######## seq_sum_reader ########
seq_sum_reader/gates.png
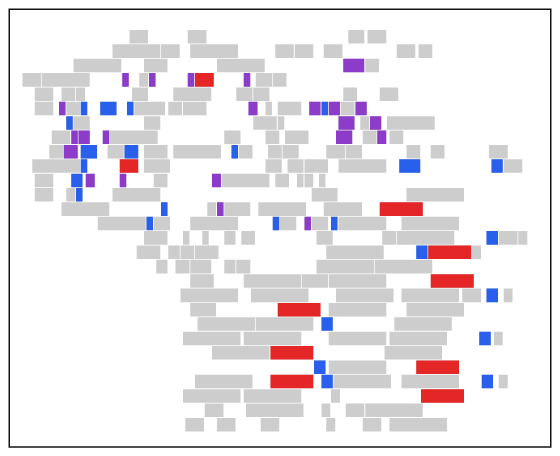

`src/rtl/seq_sum_pkg.sv`:
```
// Shared definitions for the seq_sum_reader buffer.
//   WIDTH_DEFAULT / DEPTH_DEFAULT : default word width and buffer depth
//   fill_state_e                  : occupancy state of the buffer
package seq_sum_pkg;

  localparam int WIDTH_DEFAULT = 8;
  localparam int DEPTH_DEFAULT = 4;

  typedef enum logic [1:0] {
    EMPTY,
    PARTIAL,
    FULL
  } fill_state_e;

endpackage

```
`src/rtl/seq_sum_fifo_mem.sv`:
```
// DEPTH x WIDTH register array used as FIFO storage.
// Storage has no reset; the surrounding control logic guarantees that stale
// entries are never presented as valid.
//   clk   : rising-edge clock
//   we    : write enable
//   waddr : write address
//   wdata : write data
//   raddr : read address (combinational read)
//   rdata : read data
module seq_sum_fifo_mem
  import seq_sum_pkg::*;
#(
  parameter int WIDTH = WIDTH_DEFAULT,
  parameter int DEPTH = DEPTH_DEFAULT,
  parameter int AW    = $clog2(DEPTH)
) (
  input  logic             clk,
  input  logic             we,
  input  logic [AW-1:0]    waddr,
  input  logic [WIDTH-1:0] wdata,
  input  logic [AW-1:0]    raddr,
  output logic [WIDTH-1:0] rdata
);

  logic [WIDTH-1:0] mem_q [DEPTH];

  always_ff @(posedge clk) begin
    if (we) begin
      mem_q[waddr] <= wdata;
    end
  end

  assign rdata = mem_q[raddr];

endmodule

```
`src/rtl/seq_sum_reader.sv`:
```
// Consumer-side buffer for an enabled sum register. Words arrive over a
// valid/ready handshake, are held in a small FIFO, and are handed to a reader
// whose side is gated by en. A flush discards the buffered words and adds
// their number to a saturating drop counter.
//   clk, rst_n          : clock, asynchronous active-low reset
//   in_valid/in_data    : producer word, accepted when in_ready is high
//   in_ready            : buffer not full
//   en                  : read enable; low stalls the output side
//   flush               : synchronous clear of buffered contents
//   out_valid/out_data  : head-of-buffer word, taken when out_ready is high
//   count               : current occupancy
//   drop_cnt            : words discarded by flush (saturating)
module seq_sum_reader
  import seq_sum_pkg::*;
#(
  parameter int WIDTH = WIDTH_DEFAULT,
  parameter int DEPTH = DEPTH_DEFAULT,
  parameter int CNT_W = 8
) (
  input  logic                       clk,
  input  logic                       rst_n,
  input  logic                       in_valid,
  input  logic [WIDTH-1:0]           in_data,
  output logic                       in_ready,
  input  logic                       en,
  input  logic                       flush,
  output logic                       out_valid,
  output logic [WIDTH-1:0]           out_data,
  input  logic                       out_ready,
  output logic [$clog2(DEPTH+1)-1:0] count,
  output logic [CNT_W-1:0]           drop_cnt
);

  localparam int AW = $clog2(DEPTH);
  localparam int CW = $clog2(DEPTH + 1);

  logic [AW-1:0]    wr_ptr_q, wr_ptr_d;
  logic [AW-1:0]    rd_ptr_q, rd_ptr_d;
  logic [CW-1:0]    count_q, count_d;
  logic [CNT_W-1:0] drop_q, drop_d;
  fill_state_e      state_q, state_d;

  logic             push;
  logic             pop;
  logic [WIDTH-1:0] rdata;

  function automatic logic [CNT_W-1:0] sat_add(input logic [CNT_W-1:0] a,
                                               input logic [CW-1:0]    b);
    logic [CNT_W:0] s;
    s = {1'b0, a} + (CNT_W + 1)'(b);
    return s[CNT_W] ? {CNT_W{1'b1}} : s[CNT_W-1:0];
  endfunction

  // The state register mirrors count, so handshake outputs decode it directly.
  assign in_ready  = (state_q != FULL);
  assign out_valid = en & (state_q != EMPTY);
  assign push      = in_valid & in_ready & ~flush;
  assign pop       = out_valid & out_ready & ~flush;

  // Storage is not reset, so hold out_data at zero while nothing is buffered.
  assign out_data  = (state_q != EMPTY) ? rdata : '0;
  assign count     = count_q;
  assign drop_cnt  = drop_q;

  seq_sum_fifo_mem #(
    .WIDTH (WIDTH),
    .DEPTH (DEPTH),
    .AW    (AW)
  ) u_mem (
    .clk   (clk),
    .we    (push),
    .waddr (wr_ptr_q),
    .wdata (in_data),
    .raddr (rd_ptr_q),
    .rdata (rdata)
  );

  always_comb begin
    wr_ptr_d = wr_ptr_q;
    rd_ptr_d = rd_ptr_q;
    count_d  = count_q;
    drop_d   = drop_q;
    state_d  = state_q;

    if (flush) begin
      wr_ptr_d = '0;
      rd_ptr_d = '0;
      count_d  = '0;
      drop_d   = sat_add(drop_q, count_q);
      state_d  = EMPTY;
    end else begin
      if (push) wr_ptr_d = wr_ptr_q + AW'(1);
      if (pop)  rd_ptr_d = rd_ptr_q + AW'(1);

      if (push && !pop)      count_d = count_q + CW'(1);
      else if (pop && !push) count_d = count_q - CW'(1);

      case (state_q)
        EMPTY: begin
          // pop cannot occur while empty
          if (push) state_d = PARTIAL;
        end
        PARTIAL: begin
          if (push && !pop && count_q == CW'(DEPTH - 1)) state_d = FULL;
          else if (pop && !push && count_q == CW'(1))    state_d = EMPTY;
        end
        FULL: begin
          // push is refused while full, so any pop leaves room
          if (pop) state_d = PARTIAL;
        end
        default: state_d = EMPTY;
      endcase
    end
  end

  always_ff @(posedge clk or negedge rst_n) begin
    if (!rst_n) begin
      wr_ptr_q <= '0;
      rd_ptr_q <= '0;
      count_q  <= '0;
      drop_q   <= '0;
      state_q  <= EMPTY;
    end else begin
      wr_ptr_q <= wr_ptr_d;
      rd_ptr_q <= rd_ptr_d;
      count_q  <= count_d;
      drop_q   <= drop_d;
      state_q  <= state_d;
    end
  end

endmodule

```
`config.mk`:
```
export PLATFORM = sky130hd
export DESIGN_NAME = seq_sum_reader
export DESIGN_NICKNAME = d
export VERILOG_FILES = /design/src/rtl/seq_sum_pkg.sv /design/src/rtl/seq_sum_fifo_mem.sv /design/src/rtl/seq_sum_reader.sv
export SDC_FILE = /design/constraint.sdc
export NUM_CORES = 1
export LEC_CHECK = 0
export CORE_ASPECT_RATIO = 0.8
export CORE_MARGIN = 2
export CORE_UTILIZATION = 30
export DETAILED_ROUTE_END_ITERATION = 6
export GPL_ROUTABILITY_DRIVEN = 0
export PLACE_DENSITY = 0.54
export SYNTH_ARGS = -nofsm -noshare
export SYNTH_HDL_FRONTEND = slang
export SYNTH_SLANG_ARGS = --single-unit
```
`constraint.sdc`:
```
create_clock -name clk -period 2.01 [get_ports clk]
set_clock_uncertainty 0.1 [all_clocks]
set_input_delay 0.201 -clock clk [delete_from_list [all_inputs] [get_ports clk]]
set_output_delay 0.201 -clock clk [all_outputs]
set_load 0.02 [all_outputs]
```
######## thread_fetch_sched ########
$ cat src/rtl/thread_fetch_sched_pkg.sv
// rtl/thread_fetch_sched_pkg.sv - shared types and constants for the per-thread fetch scheduler
package thread_fetch_sched_pkg;

    localparam int TFS_XLEN         = 32;
    localparam int TFS_THREAD_WIDTH = 2;

    typedef enum logic [1:0] {
        TS_IDLE    = 2'd0,
        TS_READY   = 2'd1,
        TS_BR_WAIT = 2'd2
    } thread_state_e;

    typedef struct packed {
        logic                        valid;
        logic [TFS_XLEN-1:0]         pc;
        logic [TFS_THREAD_WIDTH-1:0] thread_id;
    } fetch_req_t;

    typedef struct packed {
        logic                        valid;
        logic                        br_true;
        logic [TFS_THREAD_WIDTH-1:0] thread_id;
        logic [TFS_XLEN-1:0]         pc_n;
    } br_result_t;

endpackage

$ cat src/rtl/thread_fetch_sched_rr_arbiter.sv
// rtl/thread_fetch_sched_rr_arbiter.sv - round-robin arbiter, search starts one past the pointer
module thread_fetch_sched_rr_arbiter #(
    parameter int N  = 4,
    parameter int IW = 2
) (
    input  logic [N-1:0]  req,
    input  logic [IW-1:0] ptr,
    output logic          gnt_valid,
    output logic [N-1:0]  gnt_onehot,
    output logic [IW-1:0] gnt_id
);

    logic [IW-1:0] idx;

    // First requester at ptr+1, ptr+2, ... ptr (N is a power of two so the add wraps)
    always_comb begin
        gnt_valid  = 1'b0;
        gnt_onehot = '0;
        gnt_id     = '0;
        idx        = '0;
        for (int i = 1; i <= N; i++) begin
            idx = ptr + IW'(i);
            if (!gnt_valid && req[idx]) begin
                gnt_valid       = 1'b1;
                gnt_id          = idx;
                gnt_onehot[idx] = 1'b1;
            end
        end
    end

endmodule

$ cat src/rtl/thread_fetch_sched.sv
// rtl/thread_fetch_sched.sv - per-thread PC holder with round-robin fetch grant and branch redirect
module thread_fetch_sched
    import thread_fetch_sched_pkg::*;
#(
    parameter int          THREAD_WIDTH = TFS_THREAD_WIDTH,
    parameter int          XLEN         = TFS_XLEN,
    parameter logic [31:0] RESET_PC     = 32'h0000_0000
) (
    input  logic                         clk,
    input  logic                         rst,
    input  logic                         stall_i,
    input  logic [(1<<THREAD_WIDTH)-1:0] thread_en,
    input  logic                         fetch_ready,
    output logic                         fetch_valid,
    output logic [XLEN-1:0]              fetch_pc,
    output logic [THREAD_WIDTH-1:0]      fetch_thread_id,
    input  logic                         dec_br_valid,
    input  logic [THREAD_WIDTH-1:0]      dec_br_thread_id,
    input  logic                         br_valid,
    input  logic                         br_empty,
    input  logic                         br_true,
    input  logic [THREAD_WIDTH-1:0]      br_thread_id,
    input  logic [XLEN-1:0]              br_pc_n,
    output logic                         pc_ack,
    output logic                         squash_valid,
    output logic [THREAD_WIDTH-1:0]      squash_thread_id,
    output logic [2*(1<<THREAD_WIDTH)-1:0] thread_state,
    output logic                         err_stray_br
);

    localparam int NUM_THREADS = 1 << THREAD_WIDTH;

    thread_state_e          state_q [NUM_THREADS];
    logic [XLEN-1:0]        pc_q    [NUM_THREADS];
    logic [THREAD_WIDTH-1:0] rr_q;
    logic [15:0]            taken_cnt;

    logic [NUM_THREADS-1:0] eligible;
    logic [NUM_THREADS-1:0] dec_hit;
    logic [NUM_THREADS-1:0] ack_hit;
    logic                   gnt_valid;
    logic [NUM_THREADS-1:0] gnt_onehot;
    logic [THREAD_WIDTH-1:0] gnt_id;
    logic                   accept;
    fetch_req_t             req;
    br_result_t             br;

    assign br.valid     = br_valid && !br_empty;
    assign br.br_true   = br_true;
    assign br.thread_id = br_thread_id;
    assign br.pc_n      = br_pc_n;

    assign pc_ack = br.valid && !stall_i;

    // Per-thread eligibility; a same-cycle decode branch keeps the thread off the fetch port
    always_comb begin
        eligible     = '0;
        dec_hit      = '0;
        ack_hit      = '0;
        thread_state = '0;
        for (int t = 0; t < NUM_THREADS; t++) begin
            dec_hit[t]  = dec_br_valid && (dec_br_thread_id == THREAD_WIDTH'(t));
            ack_hit[t]  = pc_ack && (br.thread_id == THREAD_WIDTH'(t));
            eligible[t] = (state_q[t] == TS_READY) && thread_en[t] && !dec_hit[t];
            thread_state[2*t +: 2] = state_q[t];
        end
    end

    thread_fetch_sched_rr_arbiter #(
        .N  (NUM_THREADS),
        .IW (THREAD_WIDTH)
    ) u_arb (
        .req        (eligible),
        .ptr        (rr_q),
        .gnt_valid  (gnt_valid),
        .gnt_onehot (gnt_onehot),
        .gnt_id     (gnt_id)
    );

    // Fetch request is zeroed when not valid so idle outputs read as 0
    always_comb begin
        req.valid     = gnt_valid && !stall_i;
        req.pc        = req.valid ? pc_q[gnt_id] : '0;
        req.thread_id = req.valid ? gnt_id : '0;
    end

    assign fetch_valid      = req.valid;
    assign fetch_pc         = req.pc;
    assign fetch_thread_id  = req.thread_id;
    assign accept           = req.valid && fetch_ready;
    assign squash_valid     = pc_ack;
    assign squash_thread_id = pc_ack ? br.thread_id : '0;

    // Thread state, PCs, RR pointer and sticky error; a stall freezes everything
    always_ff @(posedge clk) begin
        if (rst) begin
            for (int t = 0; t < NUM_THREADS; t++) begin
                state_q[t] <= TS_IDLE;
                pc_q[t]    <= XLEN'(RESET_PC);
            end
            rr_q         <= THREAD_WIDTH'(NUM_THREADS - 1);
            err_stray_br <= 1'b0;
            taken_cnt    <= '0;
        end else if (!stall_i) begin
            for (int t = 0; t < NUM_THREADS; t++) begin
                case (state_q[t])
                    TS_IDLE: begin
                        if (thread_en[t]) state_q[t] <= TS_READY;
                    end
                    TS_READY: begin
                        // A resolution for this thread beats its decode branch (wrong-path op)
                        if (!thread_en[t])                  state_q[t] <= TS_IDLE;
                        else if (dec_hit[t] && !ack_hit[t]) state_q[t] <= TS_BR_WAIT;
                    end
                    TS_BR_WAIT: begin
                        // Disable is held off until the outstanding branch resolves
                        if (ack_hit[t]) state_q[t] <= thread_en[t] ? TS_READY : TS_IDLE;
                    end
                    default: state_q[t] <= TS_IDLE;
                endcase
                if (ack_hit[t])
                    pc_q[t] <= br.pc_n;
                else if (accept && gnt_onehot[t])
                    pc_q[t] <= pc_q[t] + XLEN'(4);
            end
            if (accept)
                rr_q <= gnt_id;
            if (pc_ack && (state_q[br.thread_id] != TS_BR_WAIT))
                err_stray_br <= 1'b1;
            if (pc_ack && br.br_true)
                taken_cnt <= taken_cnt + 16'd1;
        end
    end

endmodule

$ cat config.mk
export PLATFORM = sky130hd
export DESIGN_NAME = thread_fetch_sched
export DESIGN_NICKNAME = d
export VERILOG_FILES = /design/src/rtl/thread_fetch_sched_pkg.sv /design/src/rtl/thread_fetch_sched_rr_arbiter.sv /design/src/rtl/thread_fetch_sched.sv
export SDC_FILE = /design/constraint.sdc
export NUM_CORES = 1
export LEC_CHECK = 0
export ABC_AREA = 0
export CORE_ASPECT_RATIO = 1.75
export CORE_MARGIN = 1
export CORE_UTILIZATION = 35
export DETAILED_ROUTE_END_ITERATION = 8
export PLACE_DENSITY_LB_ADDON = 0.1
export REMOVE_ABC_BUFFERS = 1
export SLEW_MARGIN = 20
export SYNTH_ARGS = -nofsm -noshare
export SYNTH_HDL_FRONTEND = slang
export SYNTH_SLANG_ARGS = --single-unit
$ cat constraint.sdc
create_clock -name clk -period 8.3 [get_ports clk]
set_input_delay 1.66 -clock clk [delete_from_list [all_inputs] [get_ports clk]]
set_output_delay 1.66 -clock clk [all_outputs]
set_load 0.1 [all_outputs]
seq_sum_reader/m2.png
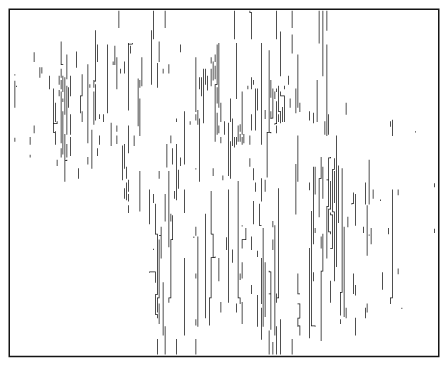
The longest straight run is 31.3 um. The wires run mostly vertical. The layer holds 45% of the routed length. The layer carries 1,950 um of wire.

About seq_sum_reader/gates.png:
nor cells: in blue, cells 25. nand cells: in purple, cells 23. mux cells: in red, cells 10.

==> summary.txt, seq_sum_reader <==
This note records the results obtained with Yosys and OpenROAD.

Clocking
The insertion delay to the later sink of the worst-skew pair is between 0.3 and 0.4 ns. Buffers inserted during clock tree synthesis total 5. The maximum level of the CTS H-tree is 2. The quantity of hold-fixing buffers added after cts is 0. The maximum clock insertion buffer count is 2. The cell resize tally after clock tree synthesis is 35. The number of clock sinks is 49.

Yosys
Looking at the cell usage after synthesis, the top flip-flop cell is edfxtp_1. The most frequently used library cell after synthesis is edfxtp_1. The cell count listed in synth_stat.txt is 165.

Before any placement, the netlist area is recorded as 2320 sq um. Yosys reports a chip area of 2320 sq um.

Power
The fraction of power consumed by combinational cells is ~27%. The cell-internal power is 1.78 mW. The share of total power consumed by net switching is 31.5%. The total power per unit cell area is just under 900 nW/um^2.

Layout
Of the cells placed in the final design, the portion with a size suffix greater than 1 is around 20%. The filler-free cell count of the finished design is 322.

Setup path
The worst-path cell with the longest stage delay is mux4_2. The worst setup path endpoint is out_data[2]. The largest incremental delay on the critical path is 0.49 ns. The critical path buffer and inverter count is 2. The worst setup path is launched from a flop.

In this run the critical register-to-register path is launched from drop_cnt[0]$_DFFE_PN0P_. The critical path is of the flop to output port type.

Detailed routing
After the first detailed-routing iteration, the DRC count stood at 54. The met2 routed wirelength is approximately 2000 um. In this run the remaining antenna-violating nets after routing total 0. The detailed-route wire length on metal 1 is 2110 um.

The wire length after detailed routing is 4300 um. The detailed-route wire length per cell is about 13 um.

Timing
The normalized max-slew margin is 67.9%. Static timing analysis puts the maximum clock frequency at 517 MHz. Counting pins that exceed their max-slew limit in the final report gives 0.

The tightest hold path in the finished design has a slack of 0.111 ns. The number of failing hold endpoints at the final stage is 0. The final critical path takes up 96.2% of the cycle.

GRT
The global-route wire length before repair is 7090 um. The via count of the first global-routing pass is 1,401. The global router's overall resource usage is 11.1%.

Die
The cell row count is 28.

Hold path
The type recorded for the worst min-delay path is primary input to async pin.

Run
The stage-log warning count is 31.

Run status
The run finished with clean final reports.

Place
The worst setup timing slack at the placement stage is -0.00994 ns.
## seq_sum_reader: kinds of logic (layout without fill, tap and decap cells)
logic type      count (synthesis)  in the layout  synth area share [%]
mux                            10             10                  8.64
flops                          49             49                  59.9
xor+xnor                        8              8                  3.03
buf+inv                        12             64                  2.65
compound gates                 22             22                  6.81
fa+ha+maj                      12             12                  6.81
simple gates                   52             52                  12.2
## seq_sum_reader: cell type report
class | instances | share of cell area [%]
clock inverter | 3 | 0.973
multi-input combinational | 104 | 30.0
timing repair buffer | 50 | 14.6
tap | 105 | 4.44
inverter | 6 | 0.762
clock buffer | 5 | 2.33
sequential | 49 | 46.9
thread_fetch_sched/clock_nets.png
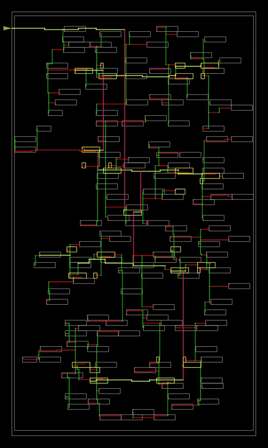
worst-case clock skew: 0.0106 ns
# clock sinks: 139
Late-Pin Clk Latency: 0.44 ns
number of clock buffer instances in the layout: 28

==> summary.txt, thread_fetch_sched <==
This note records the results obtained with Yosys and OpenROAD.

Yosys
For reference, simple AND, OR, NAND and NOR cells occupy 19.8% of the area reported after synthesis. The most frequently used flop master after synthesis is edfxtp_1. The adder-cell area share of the yosys netlist is 1.58%. The synth_stat.txt file lists the number of cells as between 1,000 and 1,500.

Timing
The final worst setup slack is 1.27 ns. The normalized max-slew margin is 29.5%. The final setup violation count is 0.

Layout
Across the whole layout, multi-input logic makes up 44.9% of the cell area. The flop share of the area is 36.7%. By instance count after routing, the leading logic cell type is nand2_1. In the layout the tool counted multi-input logic cells amounting to 796.

Place
The worst setup timing slack at the placement stage is 1.30 ns. The post-place instance area is 10,700 sq um. The instance count after placement with tap cells included is 1,392.

Setup path
The critical path buffer and inverter count is 2. In this run the worst setup path terminates at fetch_thread_id[1].

Run
The report counts max-capacitance violations totalling 0.

Clocking
The maximum clock insertion buffer count is 2.

GRT
Looking at the global route congestion table, the highest-usage layer is met2.

Detailed routing
The average via count per standard cell is about 5.5. The DRC violation total left in the routed layout is recorded as 0.

Run status
The run finished with clean final reports.

Die
The inserted tap cell count is about 320.

Hold path
The endpoint of the worst hold path is err_stray_br$_SDFFE_PP0P_.
thread_fetch_sched: flip-flops by register name (all words and copies together) (netlist names):
| name | flops |
|---|---|
| err_stray_br | 1 |
| pc_q | 128 |
| rr_q | 2 |
| state_q | 8 |
thread_fetch_sched: per-layer routing:
metal | up-vias | routed length (um)
met2 | 175 | 17000
li1 | 3835 | -
met4 | 0 | 1120
met5 | - | 0
met3 | 51 | 883
met1 | 3814 | 11200
thread_fetch_sched: where the power goes:
part | switching, mW | leakage [nW] | internal, mW
Clock | 0.296 | 0.264 | 0.419
Sequential | 0.0469 | 1.43 | 0.812
Combinational | 0.270 | 2.33 | 0.127

==> notes/layouts.md <==
Pictures saved along the way, in no particular order.

Signal wires on met1.
Supply wires on this layer in gray.
picture 1
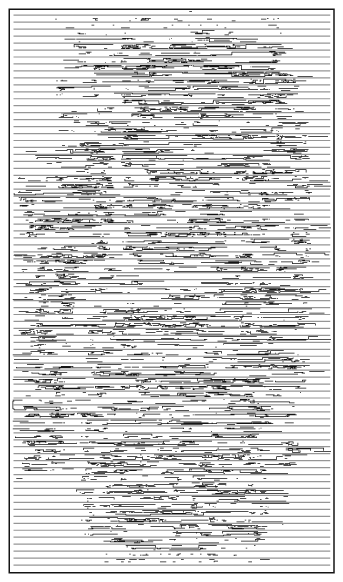
picture 2
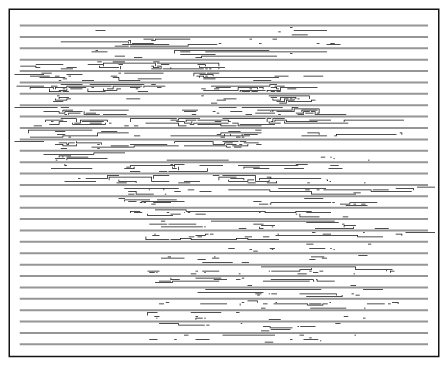
picture 2: seq_sum_reader
picture 1: thread_fetch_sched


######## mc_control_unit ########
mc_control_unit/m3.png
Bar = 10 um. Cells faint in the background.
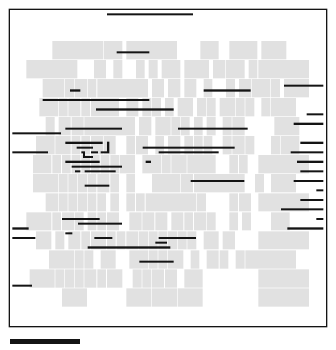

## config.mk

```make
export PLATFORM = sky130hd
export DESIGN_NAME = mc_control_unit
export DESIGN_NICKNAME = d
export VERILOG_FILES = /design/src/rtl/mc_cpu_pkg.sv /design/src/rtl/mc_ctrl_decode.sv /design/src/rtl/mc_control_unit.sv
export SDC_FILE = /design/constraint.sdc
export NUM_CORES = 1
export LEC_CHECK = 0
export ABC_AREA = 1
export CAP_MARGIN = 15
export CORE_MARGIN = 2
export CORE_UTILIZATION = 46
export CTS_CLUSTER_DIAMETER = 150
export CTS_CLUSTER_SIZE = 40
export DETAILED_ROUTE_END_ITERATION = 12
export PLACE_DENSITY = 0.82
export SYNTH_ARGS = -nofsm -noshare
export SYNTH_HDL_FRONTEND = slang
export SYNTH_SLANG_ARGS = --single-unit
```

## constraint.sdc

```tcl
create_clock -name clk -period 4.2 [get_ports clk]
set_input_delay 1.05 -clock clk [delete_from_list [all_inputs] [get_ports clk]]
set_output_delay 1.05 -clock clk [all_outputs]
set_load 0.05 [all_outputs]
```

## src/rtl/mc_cpu_pkg.sv

```systemverilog
`default_nettype none
// ============================================================================
// mc_cpu_pkg : opcode, state and control-field encodings for the multicycle CPU
// Revision   : 1.0
// ============================================================================
package mc_cpu_pkg;

    localparam logic [5:0] c_OP_ADD   = 6'b000000;
    localparam logic [5:0] c_OP_SUB   = 6'b000001;
    localparam logic [5:0] c_OP_ADDIU = 6'b000010;
    localparam logic [5:0] c_OP_AND   = 6'b010000;
    localparam logic [5:0] c_OP_ANDI  = 6'b010001;
    localparam logic [5:0] c_OP_ORI   = 6'b010010;
    localparam logic [5:0] c_OP_XORI  = 6'b010011;
    localparam logic [5:0] c_OP_OR    = 6'b010100;
    localparam logic [5:0] c_OP_SLL   = 6'b011000;
    localparam logic [5:0] c_OP_SLTI  = 6'b100110;
    localparam logic [5:0] c_OP_SLT   = 6'b100111;
    localparam logic [5:0] c_OP_SW    = 6'b110000;
    localparam logic [5:0] c_OP_LW    = 6'b110001;
    localparam logic [5:0] c_OP_BEQ   = 6'b110100;
    localparam logic [5:0] c_OP_BNE   = 6'b110101;
    localparam logic [5:0] c_OP_BLTZ  = 6'b110110;
    localparam logic [5:0] c_OP_J     = 6'b111000;
    localparam logic [5:0] c_OP_JR    = 6'b111001;
    localparam logic [5:0] c_OP_JAL   = 6'b111010;

    // One extra bit beyond the eight pipeline-phase codes gives HALT its own encoding.
    localparam int c_STATE_W = 4;

    typedef enum logic [c_STATE_W-1:0] {
        c_ST_IF     = 4'b0000,
        c_ST_ID     = 4'b0001,
        c_ST_EXE_LS = 4'b0010,
        c_ST_MEM    = 4'b0011,
        c_ST_WB_L   = 4'b0100,
        c_ST_EXE_BR = 4'b0101,
        c_ST_EXE_AL = 4'b0110,
        c_ST_WB_AL  = 4'b0111,
        c_ST_HALT   = 4'b1000
    } state_t;

    localparam logic [2:0] c_ALU_ADD  = 3'b000;
    localparam logic [2:0] c_ALU_SUB  = 3'b001;
    localparam logic [2:0] c_ALU_SLL  = 3'b010;
    localparam logic [2:0] c_ALU_OR   = 3'b011;
    localparam logic [2:0] c_ALU_AND  = 3'b100;
    localparam logic [2:0] c_ALU_SLTU = 3'b101;
    localparam logic [2:0] c_ALU_SLT  = 3'b110;
    localparam logic [2:0] c_ALU_XOR  = 3'b111;

    localparam logic [1:0] c_PC_NEXT   = 2'b00;
    localparam logic [1:0] c_PC_BRANCH = 2'b01;
    localparam logic [1:0] c_PC_RS     = 2'b10;
    localparam logic [1:0] c_PC_JUMP   = 2'b11;

    localparam logic [1:0] c_RD_RA = 2'b00;
    localparam logic [1:0] c_RD_RT = 2'b01;
    localparam logic [1:0] c_RD_RD = 2'b10;

    typedef enum logic [2:0] {
        c_CL_UNDEF = 3'd0,
        c_CL_ALU   = 3'd1,
        c_CL_LS    = 3'd2,
        c_CL_BR    = 3'd3,
        c_CL_J     = 3'd4,
        c_CL_JAL   = 3'd5,
        c_CL_JR    = 3'd6
    } op_class_t;

    typedef struct packed {
        logic       pc_wre;
        logic       ir_wre;
        logic       ins_mem_rw;
        logic       reg_wre;
        logic [1:0] reg_dst;
        logic       wr_reg_d_src;
        logic       db_data_src;
        logic       alu_src_a;
        logic       alu_src_b;
        logic       ext_sel;
        logic [2:0] alu_op;
        logic       m_rd;
        logic       m_wr;
        logic [1:0] pc_src;
    } ctrl_t;

    function automatic op_class_t classify(input logic [5:0] op);
        op_class_t cl;
        case (op)
            c_OP_ADD, c_OP_SUB, c_OP_ADDIU, c_OP_AND, c_OP_ANDI, c_OP_ORI,
            c_OP_XORI, c_OP_OR, c_OP_SLL, c_OP_SLTI, c_OP_SLT: cl = c_CL_ALU;
            c_OP_SW, c_OP_LW:                                   cl = c_CL_LS;
            c_OP_BEQ, c_OP_BNE, c_OP_BLTZ:                      cl = c_CL_BR;
            c_OP_J:                                             cl = c_CL_J;
            c_OP_JAL:                                           cl = c_CL_JAL;
            c_OP_JR:                                            cl = c_CL_JR;
            default:                                            cl = c_CL_UNDEF;
        endcase
        return cl;
    endfunction

    function automatic logic [2:0] alu_op_of(input logic [5:0] op);
        logic [2:0] a;
        case (op)
            c_OP_SUB:             a = c_ALU_SUB;
            c_OP_AND, c_OP_ANDI:  a = c_ALU_AND;
            c_OP_OR, c_OP_ORI:    a = c_ALU_OR;
            c_OP_XORI:            a = c_ALU_XOR;
            c_OP_SLL:             a = c_ALU_SLL;
            c_OP_SLT, c_OP_SLTI:  a = c_ALU_SLT;
            default:              a = c_ALU_ADD;
        endcase
        return a;
    endfunction

    function automatic logic is_imm_op(input logic [5:0] op);
        return (op == c_OP_ADDIU) || (op == c_OP_ANDI) || (op == c_OP_ORI) ||
               (op == c_OP_XORI)  || (op == c_OP_SLTI);
    endfunction

    // Arithmetic immediates are signed; logical immediates are zero-extended.
    function automatic logic is_signed_imm(input logic [5:0] op);
        return (op == c_OP_ADDIU) || (op == c_OP_SLTI);
    endfunction

endpackage
`default_nettype wire

```

## src/rtl/mc_ctrl_decode.sv

```systemverilog
`default_nettype none
// ============================================================================
// mc_ctrl_decode : combinational control decode of (state, opcode, zero, sign)
// Revision       : 1.0
// ============================================================================
module mc_ctrl_decode
    import mc_cpu_pkg::*;
#(
    parameter logic [5:0] HALT_OP = 6'b111111
) (
    input  state_t      state,
    input  logic [5:0]  opcode,
    input  logic        zero,
    input  logic        sign,
    output ctrl_t       ctrl
);

    ctrl_t     w_ctrl;
    op_class_t w_class;
    logic      w_taken;

    always_comb begin
        w_ctrl  = '0;
        w_class = classify(opcode);
        w_taken = 1'b0;
        case (state)
            c_ST_IF: begin
                w_ctrl.ir_wre     = 1'b1;
                w_ctrl.ins_mem_rw = 1'b1;
            end
            c_ST_ID: begin
                if (opcode != HALT_OP) begin
                    case (w_class)
                        c_CL_J: begin
                            w_ctrl.pc_wre = 1'b1;
                            w_ctrl.pc_src = c_PC_JUMP;
                        end
                        c_CL_JAL: begin
                            w_ctrl.pc_wre       = 1'b1;
                            w_ctrl.pc_src       = c_PC_JUMP;
                            w_ctrl.reg_wre      = 1'b1;
                            w_ctrl.reg_dst      = c_RD_RA;
                            w_ctrl.wr_reg_d_src = 1'b0;
                        end
                        c_CL_JR: begin
                            w_ctrl.pc_wre = 1'b1;
                            w_ctrl.pc_src = c_PC_RS;
                        end
                        c_CL_UNDEF: begin
                            w_ctrl.pc_wre = 1'b1;
                            w_ctrl.pc_src = c_PC_NEXT;
                        end
                        default: ;
                    endcase
                end
            end
            c_ST_EXE_AL: begin
                w_ctrl.alu_op    = alu_op_of(opcode);
                w_ctrl.alu_src_a = (opcode == c_OP_SLL);
                w_ctrl.alu_src_b = is_imm_op(opcode);
                w_ctrl.ext_sel   = is_signed_imm(opcode);
            end
            c_ST_WB_AL: begin
                w_ctrl.reg_wre      = 1'b1;
                w_ctrl.wr_reg_d_src = 1'b1;
                w_ctrl.reg_dst      = is_imm_op(opcode) ? c_RD_RT : c_RD_RD;
                w_ctrl.pc_wre       = 1'b1;
            end
            c_ST_EXE_BR: begin
                case (opcode)
                    c_OP_BEQ:  w_taken = zero;
                    c_OP_BNE:  w_taken = ~zero;
                    c_OP_BLTZ: w_taken = sign;
                    default:   w_taken = 1'b0;
                endcase
                w_ctrl.alu_op  = c_ALU_SUB;
                w_ctrl.ext_sel = 1'b1;
                w_ctrl.pc_wre  = 1'b1;
                w_ctrl.pc_src  = w_taken ? c_PC_BRANCH : c_PC_NEXT;
            end
            c_ST_EXE_LS: begin
                w_ctrl.alu_op    = c_ALU_ADD;
                w_ctrl.alu_src_b = 1'b1;
                w_ctrl.ext_sel   = 1'b1;
            end
            c_ST_MEM: begin
                if (opcode == c_OP_LW) begin
                    w_ctrl.m_rd = 1'b1;
                end else begin
                    w_ctrl.m_wr   = 1'b1;
                    w_ctrl.pc_wre = 1'b1;
                end
            end
            c_ST_WB_L: begin
                w_ctrl.reg_wre      = 1'b1;
                w_ctrl.reg_dst      = c_RD_RT;
                w_ctrl.wr_reg_d_src = 1'b1;
                w_ctrl.db_data_src  = 1'b1;
                w_ctrl.pc_wre       = 1'b1;
            end
            default: ;
        endcase
    end

    assign ctrl = w_ctrl;

endmodule
`default_nettype wire

```

## src/rtl/mc_control_unit.sv

```systemverilog
`default_nettype none
// ============================================================================
// mc_control_unit : multicycle MIPS-subset control FSM (state register + decode)
// Revision        : 1.0
// ============================================================================
module mc_control_unit
    import mc_cpu_pkg::*;
#(
    parameter logic [5:0] HALT_OP = 6'b111111,
    parameter int         STATE_W = 3
) (
    input  logic             clk,
    input  logic             rst,
    input  logic [5:0]       opcode,
    input  logic             zero,
    input  logic             sign,
    output logic             PCWre,
    output logic             IRWre,
    output logic             InsMemRW,
    output logic             RegWre,
    output logic [1:0]       RegDst,
    output logic             WrRegDSrc,
    output logic             DBDataSrc,
    output logic             ALUSrcA,
    output logic             ALUSrcB,
    output logic             ExtSel,
    output logic [2:0]       ALUOp,
    output logic             mRD,
    output logic             mWR,
    output logic [1:0]       PCSrc,
    output logic [STATE_W:0] state
);

    state_t r_state;
    ctrl_t  w_dec;
    ctrl_t  w_ctrl;

    always_ff @(posedge clk) begin
        if (rst) begin
            r_state <= c_ST_IF;
        end else begin
            case (r_state)
                c_ST_IF: r_state <= c_ST_ID;
                c_ST_ID: begin
                    if (opcode == HALT_OP) begin
                        r_state <= c_ST_HALT;
                    end else begin
                        case (classify(opcode))
                            c_CL_ALU: r_state <= c_ST_EXE_AL;
                            c_CL_LS:  r_state <= c_ST_EXE_LS;
                            c_CL_BR:  r_state <= c_ST_EXE_BR;
                            default:  r_state <= c_ST_IF;
                        endcase
                    end
                end
                c_ST_EXE_AL: r_state <= c_ST_WB_AL;
                c_ST_WB_AL:  r_state <= c_ST_IF;
                c_ST_EXE_BR: r_state <= c_ST_IF;
                c_ST_EXE_LS: r_state <= c_ST_MEM;
                c_ST_MEM:    r_state <= (opcode == c_OP_LW) ? c_ST_WB_L : c_ST_IF;
                c_ST_WB_L:   r_state <= c_ST_IF;
                c_ST_HALT:   r_state <= c_ST_HALT;
                default:     r_state <= c_ST_IF;
            endcase
        end
    end

    mc_ctrl_decode #(
        .HALT_OP (HALT_OP)
    ) u_decode (
        .state  (r_state),
        .opcode (opcode),
        .zero   (zero),
        .sign   (sign),
        .ctrl   (w_dec)
    );

    // Reset silences every output immediately so an abandoned instruction cannot write.
    assign w_ctrl    = rst ? '0 : w_dec;
    assign state     = rst ? '0 : r_state;

    assign PCWre     = w_ctrl.pc_wre;
    assign IRWre     = w_ctrl.ir_wre;
    assign InsMemRW  = w_ctrl.ins_mem_rw;
    assign RegWre    = w_ctrl.reg_wre;
    assign RegDst    = w_ctrl.reg_dst;
    assign WrRegDSrc = w_ctrl.wr_reg_d_src;
    assign DBDataSrc = w_ctrl.db_data_src;
    assign ALUSrcA   = w_ctrl.alu_src_a;
    assign ALUSrcB   = w_ctrl.alu_src_b;
    assign ExtSel    = w_ctrl.ext_sel;
    assign ALUOp     = w_ctrl.alu_op;
    assign mRD       = w_ctrl.m_rd;
    assign mWR       = w_ctrl.m_wr;
    assign PCSrc     = w_ctrl.pc_src;

endmodule
`default_nettype wire

```

######## i2s_rx ########
## config.mk

```make
export PLATFORM = sky130hd
export DESIGN_NAME = i2s_rx
export DESIGN_NICKNAME = d
export VERILOG_FILES = /design/src/rtl/i2s_rx.sv
export SDC_FILE = /design/constraint.sdc
export NUM_CORES = 1
export LEC_CHECK = 0
export CAP_MARGIN = 20
export CORE_MARGIN = 10
export CORE_UTILIZATION = 35
export DETAILED_ROUTE_END_ITERATION = 12
export PLACE_DENSITY = 0.51
export SYNTH_ARGS = -nofsm -noshare
export SYNTH_HDL_FRONTEND = slang
export SYNTH_SLANG_ARGS = --single-unit
export TNS_END_PERCENT = 30
```

## constraint.sdc

```tcl
create_clock -name sys_clk -period 2.4 [get_ports sys_clk]
set_input_delay 0.6 -clock sys_clk [delete_from_list [all_inputs] [get_ports sys_clk]]
set_output_delay 0.6 -clock sys_clk [all_outputs]
set_load 0.1 [all_outputs]
```

## src/rtl/i2s_rx.sv

```systemverilog
// I2S receiver: synchronizes bclk/ws/sdata into sys_clk and captures DATA_W-bit words.
// Define I2S_RIGHT_CH_EN to expose the right-channel outputs au_data_r/au_vld_r.
`timescale 1ns/1ps

module i2s_rx #(
   parameter int unsigned DATA_W = 24
) (
   input  logic              sys_clk,
   input  logic              sys_rst,
   input  logic              i2s_bclk,
   input  logic              i2s_ws,
   input  logic              i2s_sdata,
   output logic [DATA_W-1:0] au_data,
   output logic              au_vld,
   output logic              ws_out,
   output logic              frame_err
`ifdef I2S_RIGHT_CH_EN
   ,
   output logic [DATA_W-1:0] au_data_r,
   output logic              au_vld_r
`endif
);

   localparam int unsigned CntW = (DATA_W > 1) ? $clog2(DATA_W) : 1;
   localparam logic [CntW-1:0] LastBit = CntW'(DATA_W - 1);

   typedef enum logic [1:0] {
      StIdle,
      StShift,
      StHold
   } state_e;

   logic              bclk_s1_q, bclk_s2_q, bclk_s3_q;
   logic              ws_s1_q, ws_s2_q;
   logic              sdata_s1_q, sdata_s2_q;
   logic              ws_prev_q;
   logic              primed_q;
   state_e            state_q;
   logic [CntW-1:0]   bit_cnt_q;
   logic              chan_q;
   logic [DATA_W-1:0] shift_q;
   logic [DATA_W-1:0] au_data_q;
   logic              au_vld_q;
   logic              frame_err_q;
`ifdef I2S_RIGHT_CH_EN
   logic [DATA_W-1:0] au_data_r_q;
   logic              au_vld_r_q;
`endif

   logic              rise_det;
   logic              ws_edge;
   logic [DATA_W-1:0] word_next;

   always_ff @(posedge sys_clk or negedge sys_rst) begin
      if (!sys_rst) begin
         bclk_s1_q  <= 1'b0;
         bclk_s2_q  <= 1'b0;
         bclk_s3_q  <= 1'b0;
         ws_s1_q    <= 1'b0;
         ws_s2_q    <= 1'b0;
         sdata_s1_q <= 1'b0;
         sdata_s2_q <= 1'b0;
      end else begin
         bclk_s1_q  <= i2s_bclk;
         bclk_s2_q  <= bclk_s1_q;
         bclk_s3_q  <= bclk_s2_q;
         ws_s1_q    <= i2s_ws;
         ws_s2_q    <= ws_s1_q;
         sdata_s1_q <= i2s_sdata;
         sdata_s2_q <= sdata_s1_q;
      end
   end

   always_comb begin
      rise_det  = bclk_s2_q & ~bclk_s3_q;
      ws_edge   = ws_s2_q != ws_prev_q;
      word_next = {shift_q[DATA_W-2:0], sdata_s2_q};
   end

   // The first bclk rise after reset only samples ws, so a reset released during a right
   // slot is not mistaken for a ws edge.
   always_ff @(posedge sys_clk or negedge sys_rst) begin
      if (!sys_rst) begin
         ws_prev_q   <= 1'b0;
         primed_q    <= 1'b0;
         state_q     <= StIdle;
         bit_cnt_q   <= '0;
         chan_q      <= 1'b0;
         shift_q     <= '0;
         au_data_q   <= '0;
         au_vld_q    <= 1'b0;
         frame_err_q <= 1'b0;
`ifdef I2S_RIGHT_CH_EN
         au_data_r_q <= '0;
         au_vld_r_q  <= 1'b0;
`endif
      end else begin
         au_vld_q    <= 1'b0;
         frame_err_q <= 1'b0;
`ifdef I2S_RIGHT_CH_EN
         au_vld_r_q  <= 1'b0;
`endif
         if (rise_det) begin
            ws_prev_q <= ws_s2_q;
            primed_q  <= 1'b1;
            if (primed_q) begin
               unique case (state_q)
                  StIdle, StHold: begin
                     if (ws_edge) begin
                        state_q   <= StShift;
                        bit_cnt_q <= '0;
                        chan_q    <= ws_s2_q;
                     end
                  end
                  StShift: begin
                     if (bit_cnt_q == LastBit) begin
                        shift_q <= word_next;
                        if (!chan_q) begin
                           au_data_q <= word_next;
                           au_vld_q  <= 1'b1;
                        end
`ifdef I2S_RIGHT_CH_EN
                        else begin
                           au_data_r_q <= word_next;
                           au_vld_r_q  <= 1'b1;
                        end
`endif
                        // With DATA_W-bit slots the last bit arrives on the next slot's
                        // first edge, so the next word starts here rather than in HOLD.
                        if (ws_edge) begin
                           state_q   <= StShift;
                           bit_cnt_q <= '0;
                           chan_q    <= ws_s2_q;
                        end else begin
                           state_q <= StHold;
                        end
                     end else if (ws_edge) begin
                        frame_err_q <= 1'b1;
                        state_q     <= StShift;
                        bit_cnt_q   <= '0;
                        chan_q      <= ws_s2_q;
                     end else begin
                        shift_q   <= word_next;
                        bit_cnt_q <= bit_cnt_q + CntW'(1);
                     end
                  end
                  default: state_q <= StIdle;
               endcase
            end
         end
      end
   end

   assign au_data   = au_data_q;
   assign au_vld    = au_vld_q;
   assign frame_err = frame_err_q;
   assign ws_out    = ws_prev_q;
`ifdef I2S_RIGHT_CH_EN
   assign au_data_r = au_data_r_q;
   assign au_vld_r  = au_vld_r_q;
`endif

endmodule

```

mc_control_unit/clock_nets.png
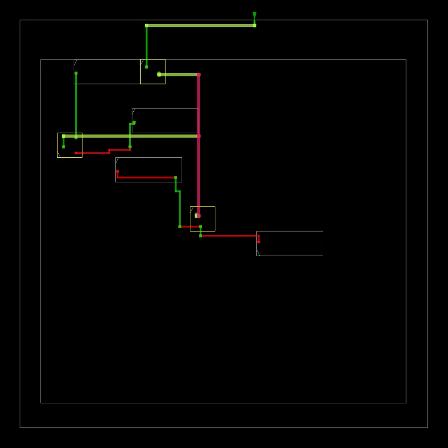
clock buffers created by TritonCTS: 3
power drawn by the clock network: 0.0516 mW
total number of sequential cells: 4
worst-case clock skew: 0.00368 ns
# clock sinks: 4

Notes on mc_control_unit/m3.png above:
The layer carries 227 um of wire. The wires run mostly horizontal. 43 nets have wire on it.
vias post-DR: 1,095
GR Util met3: 4.80%
Routed Wire Length: 2350 um

==> summary.txt, mc_control_unit <==
This note records the results obtained with Yosys and OpenROAD.

Layout
The finished cells cover 1200 sq um. The multi-input gate count is 121. In the final layout, flip-flops and latches take up roughly 6.7% of the cell area. The layout report lists the non-clock buffer share of cell area as 33.5%. The number of non-clock buffers is 32. The layout clock buffer count is 3.

The multi-input combinational area share is between 40 and 50%. The register with the most flip-flops in the layout has 4 of them.

Yosys
The cell-mix breakdown from Yosys lists the adder-cell area share as 0%. The synthesized design spends more area on one cell type than any other, namely nand2_1. The post-synthesis mux area share is 0%.

The post-synthesis register bit count is 4. The share of flip-flops with an asynchronous set or reset after synthesis is 0%. The average cell area after synthesis is 5.00 sq um.

The biggest combinational cell group after synthesis is simple AND/OR/NAND/NOR gates. The cell count listed in synth_stat.txt is 156. The Yosys step of the flow raised 0 warnings. Looking at the gate-level netlist, the highest instance count belongs to nand2_1.

GRT
The via count of the first global-routing pass came to approximately 950. Across every metal layer, demand over resource in global routing totals 25.9%. The number of antenna violations at the first check in global routing was 0.

Die
In this run the vertical extent of the chip is 45.2 um. The cell row count is 14.

Hold path
The worst min-delay path startpoint is r_state[3]$_SDFF_PP0_.

Place
The instance count after placement with tap cells included is 200. The worst setup timing slack at the placement stage is 0.387 ns.

Setup path
According to the timing report, the arrival time at the worst endpoint equals 2.79 ns. STA classifies the critical path endpoint as an output port. The register-to-register path setup slack is 2.93 ns.

For the worst reg-to-reg path, the endpoint reported by OpenROAD is r_state[1]$_SDFF_PP0_. The kind of start point of the critical path is a primary input.

Clocking
Post-CTS repair ended up resizing 0 cells.

Timing
The pin closest to its max-slew limit shows a slew of ~0.49 ns. The number of failing hold endpoints at the final stage is 0.

Power
After layout, the design draws a total of 0.235 mW. Cell internal power was estimated by the tool at roughly 0.12 mW. The share of total power in the clock network is 21.9%. The fraction of power consumed by combinational cells is between 50% and 60%.

Run status
The run finished with clean final reports.
## mc_control_unit: layout by cell type (no fill, tap or decap), types with 6 or more instances in the layout
cell type,synthesis,final
clkdlybuf4s50_1,0,14
nand2_1,41,41
nor3_1,7,7
inv_1,23,23
nor2_1,25,25
nor2_2,6,6
a21oi_1,7,7
buf_12,0,10
buf_4,1,8
nand3_1,18,18
## mc_control_unit: metal layers
| metal | vias to the layer above | wire length (um) |
|---|---|---|
| met5 | - | 0 |
| met4 | 0 | 45 |
| met3 | 9 | 226 |
| met2 | 74 | 1110 |
| met1 | 453 | 973 |
| li1 | 559 | - |
i2s_rx/clock_nets.png
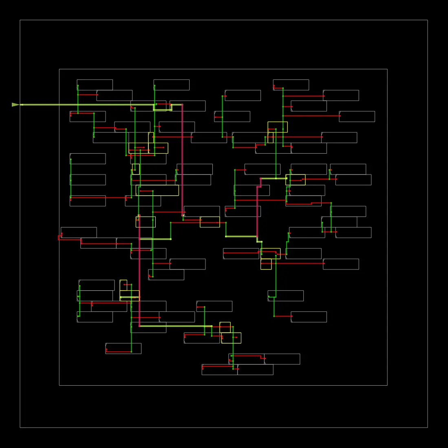
clock buffers created by TritonCTS: 9
# clock sinks: 66
number of clock buffer instances in the layout: 11

==> summary.txt, i2s_rx <==
This note records the results obtained with Yosys and OpenROAD.

Run status
The run finished with clean final reports.

Place
Detailed placement reports a standard cell area of 2890 sq um. In this run the tool buffered the top-level ports with 31 buffer cells. The weighted congestion reported at the end of routability-driven placement is 0.734.

Yosys
The post-synthesis mux area share is 21.7%. The cell with the most instances after synthesis is dfrtp_1. The post-synth tally of flip-flops with integrated enable is 0.

The biggest combinational cell group after synthesis is multiplexers. The area fraction in xor and xnor cells is under 10%. The fraction of the yosys area taken by sequential cells is about two thirds. The average cell area after synthesis is 15.7 sq um. The most frequently used flop master after synthesis is dfrtp_1. In the synthesized netlist, the number of instances is 162. The share of synthesized cell area in and-or and or-and compound cells is 3.50%.

The synthesis report gives the async set-or-reset register share as 100%. After synthesis, the design contains 162 cells according to Yosys.

Setup path
The data required time reported for the critical path is 2.62 ns. The critical path ends at au_data[0]$_DFFE_PN0P_. The classification of the worst setup path is flop to flop.

Power
The net switching power in the latest report is 0.610 mW. The group drawing the most power is sequential cells. For the sequential group, total power comes out at ~1.3 mW. The largest vdd supply drop is 419 uV. In this run, the combinational gates consume 10.1% of the power. The design draws 2.41 mW.

Power attributed to combinational cells is 0.243 mW.

Timing
The maximum clock frequency is 515 MHz. The final critical path takes up between 80% and 90% of the cycle. The minimum clock period is around 1.9 ns. Setup repair after global routing left no endpoint under its margin.

Layout
The final design utilization is 44.5%. The repair_antennas step left the layout with diodes totalling 0. The combinational gate area is 830 sq um. The number of flip-flops in the largest register is 24. The top cell class by occupied area is registers. The finished layout holds 304 standard cells, fillers aside. The flop count is roughly 66. For the completed layout, the total cell area is recorded as 3070 sq um.

Clocking
The quantity of hold-fixing buffers added after cts is 0. The later pin in the worst-skew pair is clocked with a latency of 0.33 ns. The total setup buffers inserted after CTS is 0.

Detailed routing
The first-pass iteration count of the detailed router is 4. The violation tally recorded at the end of detailed-routing iteration 0 is 49. The detailed-route wire length on metal 1 is 1960 um. For this block, the via count after detailed routing is roughly 1,400. Per the post-route antenna check, the number of violating nets is 0.

Die
The vertical die dimension is 105 um. The width of the die is ~110 um. Per the OpenROAD floorplan log, the area of the core is between 6000 and 7000 sq um. The top-level port count is 32.

GRT
The number of antenna violations at the first check in global routing is 0. The maximum number of pins on one net before global-route repair is 67. The met3 capacity usage during global routing is 3.62%.
## i2s_rx: critical path, cell delays in order, from the launching register on
cell	delay (ns)
dfrtp_1	0.39
ha_1	0.24
nand4b_1	0.28
nor3_4	0.19
buf_4	0.34
mux2_2	0.38
## i2s_rx: layout by cell type, fill, tap and decap left out, drive strengths merged, types with 2 or more instances in the layout
cell type / instances
clkbuf: 11
and3: 2
clkinvlp: 2
dfrtp: 66
buf: 32
o21ai: 4
clkdlybuf4s50: 3
nor2: 4
xnor2: 2
nand2: 4
mux2: 48
nand3: 2
nor3: 3
a21oi: 5
clkinv: 2

######## regbank_wb_arbiter ########
regbank_wb_arbiter/gates.png
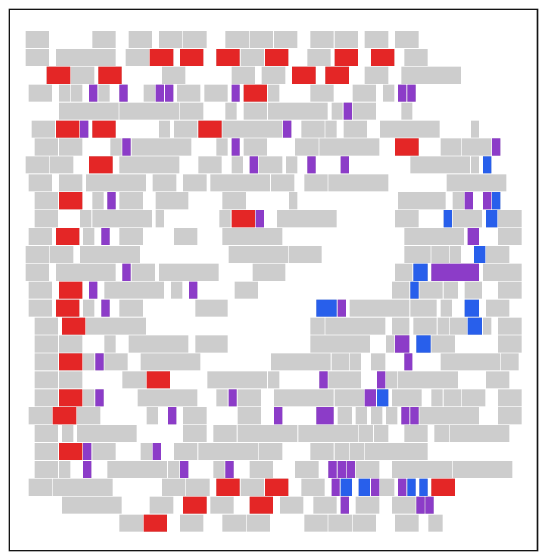

`config.mk`:
```
export PLATFORM = sky130hd
export DESIGN_NAME = regbank_wb_arbiter
export DESIGN_NICKNAME = d
export VERILOG_FILES = /design/src/rtl/regbank_wb_arbiter.sv
export SDC_FILE = /design/constraint.sdc
export NUM_CORES = 1
export LEC_CHECK = 0
export ABC_CLOCK_PERIOD_IN_PS = 3430
export CAP_MARGIN = 20
export CORE_AREA = 2 2 78 80
export DETAILED_ROUTE_END_ITERATION = 8
export DIE_AREA = 0 0 80 82
export PLACE_DENSITY = 0.94
export SLEW_MARGIN = 15
export SYNTH_ARGS = -nofsm -noshare
export SYNTH_HDL_FRONTEND = slang
export SYNTH_SLANG_ARGS = --single-unit
```
`constraint.sdc`:
```
create_clock -name clk -period 3.43 [get_ports clk]
set_input_delay 0.686 -clock clk [delete_from_list [all_inputs] [get_ports clk]]
set_output_delay 0.686 -clock clk [all_outputs]
set_load 0.02 [all_outputs]
```
`src/rtl/regbank_wb_arbiter.sv`:
```
// Writeback arbiter and clear sequencer that owns the Reg_Bank write port.
// Two requesters (ALU = req0, LSU = req1) share one registered write port;
// a clear sequence can overwrite x1..x31 with CLR_VALUE, one per cycle.
module regbank_wb_arbiter #(
  parameter int                 DATA_W     = 32,
  parameter int                 ADDR_W     = 5,
  parameter int                 STARVE_MAX = 4,
  parameter logic [DATA_W-1:0]  CLR_VALUE  = '0
) (
  input  logic              clk,
  input  logic              rst,
  input  logic              req0_valid,
  output logic              req0_ready,
  input  logic [ADDR_W-1:0] req0_addr,
  input  logic [DATA_W-1:0] req0_data,
  input  logic              req1_valid,
  output logic              req1_ready,
  input  logic [ADDR_W-1:0] req1_addr,
  input  logic [DATA_W-1:0] req1_data,
  input  logic              clr_start,
  output logic              clr_busy,
  output logic              clr_done,
  output logic              WE3,
  output logic [ADDR_W-1:0] A3,
  output logic [DATA_W-1:0] WD3
);

  localparam int              SW         = $clog2(STARVE_MAX + 1);
  localparam logic [SW-1:0]   STARVE_LIM = SW'(STARVE_MAX);
  localparam logic [ADDR_W-1:0] IDX_FIRST = ADDR_W'(1);
  localparam logic [ADDR_W-1:0] IDX_LAST  = {ADDR_W{1'b1}};

  typedef enum logic [1:0] {
    ST_ARB   = 2'd0,
    ST_CLEAR = 2'd1,
    ST_DONE  = 2'd2
  } state_e;

  state_e              state_q, state_d;
  logic [SW-1:0]       starve_q, starve_d;
  logic [ADDR_W-1:0]   idx_q, idx_d;
  logic                we_q, we_d;
  logic [ADDR_W-1:0]   a_q, a_d;
  logic [DATA_W-1:0]   wd_q, wd_d;
  logic                gnt0, gnt1;

  // Next-state, grant and write-port selection for the current state.
  always_comb begin
    // NOTE: every signal gets a default first so no path leaves one unassigned, which would infer a latch.
    state_d  = state_q;
    starve_d = starve_q;
    idx_d    = idx_q;
    we_d     = 1'b0;
    a_d      = a_q;
    wd_d     = wd_q;
    gnt0     = 1'b0;
    gnt1     = 1'b0;
    clr_busy = 1'b0;
    clr_done = 1'b0;

    unique case (state_q)
      ST_ARB: begin
        if (clr_start) begin
          // Starting a clear pre-empts any grant this cycle.
          state_d = ST_CLEAR;
        end else if (req0_valid && (!req1_valid || starve_q == STARVE_LIM)) begin
          gnt0 = 1'b1;
        end else if (req1_valid) begin
          gnt1 = 1'b1;
        end

        if (gnt0) begin
          we_d = (req0_addr != '0);
          a_d  = req0_addr;
          wd_d = req0_data;
        end else if (gnt1) begin
          we_d = (req1_addr != '0);
          a_d  = req1_addr;
          wd_d = req1_data;
        end
      end

      ST_CLEAR: begin
        clr_busy = 1'b1;
        we_d     = 1'b1;
        a_d      = idx_q;
        wd_d     = CLR_VALUE;
        if (idx_q == IDX_LAST) begin
          idx_d   = IDX_FIRST;
          state_d = ST_DONE;
        end else begin
          idx_d = idx_q + IDX_FIRST;
        end
      end

      ST_DONE: begin
        clr_done = 1'b1;
        state_d  = ST_ARB;
      end

      default: state_d = ST_ARB;
    endcase

    // A valid req0 that loses the cycle (for any reason) ages toward priority.
    if (!req0_valid || gnt0) begin
      starve_d = '0;
    end else if (starve_q != STARVE_LIM) begin
      starve_d = starve_q + SW'(1);
    end
  end

  // Readies are gated by reset so nothing is accepted while rst is high.
  assign req0_ready = gnt0 & ~rst;
  assign req1_ready = gnt1 & ~rst;

  assign WE3 = we_q;
  assign A3  = a_q;
  assign WD3 = wd_q;

  // State, counters and the registered write port.
  always_ff @(posedge clk or posedge rst) begin
    if (rst) begin
      state_q  <= ST_ARB;
      starve_q <= '0;
      idx_q    <= IDX_FIRST;
      we_q     <= 1'b0;
      a_q      <= '0;
      wd_q     <= '0;
    end else begin
      // NOTE: sequential state uses non-blocking assignments so every register samples pre-edge values.
      state_q  <= state_d;
      starve_q <= starve_d;
      idx_q    <= idx_d;
      we_q     <= we_d;
      a_q      <= a_d;
      wd_q     <= wd_d;
    end
  end

endmodule

```
######## mem_arbiter ########
`config.mk`:
```
export PLATFORM = sky130hd
export DESIGN_NAME = mem_arbiter
export DESIGN_NICKNAME = d
export VERILOG_FILES = /design/src/rtl/mem_arbiter.sv
export SDC_FILE = /design/constraint.sdc
export NUM_CORES = 1
export LEC_CHECK = 0
export ABC_CLOCK_PERIOD_IN_PS = 5900
export CAP_MARGIN = 5
export CELL_PAD_IN_SITES_DETAIL_PLACEMENT = 0
export CELL_PAD_IN_SITES_GLOBAL_PLACEMENT = 2
export CORE_MARGIN = 2
export CORE_UTILIZATION = 26
export DETAILED_ROUTE_END_ITERATION = 16
export PLACE_DENSITY_LB_ADDON = 0.1
export SETUP_SLACK_MARGIN = 0.4
export SYNTH_ARGS = -nofsm -noshare
export SYNTH_HDL_FRONTEND = slang
export SYNTH_SLANG_ARGS = --single-unit
```
`constraint.sdc`:
```
create_clock -name clk -period 5.9 [get_ports clk]
set_input_delay 1.18 -clock clk [delete_from_list [all_inputs] [get_ports clk]]
set_output_delay 1.18 -clock clk [all_outputs]
set_load 0.005 [all_outputs]
```
`src/rtl/mem_arbiter.sv`:
```
// mem_arbiter: shares one single-port unified memory between an instruction
// fetch port and a data load/store port. Data wins over fetch. Every access
// completes with exactly one ready or err pulse unless reset abandons it.
//
// Handshake: a CPU request (if_req, d_rd/d_wr) is held until the matching
// x_ready or x_err pulse. The memory side is a req/ack pair: mem_req and its
// address/data stay constant until mem_ack is seen or the wait limit expires.
module mem_arbiter #(
   parameter int TIMEOUT = 255
) (
   input  logic        clk,
   input  logic        reset,
   input  logic        if_req,
   input  logic [31:0] if_addr,
   output logic [31:0] if_rdata,
   output logic        if_ready,
   input  logic        d_rd,
   input  logic        d_wr,
   input  logic [31:0] d_addr,
   input  logic [31:0] d_wdata,
   output logic [31:0] d_rdata,
   output logic        d_ready,
   output logic        mem_req,
   output logic        mem_we,
   output logic [31:0] mem_addr,
   output logic [31:0] mem_wdata,
   input  logic [31:0] mem_rdata,
   input  logic        mem_ack,
   output logic        stall,
   output logic        if_err,
   output logic        d_err,
   output logic [1:0]  dbg_state
);

   typedef enum logic [1:0] {
      IDLE   = 2'd0,
      BUSY_I = 2'd1,
      BUSY_D = 2'd2,
      RESP   = 2'd3
   } state_t;

   state_t      r_state;
   state_t      w_next;
   logic [31:0] r_addr;
   logic [31:0] r_wdata;
   logic [31:0] r_if_rdata;
   logic [31:0] r_d_rdata;
   logic        r_we;
   logic        r_is_d;
   logic        r_ok;
   logic        r_proto;
   logic [15:0] r_cnt;
   logic        w_busy;
   logic        w_d_req;
   logic        w_limit;
   logic        w_resp;

   assign w_busy  = (r_state == BUSY_I) || (r_state == BUSY_D);
   assign w_resp  = (r_state == RESP);
   assign w_d_req = d_rd | d_wr;
   // Last permitted wait cycle: the counter reaches TIMEOUT at its end.
   assign w_limit = (r_cnt == 16'(TIMEOUT - 1));

   // State register; reset drops any access in flight.
   always_ff @(posedge clk or posedge reset) begin
      if (reset) r_state <= IDLE;
      else       r_state <= w_next;
   end

   // Next-state: data has priority, RESP always lasts one cycle.
   always_comb begin
      w_next = r_state;
      case (r_state)
         IDLE: begin
            if (w_d_req)     w_next = BUSY_D;
            else if (if_req) w_next = BUSY_I;
         end
         BUSY_I, BUSY_D: begin
            if (mem_ack || w_limit) w_next = RESP;
         end
         RESP:    w_next = IDLE;
         default: w_next = IDLE;
      endcase
   end

   // Request capture, wait counter, outcome flag and read-data capture.
   always_ff @(posedge clk or posedge reset) begin
      if (reset) begin
         r_addr     <= '0;
         r_wdata    <= '0;
         r_we       <= 1'b0;
         r_is_d     <= 1'b0;
         r_ok       <= 1'b0;
         r_proto    <= 1'b0;
         r_cnt      <= '0;
         r_if_rdata <= '0;
         r_d_rdata  <= '0;
      end else begin
         if (r_state == IDLE) begin
            if (w_d_req) begin
               r_addr  <= d_addr;
               r_wdata <= d_wdata;
               r_we    <= d_wr;
               r_is_d  <= 1'b1;
               r_proto <= d_rd & d_wr;
               r_cnt   <= '0;
            end else if (if_req) begin
               r_addr  <= if_addr;
               r_we    <= 1'b0;
               r_is_d  <= 1'b0;
               r_proto <= 1'b0;
               r_cnt   <= '0;
            end
         end else if (w_busy) begin
            if (mem_ack) begin
               // Ack on the last wait cycle still counts as success.
               r_ok <= 1'b1;
               if (r_state == BUSY_I)  r_if_rdata <= mem_rdata;
               else if (!r_we)         r_d_rdata  <= mem_rdata;
            end else begin
               r_cnt <= r_cnt + 16'd1;
               if (w_limit) r_ok <= 1'b0;
            end
         end
      end
   end

   assign mem_req   = w_busy;
   assign mem_we    = w_busy & r_we;
   assign mem_addr  = r_addr;
   assign mem_wdata = r_wdata;
   assign if_rdata  = r_if_rdata;
   assign d_rdata   = r_d_rdata;

   // A conflicting rd+wr completes its write but reports an error.
   assign if_ready  = w_resp & ~r_is_d & r_ok;
   assign if_err    = w_resp & ~r_is_d & ~r_ok;
   assign d_ready   = w_resp & r_is_d & r_ok & ~r_proto;
   assign d_err     = w_resp & r_is_d & (~r_ok | r_proto);

   assign stall = (if_req & ~if_ready & ~if_err) | (w_d_req & ~d_ready & ~d_err);
   assign dbg_state = r_state;

endmodule

```
######## fir_serial_mc ########
--- src/rtl/fir_serial_mc.sv ---
// Multi-channel time-multiplexed FIR: one signed MAC shared by all channels and taps,
// runtime-loadable coefficients, rounded and saturated output, valid/ready on both sides.
module fir_serial_mc #(
   parameter int unsigned WIDTH      = 16,
   parameter int unsigned COEF_WIDTH = 16,
   parameter int unsigned TAPS       = 30,
   parameter int unsigned CHANNELS   = 2,
   parameter int unsigned OUT_WIDTH  = 16,
   parameter int unsigned SHIFT      = 15,
   localparam int unsigned CW        = (CHANNELS > 1) ? $clog2(CHANNELS) : 1,
   localparam int unsigned AW        = $clog2(TAPS)
) (
   input  logic                         clk,
   input  logic                         rst,
   input  logic                         s_valid,
   output logic                         s_ready,
   input  logic [CW-1:0]                s_chan,
   input  logic signed [WIDTH-1:0]      s_data,
   output logic                         s_err,
   input  logic                         coef_we,
   input  logic [AW-1:0]                coef_addr,
   input  logic signed [COEF_WIDTH-1:0] coef_data,
   output logic                         coef_busy,
   output logic                         m_valid,
   input  logic                         m_ready,
   output logic [CW-1:0]                m_chan,
   output logic signed [OUT_WIDTH-1:0]  m_data,
   output logic                         m_sat,
   output logic                         m_primed
);

   localparam int unsigned PW        = WIDTH + COEF_WIDTH;
   localparam int unsigned ACC_WIDTH = PW + $clog2(TAPS);
   localparam int unsigned RW        = ACC_WIDTH + 1;
   localparam int unsigned FW        = $clog2(TAPS + 1);

   localparam logic signed [RW-1:0] RND  = RW'(64'd1 << (SHIFT - 1));
   localparam logic signed [RW-1:0] OMAX = RW'((64'sd1 <<< (OUT_WIDTH - 1)) - 64'sd1);
   localparam logic signed [RW-1:0] OMIN = ~OMAX;

   typedef enum logic [1:0] {S_IDLE, S_MAC, S_ROUND, S_OUT} state_t;

   state_t                         r_state;
   logic signed [WIDTH-1:0]        r_buf    [CHANNELS][TAPS];
   logic [AW-1:0]                  r_wr_ptr [CHANNELS];
   logic [FW-1:0]                  r_fill   [CHANNELS];
   logic signed [COEF_WIDTH-1:0]   r_coef   [TAPS];
   logic signed [ACC_WIDTH-1:0]    r_acc;
   logic [AW-1:0]                  r_k;
   logic [CW-1:0]                  r_ch;

   logic                           r_s_ready;
   logic                           r_s_err;
   logic                           r_coef_busy;
   logic                           r_m_valid;
   logic [CW-1:0]                  r_m_chan;
   logic signed [OUT_WIDTH-1:0]    r_m_data;
   logic                           r_m_sat;
   logic                           r_m_primed;

   logic                           w_chan_ok;
   logic                           w_addr_ok;
   logic [AW-1:0]                  w_ptr;
   logic [AW-1:0]                  w_rd_idx;
   logic signed [PW-1:0]           w_prod;
   logic signed [RW-1:0]           w_rsum;
   logic signed [RW-1:0]           w_rsh;
   logic signed [OUT_WIDTH-1:0]    w_out;
   logic                           w_sat;

   assign w_chan_ok = (32'(s_chan) < CHANNELS);
   assign w_addr_ok = (32'(coef_addr) < TAPS);

   // Tap k reads the sample written k accepts ago: (wr_ptr - k) mod TAPS
   assign w_ptr = r_wr_ptr[r_ch];
   always_comb begin
      w_rd_idx = w_ptr - r_k;
      if (w_ptr < r_k) begin
         w_rd_idx = AW'(w_ptr + AW'(TAPS) - r_k);
      end
   end

   assign w_prod = PW'(r_buf[r_ch][w_rd_idx]) * PW'(r_coef[r_k]);

   // Round half up, arithmetic shift, then clip to the output range
   assign w_rsum = RW'(r_acc) + RND;
   assign w_rsh  = w_rsum >>> SHIFT;

   always_comb begin
      w_sat = 1'b0;
      w_out = OUT_WIDTH'(w_rsh);
      if (w_rsh > OMAX) begin
         w_sat = 1'b1;
         w_out = OUT_WIDTH'(OMAX);
      end else if (w_rsh < OMIN) begin
         w_sat = 1'b1;
         w_out = OUT_WIDTH'(OMIN);
      end
   end

   always_ff @(posedge clk or posedge rst) begin
      if (rst) begin
         r_state     <= S_IDLE;
         r_buf       <= '{default: '0};
         r_wr_ptr    <= '{default: '0};
         r_fill      <= '{default: '0};
         r_coef      <= '{default: '0};
         r_acc       <= '0;
         r_k         <= '0;
         r_ch        <= '0;
         r_s_ready   <= 1'b1;
         r_s_err     <= 1'b0;
         r_coef_busy <= 1'b0;
         r_m_valid   <= 1'b0;
         r_m_chan    <= '0;
         r_m_data    <= '0;
         r_m_sat     <= 1'b0;
         r_m_primed  <= 1'b0;
      end else begin
         r_s_err <= 1'b0;
         case (r_state)
            S_IDLE: begin
               if (coef_we && w_addr_ok) begin
                  r_coef[coef_addr] <= coef_data;
               end
               if (s_valid) begin
                  if (w_chan_ok) begin
                     r_buf[s_chan][r_wr_ptr[s_chan]] <= s_data;
                     r_ch        <= s_chan;
                     r_acc       <= '0;
                     r_k         <= '0;
                     r_s_ready   <= 1'b0;
                     r_coef_busy <= 1'b1;
                     r_state     <= S_MAC;
                  end else begin
                     r_s_err <= 1'b1;
                  end
               end
            end
            S_MAC: begin
               r_acc <= r_acc + ACC_WIDTH'(w_prod);
               if (r_k == AW'(TAPS - 1)) begin
                  r_wr_ptr[r_ch] <= (w_ptr == AW'(TAPS - 1)) ? '0 : w_ptr + AW'(1);
                  if (r_fill[r_ch] != FW'(TAPS)) begin
                     r_fill[r_ch] <= r_fill[r_ch] + FW'(1);
                  end
                  r_state <= S_ROUND;
               end else begin
                  r_k <= r_k + AW'(1);
               end
            end
            S_ROUND: begin
               r_m_data   <= w_out;
               r_m_sat    <= w_sat;
               r_m_chan   <= r_ch;
               r_m_primed <= (r_fill[r_ch] == FW'(TAPS));
               r_m_valid  <= 1'b1;
               r_state    <= S_OUT;
            end
            S_OUT: begin
               if (m_ready) begin
                  r_m_valid   <= 1'b0;
                  r_s_ready   <= 1'b1;
                  r_coef_busy <= 1'b0;
                  r_state     <= S_IDLE;
               end
            end
            default: begin
               r_state <= S_IDLE;
            end
         endcase
      end
   end

   assign s_ready   = r_s_ready;
   assign s_err     = r_s_err;
   assign coef_busy = r_coef_busy;
   assign m_valid   = r_m_valid;
   assign m_chan    = r_m_chan;
   assign m_data    = r_m_data;
   assign m_sat     = r_m_sat;
   assign m_primed  = r_m_primed;

endmodule

--- config.mk ---
export PLATFORM = sky130hd
export DESIGN_NAME = fir_serial_mc
export DESIGN_NICKNAME = d
export VERILOG_FILES = /design/src/rtl/fir_serial_mc.sv
export SDC_FILE = /design/constraint.sdc
export NUM_CORES = 2
export LEC_CHECK = 0
export ABC_CLOCK_PERIOD_IN_PS = 66200
export CAP_MARGIN = 20
export CORE_MARGIN = 3
export CORE_UTILIZATION = 35
export CTS_CLUSTER_SIZE = 10
export DETAILED_ROUTE_END_ITERATION = 8
export PLACE_DENSITY = 0.52
export SLEW_MARGIN = 40
export SYNTH_ARGS = -nofsm -noshare
export SYNTH_HDL_FRONTEND = slang
export SYNTH_SLANG_ARGS = --single-unit
--- constraint.sdc ---
create_clock -name clk -period 66.2 [get_ports clk]
set_clock_uncertainty 0.1 [all_clocks]
set_input_delay 13.24 -clock clk [delete_from_list [all_inputs] [get_ports clk]]
set_output_delay 13.24 -clock clk [all_outputs]
set_load 0.01 [all_outputs]
######## seq_tx ########
$ cat src/rtl/seq_tx.sv
// Serial pattern transmitter: shifts a captured WIDTH-bit pattern out MSB-first, (rep+1) times,
// with busy/done handshake. Define SEQ_TX_GAP_EN to insert GAP_LEN idle cycles between repetitions.
module seq_tx #(
    parameter int               WIDTH   = 5,
    parameter logic [WIDTH-1:0] PATTERN = 5'b11011,
    parameter int               GAP_LEN = 2
) (
    input  logic             clk,
    input  logic             reset,
    input  logic             start,
    input  logic             pat_sel,
    input  logic [WIDTH-1:0] pat_in,
    input  logic [3:0]       rep,
    output logic             dout,
    output logic             dout_valid,
    output logic             busy,
    output logic             done
);

    localparam int CW = (WIDTH > 1) ? $clog2(WIDTH) : 1;
    localparam logic [CW-1:0] LAST_BIT = CW'(WIDTH - 1);

    typedef enum logic [1:0] {
        IDLE,
        SHIFT,
`ifdef SEQ_TX_GAP_EN
        GAP,
`endif
        DONE
    } state_t;

    state_t           state, state_nx;
    logic [WIDTH-1:0] shreg, shreg_nx;
    logic [WIDTH-1:0] cap, cap_nx;
    logic [CW-1:0]    bitcnt, bitcnt_nx;
    logic [3:0]       repcnt, repcnt_nx;
    logic [WIDTH-1:0] sel_pat;
    logic             dout_nx, dout_valid_nx, busy_nx, done_nx;

`ifdef SEQ_TX_GAP_EN
    logic [3:0]       gapcnt, gapcnt_nx;
    localparam logic [3:0] GAP_LOAD = 4'(GAP_LEN - 1);
`else
    logic             unused_gap_len;
    assign unused_gap_len = ^GAP_LEN;
`endif

    assign sel_pat = pat_sel ? pat_in : PATTERN;

    always_comb begin
        // NOTE: every signal gets a default before the case so no path leaves it unassigned (no latches).
        state_nx  = state;
        shreg_nx  = shreg;
        cap_nx    = cap;
        bitcnt_nx = bitcnt;
        repcnt_nx = repcnt;
`ifdef SEQ_TX_GAP_EN
        gapcnt_nx = gapcnt;
`endif
        case (state)
            IDLE: begin
                if (start) begin
                    cap_nx    = sel_pat;
                    shreg_nx  = sel_pat;
                    repcnt_nx = rep;
                    bitcnt_nx = LAST_BIT;
                    state_nx  = SHIFT;
                end
            end
            SHIFT: begin
                shreg_nx = {shreg[WIDTH-2:0], 1'b0};
                if (bitcnt == '0) begin
                    if (repcnt != 4'd0) begin
                        // Reload from the capture register so input changes mid-burst are invisible.
                        shreg_nx  = cap;
                        repcnt_nx = repcnt - 4'd1;
                        bitcnt_nx = LAST_BIT;
`ifdef SEQ_TX_GAP_EN
                        gapcnt_nx = GAP_LOAD;
                        state_nx  = GAP;
`endif
                    end else begin
                        state_nx = DONE;
                    end
                end else begin
                    bitcnt_nx = bitcnt - CW'(1);
                end
            end
`ifdef SEQ_TX_GAP_EN
            GAP: begin
                if (gapcnt == 4'd0) state_nx = SHIFT;
                else                gapcnt_nx = gapcnt - 4'd1;
            end
`endif
            DONE:    state_nx = IDLE;
            default: state_nx = IDLE;
        endcase
    end

    // Outputs are decoded from next-state values and registered, so they line up with the state.
    always_comb begin
        dout_valid_nx = (state_nx == SHIFT);
        dout_nx       = dout_valid_nx & shreg_nx[WIDTH-1];
        done_nx       = (state_nx == DONE);
`ifdef SEQ_TX_GAP_EN
        busy_nx       = (state_nx == SHIFT) || (state_nx == GAP);
`else
        busy_nx       = (state_nx == SHIFT);
`endif
    end

    // NOTE: sequential state uses non-blocking assignments so all flops update from pre-edge values.
    always_ff @(posedge clk or posedge reset) begin
        if (reset) begin
            state      <= IDLE;
            shreg      <= '0;
            cap        <= '0;
            bitcnt     <= '0;
            repcnt     <= '0;
`ifdef SEQ_TX_GAP_EN
            gapcnt     <= '0;
`endif
            dout       <= 1'b0;
            dout_valid <= 1'b0;
            busy       <= 1'b0;
            done       <= 1'b0;
        end else begin
            state      <= state_nx;
            shreg      <= shreg_nx;
            cap        <= cap_nx;
            bitcnt     <= bitcnt_nx;
            repcnt     <= repcnt_nx;
`ifdef SEQ_TX_GAP_EN
            gapcnt     <= gapcnt_nx;
`endif
            dout       <= dout_nx;
            dout_valid <= dout_valid_nx;
            busy       <= busy_nx;
            done       <= done_nx;
        end
    end

endmodule

$ cat config.mk
export PLATFORM = sky130hd
export DESIGN_NAME = seq_tx
export DESIGN_NICKNAME = d
export VERILOG_FILES = /design/src/rtl/seq_tx.sv
export SDC_FILE = /design/constraint.sdc
export NUM_CORES = 1
export LEC_CHECK = 0
export CORE_ASPECT_RATIO = 1.2
export CORE_MARGIN = 3
export CORE_UTILIZATION = 41
export DETAILED_ROUTE_END_ITERATION = 12
export HOLD_SLACK_MARGIN = 0.15
export REMOVE_ABC_BUFFERS = 1
export SYNTH_ARGS = -nofsm -noshare
export SYNTH_HDL_FRONTEND = slang
export SYNTH_SLANG_ARGS = --single-unit
export TNS_END_PERCENT = 1
$ cat constraint.sdc
create_clock -name clk -period 2.65 [get_ports clk]
set_clock_uncertainty 0.15 [all_clocks]
set_input_delay 0.53 -clock clk [delete_from_list [all_inputs] [get_ports clk]]
set_output_delay 0.53 -clock clk [all_outputs]
set_load 0.05 [all_outputs]
######## mem_wb_pipe_reg ########
## config.mk

```make
export PLATFORM = sky130hd
export DESIGN_NAME = mem_wb_pipe_reg
export DESIGN_NICKNAME = d
export VERILOG_FILES = /design/src/rtl/mem_wb_pkg.sv /design/src/rtl/load_align.sv /design/src/rtl/mem_wb_pipe_reg.sv
export SDC_FILE = /design/constraint.sdc
export NUM_CORES = 1
export LEC_CHECK = 0
export CAP_MARGIN = 20
export CORE_MARGIN = 3
export CORE_UTILIZATION = 40
export DETAILED_ROUTE_END_ITERATION = 16
export PLACE_DENSITY = 0.76
export SETUP_SLACK_MARGIN = 0.4
export SLEW_MARGIN = 15
export SYNTH_ARGS = -nofsm -noshare
export SYNTH_HDL_FRONTEND = slang
export SYNTH_SLANG_ARGS = --single-unit
```

## constraint.sdc

```tcl
create_clock -name clk -period 2.55 [get_ports clk]
set_clock_uncertainty 0.15 [all_clocks]
set_input_delay 0.3825 -clock clk [delete_from_list [all_inputs] [get_ports clk]]
set_output_delay 0.3825 -clock clk [all_outputs]
set_load 0.01 [all_outputs]
```

## src/rtl/mem_wb_pkg.sv

```systemverilog
// Shared definitions for the MEM/WB stage: load-size encodings and the
// helper that sizes the byte-offset field of an address.
package mem_wb_pkg;

   localparam logic [1:0] LS_BYTE = 2'b00;
   localparam logic [1:0] LS_HALF = 2'b01;
   localparam logic [1:0] LS_WORD = 2'b10;

   // Number of low address bits that select a byte within a DW-bit word.
   function automatic int addr_lo_w(input int dw);
      return $clog2(dw / 8);
   endfunction

endpackage

```

## src/rtl/load_align.sv

```systemverilog
// Combinational sub-word load aligner: picks a byte/half/word lane out of a
// memory word and zero- or sign-extends it to the full datapath width.
module load_align
   import mem_wb_pkg::*;
#(
   parameter int DW = 32,
   localparam int LO_W = addr_lo_w(DW)
) (
   input  logic [DW-1:0]   word,
   input  logic [LO_W-1:0] lo,
   input  logic [1:0]      size,
   input  logic            load_unsigned,
   output logic [DW-1:0]   result
);

   localparam logic [LO_W-1:0] HALF_MASK = {LO_W{1'b1}} << 1;
   localparam logic [LO_W-1:0] WORD_MASK = {LO_W{1'b1}} << 2;

   logic [LO_W-1:0] offset;
   logic [DW-1:0]   shifted;

   // Low offset bits below the access size are dropped, so misaligned
   // halfword/word loads simply read the naturally aligned container.
   always_comb begin
      offset  = lo;
      shifted = '0;
      result  = '0;
      case (size)
         LS_BYTE: offset = lo;
         LS_HALF: offset = lo & HALF_MASK;
         default: offset = lo & WORD_MASK;
      endcase
      shifted = word >> {offset, 3'b000};
      case (size)
         LS_BYTE: begin
            if (load_unsigned) result = DW'(shifted[7:0]);
            else               result = DW'($signed(shifted[7:0]));
         end
         LS_HALF: begin
            if (load_unsigned) result = DW'(shifted[15:0]);
            else               result = DW'($signed(shifted[15:0]));
         end
         default: begin
            if (load_unsigned) result = DW'(shifted[31:0]);
            else               result = DW'($signed(shifted[31:0]));
         end
      endcase
   end

endmodule

```

## src/rtl/mem_wb_pipe_reg.sv

```systemverilog
// MEM/WB pipeline register: holds the write-back payload with stall/flush
// control, drives the register-file write port and forwarding path, and
// counts retired instructions.
module mem_wb_pipe_reg
   import mem_wb_pkg::*;
#(
   parameter int DW       = 32,
   parameter int RA_W     = 5,
   parameter int CNT_W    = 32,
   parameter int ZERO_REG = 1
) (
   input  logic                       clk,
   input  logic                       rst,
   input  logic                       stall,
   input  logic                       flush,
   input  logic                       in_valid,
   input  logic                       mem_to_reg_in,
   input  logic                       reg_write_in,
   input  logic [RA_W-1:0]            rd_in,
   input  logic [DW-1:0]              alu_result_in,
   input  logic [DW-1:0]              mem_data_in,
   input  logic [1:0]                 load_size_in,
   input  logic                       load_unsigned_in,
   output logic                       wb_valid,
   output logic                       wb_reg_write,
   output logic [RA_W-1:0]            wb_rd,
   output logic [DW-1:0]              wb_data,
   output logic                       fwd_valid,
   output logic [RA_W-1:0]            fwd_rd,
   output logic [DW-1:0]              fwd_data,
   output logic [CNT_W-1:0]           retired_count
);

   localparam int ADDR_LO_W = addr_lo_w(DW);

   logic             valid_q;
   logic             mem_to_reg_q;
   logic             reg_write_q;
   logic [RA_W-1:0]  rd_q;
   logic [DW-1:0]    alu_q;
   logic [DW-1:0]    mem_data_q;
   logic [1:0]       size_q;
   logic             unsigned_q;
   logic [CNT_W-1:0] retired_q;
   logic [DW-1:0]    load_data;
   logic             rd_is_zero;

   // The instruction sitting in WB retires whenever the stage is not held,
   // even if a flush is replacing it with a bubble this cycle.
   always_ff @(posedge clk) begin
      if (rst) begin
         valid_q      <= 1'b0;
         mem_to_reg_q <= 1'b0;
         reg_write_q  <= 1'b0;
         rd_q         <= '0;
         alu_q        <= '0;
         mem_data_q   <= '0;
         size_q       <= '0;
         unsigned_q   <= 1'b0;
         retired_q    <= '0;
      end else begin
         if (valid_q && !stall)
            retired_q <= retired_q + CNT_W'(1);
         if (flush) begin
            valid_q      <= 1'b0;
            mem_to_reg_q <= 1'b0;
            reg_write_q  <= 1'b0;
            rd_q         <= '0;
            alu_q        <= '0;
            mem_data_q   <= '0;
            size_q       <= '0;
            unsigned_q   <= 1'b0;
         end else if (!stall) begin
            valid_q      <= in_valid;
            mem_to_reg_q <= mem_to_reg_in;
            reg_write_q  <= reg_write_in;
            rd_q         <= rd_in;
            alu_q        <= alu_result_in;
            mem_data_q   <= mem_data_in;
            size_q       <= load_size_in;
            unsigned_q   <= load_unsigned_in;
         end
      end
   end

   load_align #(.DW(DW)) u_load_align (
      .word          (mem_data_q),
      .lo            (alu_q[ADDR_LO_W-1:0]),
      .size          (size_q),
      .load_unsigned (unsigned_q),
      .result        (load_data)
   );

   // rd and data still reach the outputs for register 0; only the enable drops.
   assign rd_is_zero    = (ZERO_REG != 0) && (rd_q == '0);
   assign wb_valid      = valid_q;
   assign wb_reg_write  = valid_q & reg_write_q & ~rd_is_zero;
   assign wb_rd         = rd_q;
   assign wb_data       = mem_to_reg_q ? load_data : alu_q;
   assign fwd_valid     = wb_reg_write;
   assign fwd_rd        = wb_rd;
   assign fwd_data      = wb_data;
   assign retired_count = retired_q;

endmodule

```


==> notes/layouts.md <==
Pictures saved along the way, in no particular order.

Signal wires on met2.
Plate I
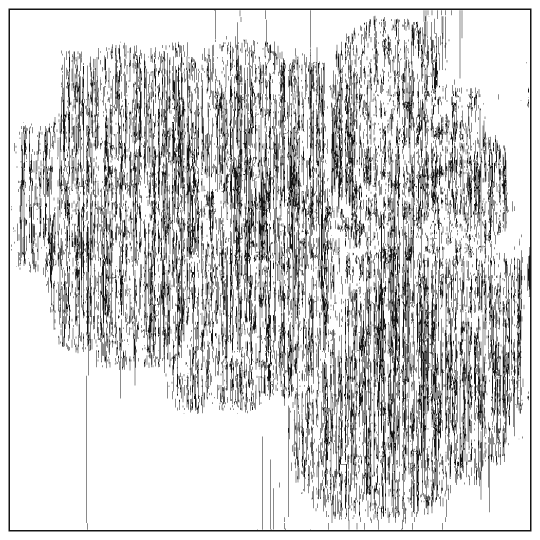
Plate II
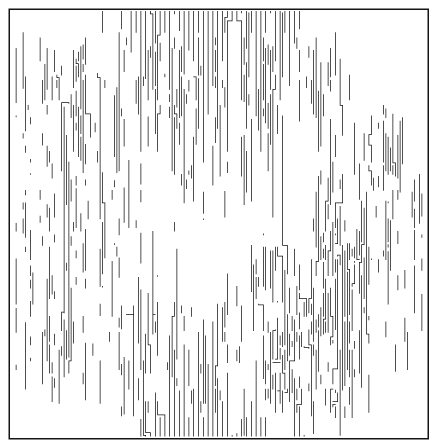
Plate III
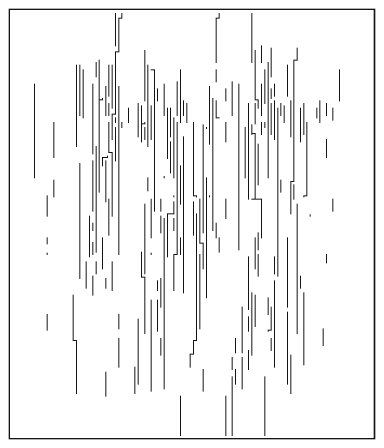
Plate IV
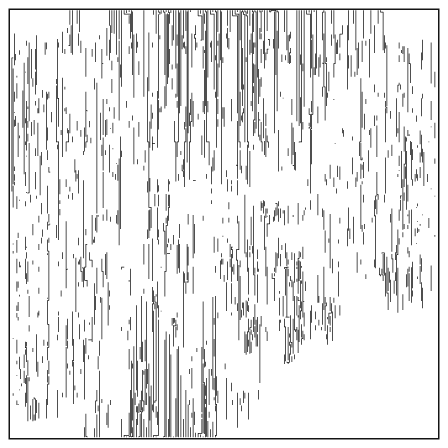
Plate V
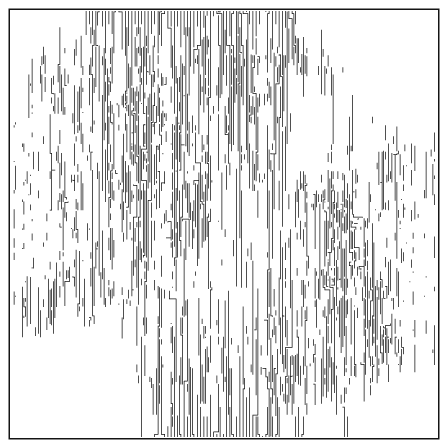
- mem_arbiter = Plate IV
- fir_serial_mc = Plate I
- seq_tx = Plate III
- mem_wb_pipe_reg = Plate V
- regbank_wb_arbiter = Plate II

Key to Plate V:
The layer holds 49% of the routed length. The layer carries 7,780 um of wire. The wires run mostly vertical. 710 nets have wire on it.

regbank_wb_arbiter/m3.png
Bar = 20 um. Cells faint in the background.
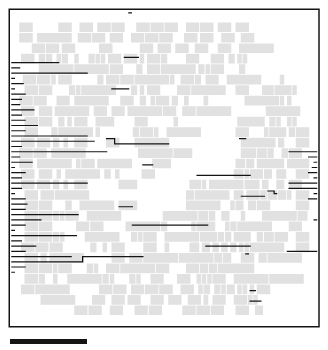
The layer carries 428 um of wire. The wires run mostly horizontal.
GR Util met3: 6.04%
Routed Wire Length: 6380 um

Notes on regbank_wb_arbiter/gates.png above:
nor cells: in blue, cells 16. nand cells: in purple, cells 55, where spread over the die. mux cells: in red, cells 33.

==> summary.txt, regbank_wb_arbiter <==
This note records the results obtained with Yosys and OpenROAD.

Run status
The flow ran to the end, and the final reports show no timing, DRC or antenna violations.

Layout
After layout, the inverter instance count without clock inverters stands at 4. The filler-free cell count of the finished design is about 430. Per the run report, area growth between synthesis and finish was 53.1%.

The clock tree cell share of total cell area is 2.40%. The multi-input gate count is between 150 and 200.

Timing
The minimum clock period is roughly 3.2 ns. Setup repair after global routing left no endpoint under its margin. The worst path meets setup with between 0.15 and 0.2 ns of slack. The final setup violation count is 0. The final timing report lists a hold violation count of 0.

Setup path
In this design, the largest share of critical-path delay is due to buffers and inverters. The largest incremental delay on the critical path is 0.65 ns. The data arrival time of the critical path is 2.55 ns. The start point of the critical path is req1_valid. The classification of the worst setup path is primary input to output port.

The OpenROAD report gives the critical path a required time of 2.74 ns. The worst register-to-register path has a setup slack of about 1.3 ns.

Die
The vertical die dimension is 82 um. In this run the count of I/O pins placed on the die edge is 121. The flow inserted approximately 75 tap cells.

Yosys
The synthesized net count is roughly 320. The total standard cell area after synthesis is 2450 sq um. Looking at the cell usage after synthesis, the top flip-flop cell is dfrtp_1.

The cell with the most instances after synthesis is nand2_1. The number of cells reported by Yosys stat comes to 239.

GRT
For this run, global-route usage on met1 was measured as 21.1%. The number of antenna violations at the first check in global routing was 0. The via count of the first global-routing pass is ~2,200. Global routing put the most usage on met2. Global routing used 19.7% of the available tracks across all layers.

The global-route wire length before repair is ~10,000 um.

Detailed routing
The detailed-route wire length per cell is 14.7 um. The detailed router put a total of about 2400 um of wire on met1. The top routing layer in use is met4. The routed design uses roughly 3500 um of met2 wire. In the log, the iteration count for the first detailed-route pass is 4.

Clocking
The CTS buffer count is 5. TritonCTS built the clock tree.

Place
The post-place instance area is roughly 3600 sq um.

Hold path
Looking at hold timing, the worst path starts from WD3[8]$_DFFE_PP0P_. The worst hold path passes through 2 cells.

Power
The power report puts the leakage power at 1.73 nW. The overall power after layout is 1.72 mW.
==> regbank_wb_arbiter: power breakdown <==
| group | leakage [nW] | total (mW) | internal (mW) | switching [mW] |
|---|---|---|---|---|
| logic | 1.05 | 0.629 | 0.318 | 0.310 |
| clock network | 0.0455 | 0.343 | 0.165 | 0.179 |
| registers | 0.637 | 0.747 | 0.667 | 0.0796 |
==> regbank_wb_arbiter: logic make-up after synthesis <==
kind of cell	share of synthesized area, %
buffers and inverters	6.08
flip-flops	49.1
XOR/XNOR	0.358
adder cells (fa/ha/maj)	2.04
AND/OR/NAND/NOR	15.0
multiplexers	13.5
AND-OR/OR-AND	13.9
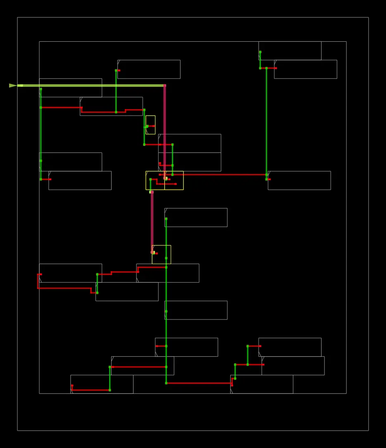
seq_tx/clock_nets.png
number of clock buffer instances in the layout: 4
clock buffers created by TritonCTS: 3

==> summary.txt, seq_tx <==
This note records the results obtained with Yosys and OpenROAD.

Run status
The flow ran to the end, and the final reports show no timing, DRC or antenna violations.

Yosys
A synthesized cell averages 10.1 sq um. Summing the areas of all xor and xnor instances in the mapped netlist gives 0% of the synthesized area. The main area contributors are dfrtp_1 51%, nand2_1 4.8%, o21ai_0 3.4%. The top cell type by total area after synthesis is dfrtp_1.

In this run the biggest area consumer among cell types represents 51.5% of the synthesized area. The number of synthesis warnings is 0.

Die
According to the floorplan report, the placeable core area is about 2300 sq um.

Setup path
The largest fanout of any net on the critical path is 2. STA classifies the critical path endpoint as an output port. The data required time reported for the critical path is 1.97 ns. In the setup report, the worst path falls into the class flop to output port. The register-to-register path setup slack is approximately 0.75 ns.

Power
The cell-internal power is 0.765 mW.

Detailed routing
The detailed-route wire length per cell is between 10 and 15 um.

Clocking
The total setup buffers inserted after CTS is 0. The quantity of hold-fixing buffers added after cts is 0. Per the CTS log, the maximum H-tree level is 1.

Timing
At the pin with the least slew margin, the transition time is 0.494 ns. Endpoints with negative setup slack in the final report add up to 0.

Layout
For this run, the share of the core covered by cells in the final layout is 53.1%.

Place
In this run, placement finished with an instance count of 146. After its last routability iteration, the placer logged a weighted congestion of 0.754.

GRT
The number of antenna violations at the first check in global routing is 0. The via count of the first global-routing pass was 801.
-- seq_tx: layout make-up --
type	count	area (sq um)
Timing Repair Buffer	19	183
Clock buffer	4	26.3
Inverter	5	18.8
Sequential cell	21	526
Multi-Input combinational cell	70	444
Tap cell	31	38.8
Fill cell	240	1090
-- seq_tx: sequential cells by signal, summed over array words and instances (netlist names) --
name,count
bitcnt,3
busy,1
cap,5
done,1
dout,1
repcnt,4
shreg,4
state,2
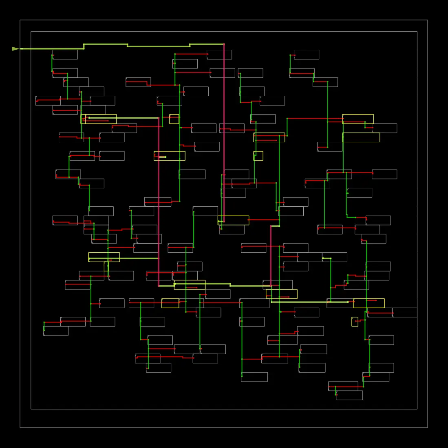
mem_wb_pipe_reg/clock_nets.png
# clock sinks: 107
clock buffers created by TritonCTS: 9
Late-Pin Clk Latency: 0.35 ns
power drawn by the clock network: 1.41 mW

==> summary.txt, mem_wb_pipe_reg <==
This note records the results obtained with Yosys and OpenROAD.

Timing
In the final timing run, aggregate negative setup slack is -3.80 ns. At the pin with the least slew margin, the transition time is 0.814 ns. For this run, the final setup violation count is recorded as about 61. After layout, the worst setup slack is -0.100 ns. Hold is met by 0.243 ns.

Yosys
The biggest area contributor in the post-synthesis netlist is dfxtp_1. A synthesized cell averages 9.55 sq um. In this run, synthesis produced a sequential element count of 107.

Detailed routing
The number of routed nets with antenna violations is 0. In the per-layer breakdown of the detailed-route log, met1 shows between 6000 and 7000 um.

Hold path
The worst min-delay path startpoint is stall.

Layout
The flop share of the area is 29.0%. Measured on the finished design, the core utilization comes to 58.9%. At the end of the flow, the number of nets in the layout was 793. The layout clock buffer count is 12.

The top cell type in the final layout, fill and taps aside, is clkdlybuf4s50_1.

Place
The instance count after placement with tap cells included is between 800 and 900.

Power
The fraction of power consumed by sequential logic is 47.9%.

GRT
The via count of the first global-routing pass is 4,515.

Run status
The final reports fail on negative setup slack. The flow ran to the end, but the final reports show violations.

Setup path
The critical path's slowest stage uses the library cell mux4_2. Counting cells, the worst reg-to-reg path comes to 5.
==> mem_wb_pipe_reg: sequential cells by signal (all words and copies together), names as in the netlist <==
signal,count
alu_q,32
fwd_rd,5
mem_to_reg_q,1
mem_data_q,32
retired_count,32
unsigned_q,1
wb_valid,1
size_q,2
reg_write_q,1
==> mem_wb_pipe_reg: power groups by stage <==
stage | logic, mW | registers [mW] | clock network, mW
after detailed placement | 0.493 | 1.78 | 0
after floorplan | 0.271 | 1.77 | 0
after global placement | 0.485 | 1.78 | 0
after global routing | 0.519 | 1.74 | 1.51
final | 0.486 | 1.74 | 1.41
after CTS | 0.483 | 1.74 | 1.44
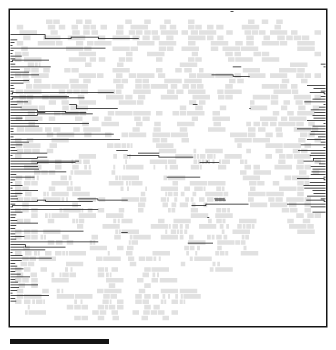
mem_arbiter/m3.png
Bar = 50 um. Cells faint in the background.
The layer carries 1,820 um of wire. The layer holds 9.9% of the routed length. The longest straight run is 55.0 um. 156 nets have wire on it. The wires run mostly horizontal.
GR Util met3: 6.62%
vias post-DR: 4,835

==> summary.txt, mem_arbiter <==
This note records the results obtained with Yosys and OpenROAD.

Run status
The flow ran to the end, and the final reports show no timing, DRC or antenna violations.

Layout
In the final layout, excluding clock buffers the buffer count is 276. By area, the class that comes first in the final layout consists of registers. Counting the inverters off the clock network in the layout gives 9. The flop count is 150. The multi-input combinational area share is between 20 and 25%.

The highest-count logic cell in the final layout is clkdlybuf4s50_1.

Clocking
TritonCTS built the clock tree.

Setup path
For this design, the slowest cell found on the critical path is clkdlybuf4s50_1. The data required time at the worst endpoint is 4.72 ns. The critical path buffer and inverter count is 2. The critical register-to-register path startpoint is dbg_state[1]$_DFFE_PP0P_. The worst-case reg-to-reg path depth is 6.

The largest incremental delay on the critical path is 0.74 ns.

Place
At the end of routability-driven placement, the weighted congestion stood at 0.743.

Yosys
The fraction of the yosys area taken by sequential cells is between 50% and 60%. The average cell area after synthesis is 12.8 sq um.

GRT
Global routing finished with a remaining overflow of 0. The maximum number of pins on one net before global-route repair is 104. met1 track demand over resource after global routing is 18.4%. The first global-routing pass estimated ~30,000 um of wire.

Power
The largest vdd supply drop is 210 uV.

Detailed routing
The detailed-route wire length on metal 1 is 7610 um. The average via count per standard cell is 4.43.
-- mem_arbiter: metrics by stage --
| step | power (mW) | cell area (sq um) | utilization [%] | instances | hold slack (ns) |
|---|---|---|---|---|---|
| floorplan | 2.63 | 6300 | - | 490 | 0.461 |
| global placement | 3.93 | 9380 | 39.7 | 1059 | 0.462 |
| detailed placement | 3.96 | 9380 | 39.7 | 1059 | 0.470 |
| CTS | 5.06 | 9950 | 42.1 | 1091 | 0.486 |
| global route | 5.32 | 9950 | 42.1 | 1091 | 0.512 |
| finish | 4.96 | 9950 | 42.1 | 1091 | 0.478 |
fir_serial_mc/m4.png
Supply wires on this layer in gray. Cells faint in the background.
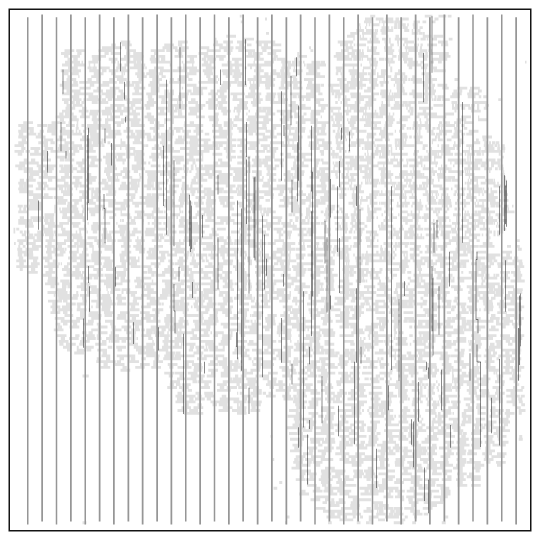
The layer holds 2.5% of the routed length. The layer carries 5,560 um of wire.

fir_serial_mc/clock_nets.png
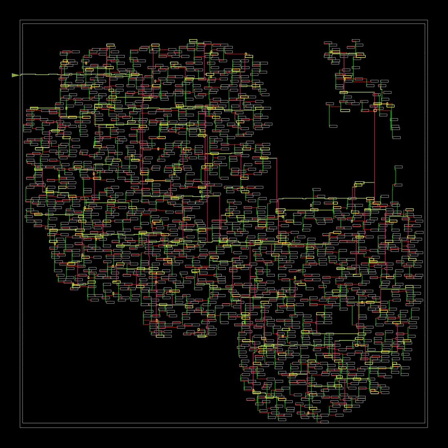
number of clock buffer instances in the layout: 226
# clock sinks: 1,527

==> summary.txt, fir_serial_mc <==
This note records the results obtained with Yosys and OpenROAD.

Timing
The most critical hold endpoint after final layout shows a slack of 0.385 ns.

Setup path
The critical register-to-register path startpoint is r_ch$_DFFE_PP0P_. The number of cells on the worst reg-to-reg path is 38. The capture instance of the worst register-to-register path is r_acc[34]$_DFFE_PP0P_. The largest incremental delay on the critical path is ~0.65 ns.

GRT
The maximum number of pins on one net before global-route repair is 126. The via count of the first global-routing pass came to 53,500. The number of antenna violations at the first check in global routing is 7.

The met2 demand-to-capacity share in global routing is 30.3%.

Layout
The largest registers in the layout are r_buf (960), r_coef (480), r_acc (37). The layout contains a multi-input combinational cell count of 3,837. Counting plain and timing-repair buffers in the layout gives 225. The flop share of the area is 41.6%.

Power
The cell-internal power is ~2.6 mW. The total power per unit cell area is 51.8 nW/um^2.

Die
The vertical die dimension reported for this design is approximately 500 um.

Clocking
The maximum level of the CTS H-tree is 4.

Yosys
The post-synth tally of flip-flops with integrated enable is 0. In the post-synthesis netlist, the biggest area contributors are dfrtp_1 46%, mux2_2 20%, mux4_2 8.9%.

Run
The total of max-cap violations is 0.

Place
The detailed placer reported the number of placed instances as slightly above 9,000.

Run status
The flow ran to the end, and the final reports show no timing, DRC or antenna violations.
==> fir_serial_mc: through the flow <==
stage | util [%] | setup slack [ns] | instance area (sq um) | total power, mW
floorplan | - | 9.78 | 82400 | 3.16
global placement | 36.9 | 47.15 | 86200 | 3.85
detailed placement | 37.1 | 47.70 | 86500 | 3.90
CTS | 39.3 | 48.59 | 91700 | 4.82
global route | 39.3 | 48.68 | 91800 | 5.22
finish | 39.3 | 49.35 | 91800 | 4.76

######## lv_owt_tx_arb ########
lv_owt_tx_arb/clock_nets.png
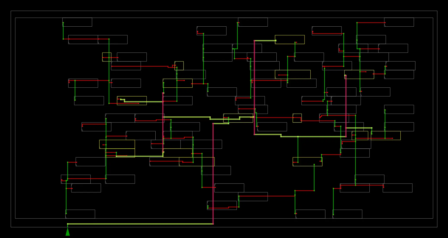

$ cat src/rtl/lv_owt_tx_arb_pkg.sv
// Shared definitions for the OWT transmit arbiter: state encoding and default geometry.
// Optional round-robin arbitration is selected with LV_OWT_ARB_RR_EN.
package lv_owt_tx_arb_pkg;

  localparam int OWT_ARB_ST_W  = 2;
  localparam int OWT_ADDR_W    = 7;
  localparam int OWT_DATA_W    = 16;
  localparam int OWT_TMO_CYC   = 1024;
  localparam int OWT_RETRY_MAX = 3;

  typedef enum logic [OWT_ARB_ST_W-1:0] {
    IDLE  = 2'd0,
    REQ   = 2'd1,
    RETRY = 2'd2,
    DONE  = 2'd3
  } owt_arb_st_e;

  // Counter width able to hold values 0..n-1, never narrower than one bit.
  function automatic int cnt_w(input int n);
    return (n > 1) ? $clog2(n) : 1;
  endfunction

endpackage

$ cat src/rtl/lv_owt_tx_arb_pick.sv
// Combinational winner selection for the OWT arbiter: fixed priority (index 0 first)
// or, with LV_OWT_ARB_RR_EN, round-robin starting after the last grant.
module lv_owt_arb_pick #(
  parameter int REQ_NUM = 3
) (
  input  logic [REQ_NUM-1:0]         i_req,
`ifdef LV_OWT_ARB_RR_EN
  input  logic [$clog2(REQ_NUM)-1:0] i_ptr,
`endif
  output logic                       o_valid,
  output logic [REQ_NUM-1:0]         o_grant,
  output logic [$clog2(REQ_NUM)-1:0] o_idx
);

  localparam int IDX_W = $clog2(REQ_NUM);

  // First asserted request in search order wins.
  always_comb begin
    int k;
    o_valid = 1'b0;
    o_idx   = '0;
    o_grant = '0;
    k       = 0;
    for (int i = 0; i < REQ_NUM; i++) begin
`ifdef LV_OWT_ARB_RR_EN
      k = (int'(i_ptr) + 1 + i) % REQ_NUM;
`else
      k = i;
`endif
      if (!o_valid && i_req[k]) begin
        o_valid = 1'b1;
        o_idx   = IDX_W'(k);
      end else begin
        o_idx = o_idx;
      end
    end
    if (o_valid) begin
      o_grant[o_idx] = 1'b1;
    end else begin
      o_grant = '0;
    end
  end

endmodule

$ cat src/rtl/lv_owt_tx_arb.sv
// Shares the single OWT transmit channel between REQ_NUM requesters with timeout and
// bounded retry. Define LV_OWT_ARB_RR_EN for round-robin instead of fixed priority.
module lv_owt_tx_arb
  import lv_owt_tx_arb_pkg::*;
#(
  parameter int REQ_NUM   = 3,
  parameter int ADDR_W    = OWT_ADDR_W,
  parameter int DATA_W    = OWT_DATA_W,
  parameter int TMO_CYC   = OWT_TMO_CYC,
  parameter int RETRY_MAX = OWT_RETRY_MAX
) (
  input  logic                         i_clk,
  input  logic                         i_rst,
  input  logic                         i_owt_com_en,
  input  logic [REQ_NUM-1:0]           i_req,
  input  logic [REQ_NUM-1:0]           i_req_wr,
  input  logic [REQ_NUM*ADDR_W-1:0]    i_req_addr,
  input  logic [REQ_NUM*DATA_W-1:0]    i_req_wdata,
  output logic [REQ_NUM-1:0]           o_req_ack,
  output logic [REQ_NUM-1:0]           o_req_err,
  output logic [DATA_W-1:0]            o_rdata,
  output logic                         o_owt_tx_req,
  output logic                         o_owt_tx_wr,
  output logic [ADDR_W-1:0]            o_owt_tx_addr,
  output logic [DATA_W-1:0]            o_owt_tx_wdata,
  input  logic                         i_owt_rx_ack,
  input  logic [DATA_W-1:0]            i_owt_rx_data,
  input  logic                         i_owt_rx_crc_err,
  output logic                         o_owt_com_err,
  output logic                         o_busy,
  output logic [$clog2(REQ_NUM)-1:0]   o_grant_id
);

  localparam int IDX_W = $clog2(REQ_NUM);
  localparam int TMO_W = cnt_w(TMO_CYC);
  localparam int RTY_W = cnt_w(RETRY_MAX + 1);

  owt_arb_st_e          r_state, w_nxt_state;
  logic [TMO_W-1:0]     r_tmo_cnt, w_nxt_tmo_cnt;
  logic [RTY_W-1:0]     r_retry_cnt, w_nxt_retry_cnt;
  logic [REQ_NUM-1:0]   r_grant_oh, w_nxt_grant_oh;
  logic [IDX_W-1:0]     r_grant_id, w_nxt_grant_id;
  logic [REQ_NUM-1:0]   r_ack, w_nxt_ack;
  logic [REQ_NUM-1:0]   r_err, w_nxt_err;
  logic [DATA_W-1:0]    r_rdata, w_nxt_rdata;
  logic                 r_tx_req, w_nxt_tx_req;
  logic                 r_tx_wr, w_nxt_tx_wr;
  logic [ADDR_W-1:0]    r_tx_addr, w_nxt_tx_addr;
  logic [DATA_W-1:0]    r_tx_wdata, w_nxt_tx_wdata;
  logic                 r_com_err, w_nxt_com_err;
  logic                 r_busy, w_nxt_busy;

  logic                 w_pick_valid;
  logic [REQ_NUM-1:0]   w_pick_oh;
  logic [IDX_W-1:0]     w_pick_idx;
  logic                 w_fail;

  lv_owt_arb_pick #(.REQ_NUM(REQ_NUM)) u_pick (
    .i_req   (i_req),
`ifdef LV_OWT_ARB_RR_EN
    .i_ptr   (r_grant_id),
`endif
    .o_valid (w_pick_valid),
    .o_grant (w_pick_oh),
    .o_idx   (w_pick_idx)
  );

  // A bad CRC or an expired timeout both count as one failed attempt; a clean ack wins.
  assign w_fail = (i_owt_rx_ack && i_owt_rx_crc_err) ||
                  (!i_owt_rx_ack && (r_tmo_cnt == TMO_W'(TMO_CYC - 1)));

  // Next-state and next-output logic.
  always_comb begin
    w_nxt_state     = r_state;
    w_nxt_tmo_cnt   = r_tmo_cnt;
    w_nxt_retry_cnt = r_retry_cnt;
    w_nxt_grant_oh  = r_grant_oh;
    w_nxt_grant_id  = r_grant_id;
    w_nxt_ack       = '0;
    w_nxt_err       = '0;
    w_nxt_rdata     = r_rdata;
    w_nxt_tx_req    = 1'b0;
    w_nxt_tx_wr     = r_tx_wr;
    w_nxt_tx_addr   = r_tx_addr;
    w_nxt_tx_wdata  = r_tx_wdata;
    w_nxt_com_err   = 1'b0;
    case (r_state)
      IDLE: begin
        if (i_owt_com_en && w_pick_valid) begin
          w_nxt_state     = REQ;
          w_nxt_tx_req    = 1'b1;
          w_nxt_tmo_cnt   = '0;
          w_nxt_retry_cnt = '0;
          w_nxt_grant_oh  = w_pick_oh;
          w_nxt_grant_id  = w_pick_idx;
          w_nxt_tx_wr     = i_req_wr[w_pick_idx];
          w_nxt_tx_addr   = i_req_addr[int'(w_pick_idx)*ADDR_W +: ADDR_W];
          w_nxt_tx_wdata  = i_req_wdata[int'(w_pick_idx)*DATA_W +: DATA_W];
        end else begin
          w_nxt_state = IDLE;
        end
      end
      REQ: begin
        if (!i_owt_com_en) begin
          w_nxt_state = DONE;
          w_nxt_ack   = r_grant_oh;
          w_nxt_err   = r_grant_oh;
        end else if (i_owt_rx_ack && !i_owt_rx_crc_err) begin
          w_nxt_state = DONE;
          w_nxt_ack   = r_grant_oh;
          w_nxt_rdata = i_owt_rx_data;
        end else if (w_fail) begin
          if (r_retry_cnt < RTY_W'(RETRY_MAX)) begin
            w_nxt_state     = RETRY;
            w_nxt_retry_cnt = r_retry_cnt + RTY_W'(1);
          end else begin
            w_nxt_state   = DONE;
            w_nxt_ack     = r_grant_oh;
            w_nxt_err     = r_grant_oh;
            w_nxt_com_err = 1'b1;
          end
        end else begin
          w_nxt_tx_req  = 1'b1;
          w_nxt_tmo_cnt = r_tmo_cnt + TMO_W'(1);
        end
      end
      RETRY: begin
        if (!i_owt_com_en) begin
          w_nxt_state = DONE;
          w_nxt_ack   = r_grant_oh;
          w_nxt_err   = r_grant_oh;
        end else begin
          w_nxt_state   = REQ;
          w_nxt_tx_req  = 1'b1;
          w_nxt_tmo_cnt = '0;
        end
      end
      DONE: begin
        w_nxt_state = IDLE;
      end
      default: begin
        w_nxt_state = IDLE;
      end
    endcase
    w_nxt_busy = (w_nxt_state != IDLE);
  end

  // State and registered outputs.
  always_ff @(posedge i_clk or posedge i_rst) begin
    if (i_rst) begin
      r_state     <= IDLE;
      r_tmo_cnt   <= '0;
      r_retry_cnt <= '0;
      r_grant_oh  <= '0;
      r_grant_id  <= '0;
      r_ack       <= '0;
      r_err       <= '0;
      r_rdata     <= '0;
      r_tx_req    <= 1'b0;
      r_tx_wr     <= 1'b0;
      r_tx_addr   <= '0;
      r_tx_wdata  <= '0;
      r_com_err   <= 1'b0;
      r_busy      <= 1'b0;
    end else begin
      r_state     <= w_nxt_state;
      r_tmo_cnt   <= w_nxt_tmo_cnt;
      r_retry_cnt <= w_nxt_retry_cnt;
      r_grant_oh  <= w_nxt_grant_oh;
      r_grant_id  <= w_nxt_grant_id;
      r_ack       <= w_nxt_ack;
      r_err       <= w_nxt_err;
      r_rdata     <= w_nxt_rdata;
      r_tx_req    <= w_nxt_tx_req;
      r_tx_wr     <= w_nxt_tx_wr;
      r_tx_addr   <= w_nxt_tx_addr;
      r_tx_wdata  <= w_nxt_tx_wdata;
      r_com_err   <= w_nxt_com_err;
      r_busy      <= w_nxt_busy;
    end
  end

  assign o_req_ack      = r_ack;
  assign o_req_err      = r_err;
  assign o_rdata        = r_rdata;
  assign o_owt_tx_req   = r_tx_req;
  assign o_owt_tx_wr    = r_tx_wr;
  assign o_owt_tx_addr  = r_tx_addr;
  assign o_owt_tx_wdata = r_tx_wdata;
  assign o_owt_com_err  = r_com_err;
  assign o_busy         = r_busy;
  assign o_grant_id     = r_grant_id;

endmodule
$ cat config.mk
export PLATFORM = sky130hd
export DESIGN_NAME = lv_owt_tx_arb
export DESIGN_NICKNAME = d
export VERILOG_FILES = /design/src/rtl/lv_owt_tx_arb_pkg.sv /design/src/rtl/lv_owt_tx_arb_pick.sv /design/src/rtl/lv_owt_tx_arb.sv
export SDC_FILE = /design/constraint.sdc
export NUM_CORES = 1
export LEC_CHECK = 0
export CAP_MARGIN = 0
export CORE_ASPECT_RATIO = 0.5
export CORE_UTILIZATION = 40
export DETAILED_ROUTE_END_ITERATION = 8
export PLACE_DENSITY_LB_ADDON = 0.08
export SLEW_MARGIN = 30
export SYNTH_ARGS = -nofsm -noshare
export SYNTH_HDL_FRONTEND = slang
export SYNTH_SLANG_ARGS = --single-unit
export TNS_END_PERCENT = 1
$ cat constraint.sdc
create_clock -name i_clk -period 2.8 [get_ports i_clk]
set_input_delay 0.56 -clock i_clk [delete_from_list [all_inputs] [get_ports i_clk]]
set_output_delay 0.56 -clock i_clk [all_outputs]
set_load 0.01 [all_outputs]
######## tilemap_read_arbiter ########
--- src/rtl/tilemap_read_arbiter.sv ---
// Round-robin arbiter sharing the single-read-port tilemap memory between the
// tile renderer and the two collision detectors, with bounded grant locking.
module tilemap_read_arbiter #(
  parameter int ADDR_W   = 15,
  parameter int DATA_W   = 4,
  parameter int LOCK_MAX = 8
) (
  input  logic              clock,
  input  logic              resetn,
  input  logic [2:0]        req,
  input  logic [2:0]        lock,
  input  logic [ADDR_W-1:0] addr0,
  input  logic [ADDR_W-1:0] addr1,
  input  logic [ADDR_W-1:0] addr2,
  output logic [2:0]        gnt,
  output logic [ADDR_W-1:0] mem_address,
  input  logic [DATA_W-1:0] mem_q,
  output logic [DATA_W-1:0] rdata,
  output logic [2:0]        rvalid,
  output logic              busy
);

  typedef enum logic [1:0] {
    CL0 = 2'd0,
    CL1 = 2'd1,
    CL2 = 2'd2
  } client_t;

  localparam int CNT_W = $clog2(LOCK_MAX + 1);
  localparam logic [CNT_W-1:0] CNT_LAST = CNT_W'(LOCK_MAX - 1);
  localparam logic [CNT_W-1:0] CNT_MAX  = CNT_W'(LOCK_MAX);

  logic [2:0]       r_gnt;
  logic [2:0]       r_rvalid;
  client_t          r_last;
  logic [CNT_W-1:0] r_lock_cnt;

  logic [2:0]        w_accept_vec;
  logic              w_accept;
  logic              w_own_req;
  logic              w_own_lock;
  logic              w_release;
  logic              w_arbitrate;
  logic              w_pick_valid;
  client_t           w_pick_idx;
  logic [ADDR_W-1:0] w_mem_address;

  assign w_accept_vec = r_gnt & req;
  assign w_accept     = |w_accept_vec;
  assign w_own_req    = |(r_gnt & req);
  assign w_own_lock   = |(r_gnt & lock);

  // With no owner the first two terms are trivially true, so an idle arbiter
  // always re-arbitrates; lock bits of non-owners are masked by r_gnt.
  assign w_release = (!w_own_req && !w_own_lock) ||
                     (w_accept && !w_own_lock) ||
                     (r_lock_cnt == CNT_LAST);
  assign w_arbitrate = (r_gnt == '0) || w_release;

  // Search order last+1, last+2, last puts the releasing owner at the back.
  always_comb begin
    int unsigned cand;
    w_pick_valid = 1'b0;
    w_pick_idx   = CL0;
    cand         = 0;
    for (int unsigned k = 1; k <= 3; k++) begin
      cand = (32'(r_last) + k) % 3;
      if (!w_pick_valid && req[cand[1:0]]) begin
        w_pick_valid = 1'b1;
        w_pick_idx   = client_t'(cand[1:0]);
      end
    end
  end

  always_comb begin
    w_mem_address = '0;
    if (w_accept_vec[0])      w_mem_address = addr0;
    else if (w_accept_vec[1]) w_mem_address = addr1;
    else if (w_accept_vec[2]) w_mem_address = addr2;
  end

  always_ff @(posedge clock or negedge resetn) begin
    if (!resetn) begin
      r_gnt      <= '0;
      r_rvalid   <= '0;
      r_last     <= CL2;
      r_lock_cnt <= '0;
    end else begin
      r_rvalid <= w_accept_vec;
      if (w_arbitrate) begin
        r_lock_cnt <= '0;
        if (w_pick_valid) begin
          r_gnt  <= 3'(3'b001 << w_pick_idx);
          r_last <= w_pick_idx;
        end else begin
          r_gnt <= '0;
        end
      end else if (r_lock_cnt != CNT_MAX) begin
        r_lock_cnt <= r_lock_cnt + 1'b1;
      end
    end
  end

  assign gnt         = r_gnt;
  assign rvalid      = r_rvalid;
  assign busy        = |r_gnt;
  assign mem_address = w_mem_address;
  assign rdata       = mem_q;

endmodule

--- config.mk ---
export PLATFORM = sky130hd
export DESIGN_NAME = tilemap_read_arbiter
export DESIGN_NICKNAME = d
export VERILOG_FILES = /design/src/rtl/tilemap_read_arbiter.sv
export SDC_FILE = /design/constraint.sdc
export NUM_CORES = 1
export LEC_CHECK = 0
export ABC_CLOCK_PERIOD_IN_PS = 1900
export CAP_MARGIN = 20
export CORE_MARGIN = 5
export CORE_UTILIZATION = 30
export CTS_CLUSTER_DIAMETER = 50
export CTS_CLUSTER_SIZE = 12
export DETAILED_ROUTE_END_ITERATION = 8
export MAX_ROUTING_LAYER = met4
export PLACE_DENSITY_LB_ADDON = 0.12
export SYNTH_ARGS = -nofsm -noshare
export SYNTH_HDL_FRONTEND = slang
export SYNTH_SLANG_ARGS = --single-unit
--- constraint.sdc ---
create_clock -name clock -period 1.9 [get_ports clock]
set_input_delay 0.475 -clock clock [delete_from_list [all_inputs] [get_ports clock]]
set_output_delay 0.475 -clock clock [all_outputs]
set_load 0.005 [all_outputs]
tilemap_read_arbiter/gates.png
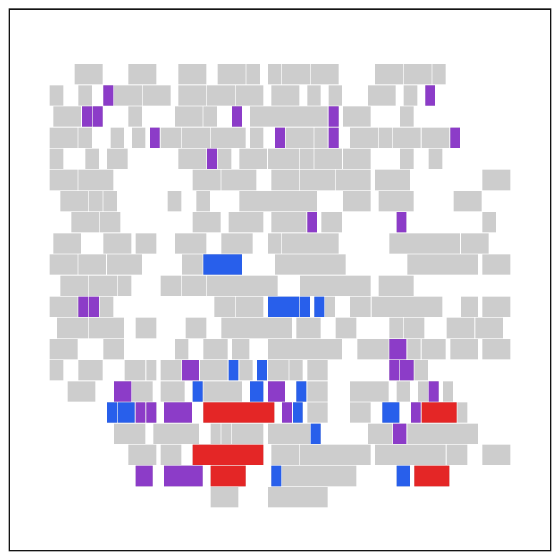
nand cells: in purple, cells 30. fa/ha/maj cells: in red, cells 5. nor cells: in blue, cells 16.
most common logic cell in the routed design: clkdlybuf4s50_1
final instance count without filler cells: 274
fraction of standard cell area in multi-input logic: 38.4%

tilemap_read_arbiter/m3.png
Bar = 20 um. Cells faint in the background.
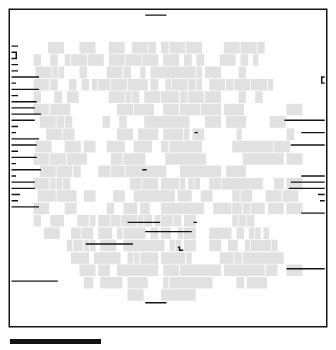
The layer carries 192 um of wire. The longest straight run is 10.1 um. 43 nets have wire on it. The wires run mostly horizontal. The layer holds 4.5% of the routed length.
GR Util met3: 1.74%
vias post-DR: 1,392
Routed Wire Length: 4270 um

==> summary.txt, tilemap_read_arbiter <==
This note records the results obtained with Yosys and OpenROAD.

Place
The instance count after placement with tap cells included is 266. The worst setup timing slack at the placement stage is -0.737 ns.

Yosys
Post-synthesis, Yosys gives the total cell area as 1060 sq um. The share of flip-flops with an asynchronous set or reset after synthesis is 100%. The post-synthesis mux area share is under 10%. The biggest combinational cell group after synthesis is AND-OR/OR-AND gates.

The post-synth tally of flip-flops with integrated enable is 0. At floorplan, the net count of the design was reported as 201. The instance count of the mapped netlist is 139.

Die
The top-level port count is 83. According to the floorplan report, the die width is 69.5 um.

Run status
The checks that failed: negative setup slack. The flow ran to the end, but the final reports show violations.

Setup path
The worst-case reg-to-reg path depth is 6. The kind of start point of the critical path is a flop.

Clocking
According to the CTS report, the clock sink count is 12. Looking at the post-CTS report, the setup buffer insertion count equals 0. The tree is rooted in a clkbuf_4.

Hold path
The kind of path behind the tightest hold check is primary input to async pin.

Timing
The minimum clock period is 1.92 ns. Setup slack on the critical path of the routed design comes to -0.0235 ns. The normalized max-slew margin is 63.9%. The final setup violation count is 7.

GRT
Entering global routing, the biggest net connects 16 pins.

Power
The largest vdd supply drop is 711 uV.

Detailed routing
The DRC marker count from the first detailed-route iteration is 44.
[tilemap_read_arbiter: layout make-up]
cell class | instances | area (sq um) | share of cell area (%)
Clock buffer | 4 | 36.3 | 1.71
Tap cell | 46 | 57.6 | 2.71
Multi-Input combinational cell | 109 | 816 | 38.4
Timing Repair Buffer | 96 | 888 | 41.8
Inverter | 7 | 26.3 | 1.24
Sequential cell | 12 | 303 | 14.2
[tilemap_read_arbiter: power breakdown]
group	switching, mW	total [mW]	internal, mW
combinational	0.920	2.00	1.08
clock	0.0847	0.201	0.116
sequential	0.0920	0.455	0.363
total	1.10	2.66	1.56
lv_owt_tx_arb/m3.png
Bar = 50 um. Cells faint in the background.
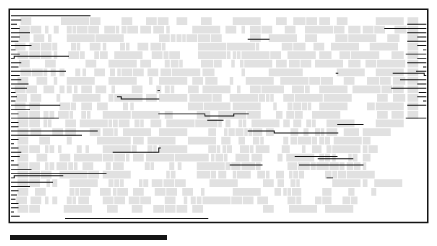
The longest straight run is 45.3 um. 76 nets have wire on it.

About lv_owt_tx_arb/clock_nets.png:
clock buffers created by TritonCTS: 9
number of clock buffer instances in the layout: 10
Late-Pin Clk Latency: 0.33 ns
# clock sinks: 67

==> summary.txt, lv_owt_tx_arb <==
This note records the results obtained with Yosys and OpenROAD.

Run status
The flow ran to the end, and the final reports show no timing, DRC or antenna violations.

Detailed routing
The number of routed nets with antenna violations is 0. The DRC marker count from the first detailed-route iteration is 159. The met2 routed wirelength is 4120 um.

The average via count per standard cell is 4.94. In this run the top signal layer used is met4. After detailed routing, the met3 layer carries just over 600 um of wire.

Yosys
The top cell type by total area after synthesis is dfrtp_1. The most frequently used flop master after synthesis is dfrtp_1. Warnings reported by Yosys during synthesis add up to 0. Before any placement, the netlist area is recorded as 3430 sq um.

Hold path
The worst min-delay path startpoint is o_owt_tx_wdata[1]$_DFFE_PP0P_.

Layout
The final design utilization is approximately 66%. Per the cell usage report, the commonest logic cells after layout are 146 x clkdlybuf4s50_1, 67 x dfrtp_1, 42 x nand2_1. The relative area change from synthesis to final layout is 58.1%.

Place
The count of buffers from port buffering is around 150. The total half-perimeter wirelength after legalization and detailed placement is 6330 um.

GRT
The met3 capacity usage during global routing is 7.06%.

Die
Tap insertion was completed with 112 tapcells. The floorplan-stage core utilization is 42.1%.

Setup path
The number of cells on the critical path is 8. The worst-path cell with the longest stage delay is dfrtp_1. The classification of the worst setup path is flop to flop. The largest incremental delay on the critical path is approximately 0.43 ns. For the worst reg-to-reg path, the endpoint reported by OpenROAD is r_tmo_cnt[6]$_DFFE_PP0P_.

Timing
Setup repair after global routing left no endpoint under its margin. Setup total negative slack on the finished layout was measured at 0 ns.
[lv_owt_tx_arb: state kept, by name, indices dropped and copies added, names as in the netlist, 3 cells and up]
name,count
o_owt_tx_addr,7
o_owt_tx_wdata,16
o_rdata,16
o_req_ack,3
o_req_err,3
r_grant_oh,3
r_tmo_cnt,10
[lv_owt_tx_arb: cells by family after synthesis]
| logic type | after synthesis | share of synthesized area, % |
|---|---|---|
| muxes | 45 | 13.9 |
| AOI/OAI and AO/OA | 89 | 15.2 |
| DFF | 67 | 48.9 |
| adders and majority gates | 7 | 2.56 |
| and+or+nand+nor | 117 | 16.0 |
| buffers and inverters | 25 | 3.36 |


==> screenshots <==
M4 wires.
Supply wires on this layer in gray. Cells faint in the background.
(a)
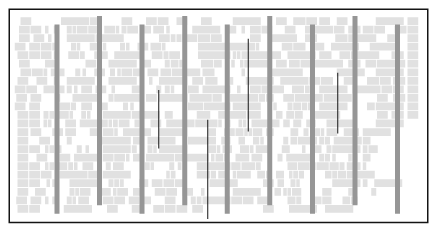
(b)
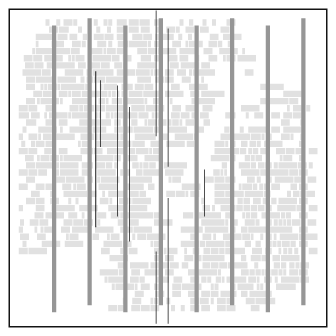
(c)
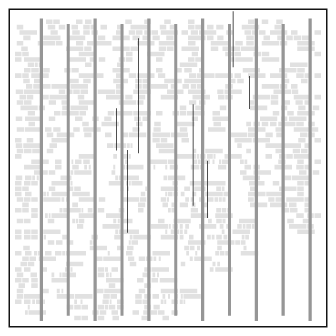
(d)
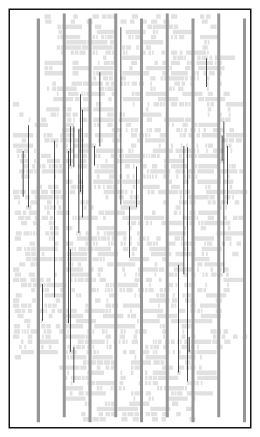
(e)
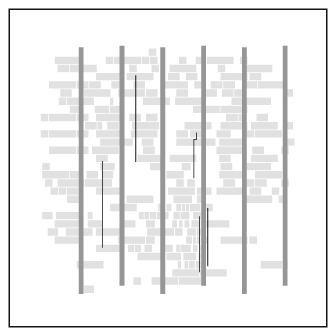
- (a) = lv_owt_tx_arb
- (e) = i2s_rx
- (c) = mem_arbiter
- (b) = mem_wb_pipe_reg
- (d) = thread_fetch_sched

Key to (e):
The layer holds 2.6% of the routed length. The longest straight run is 28.6 um. The wires run mostly vertical.


==> layout pictures side by side <==
Signal wires on met1.
Supply wires on this layer in gray.
image #1
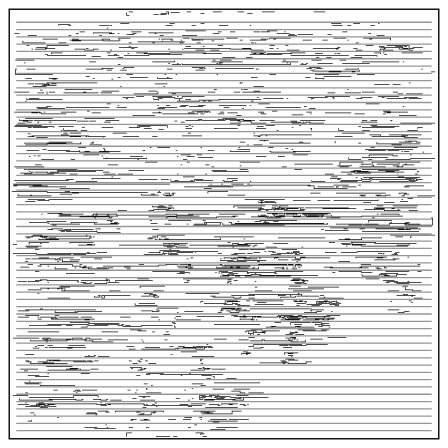
image #2
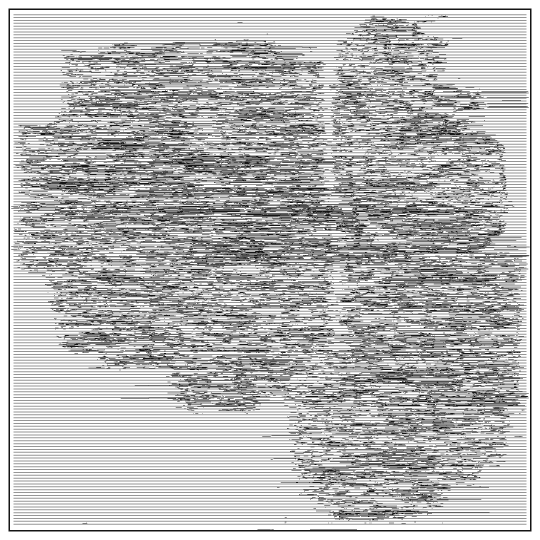
image #3
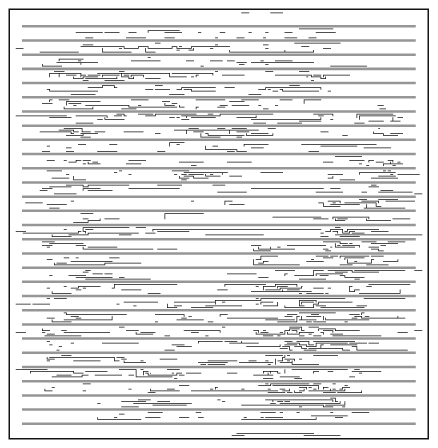
image #4
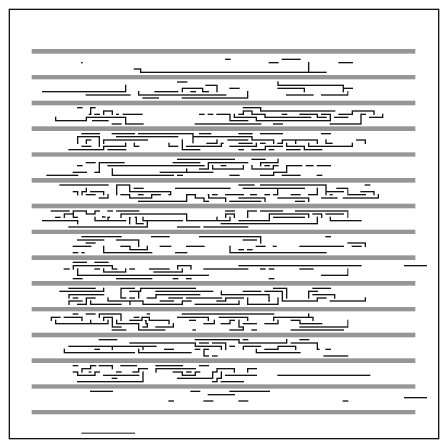
image #5
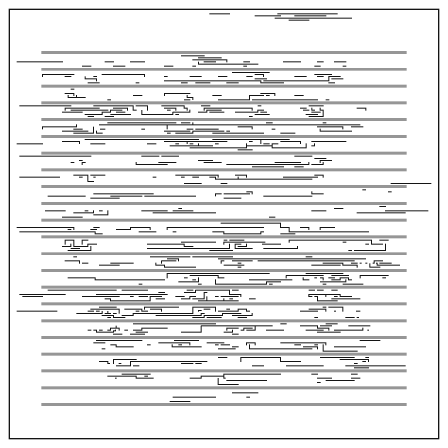
image #6
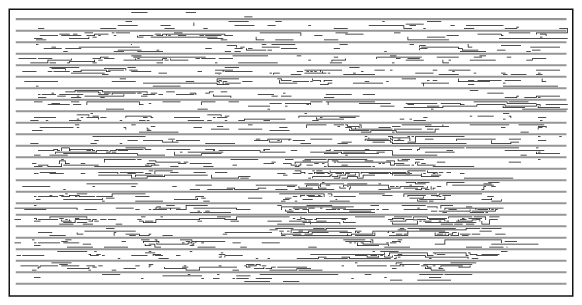
fir_serial_mc -> image #2
tilemap_read_arbiter -> image #5
regbank_wb_arbiter -> image #3
lv_owt_tx_arb -> image #6
mc_control_unit -> image #4
mem_arbiter -> image #1

Power and IR drop assume default switching activity.
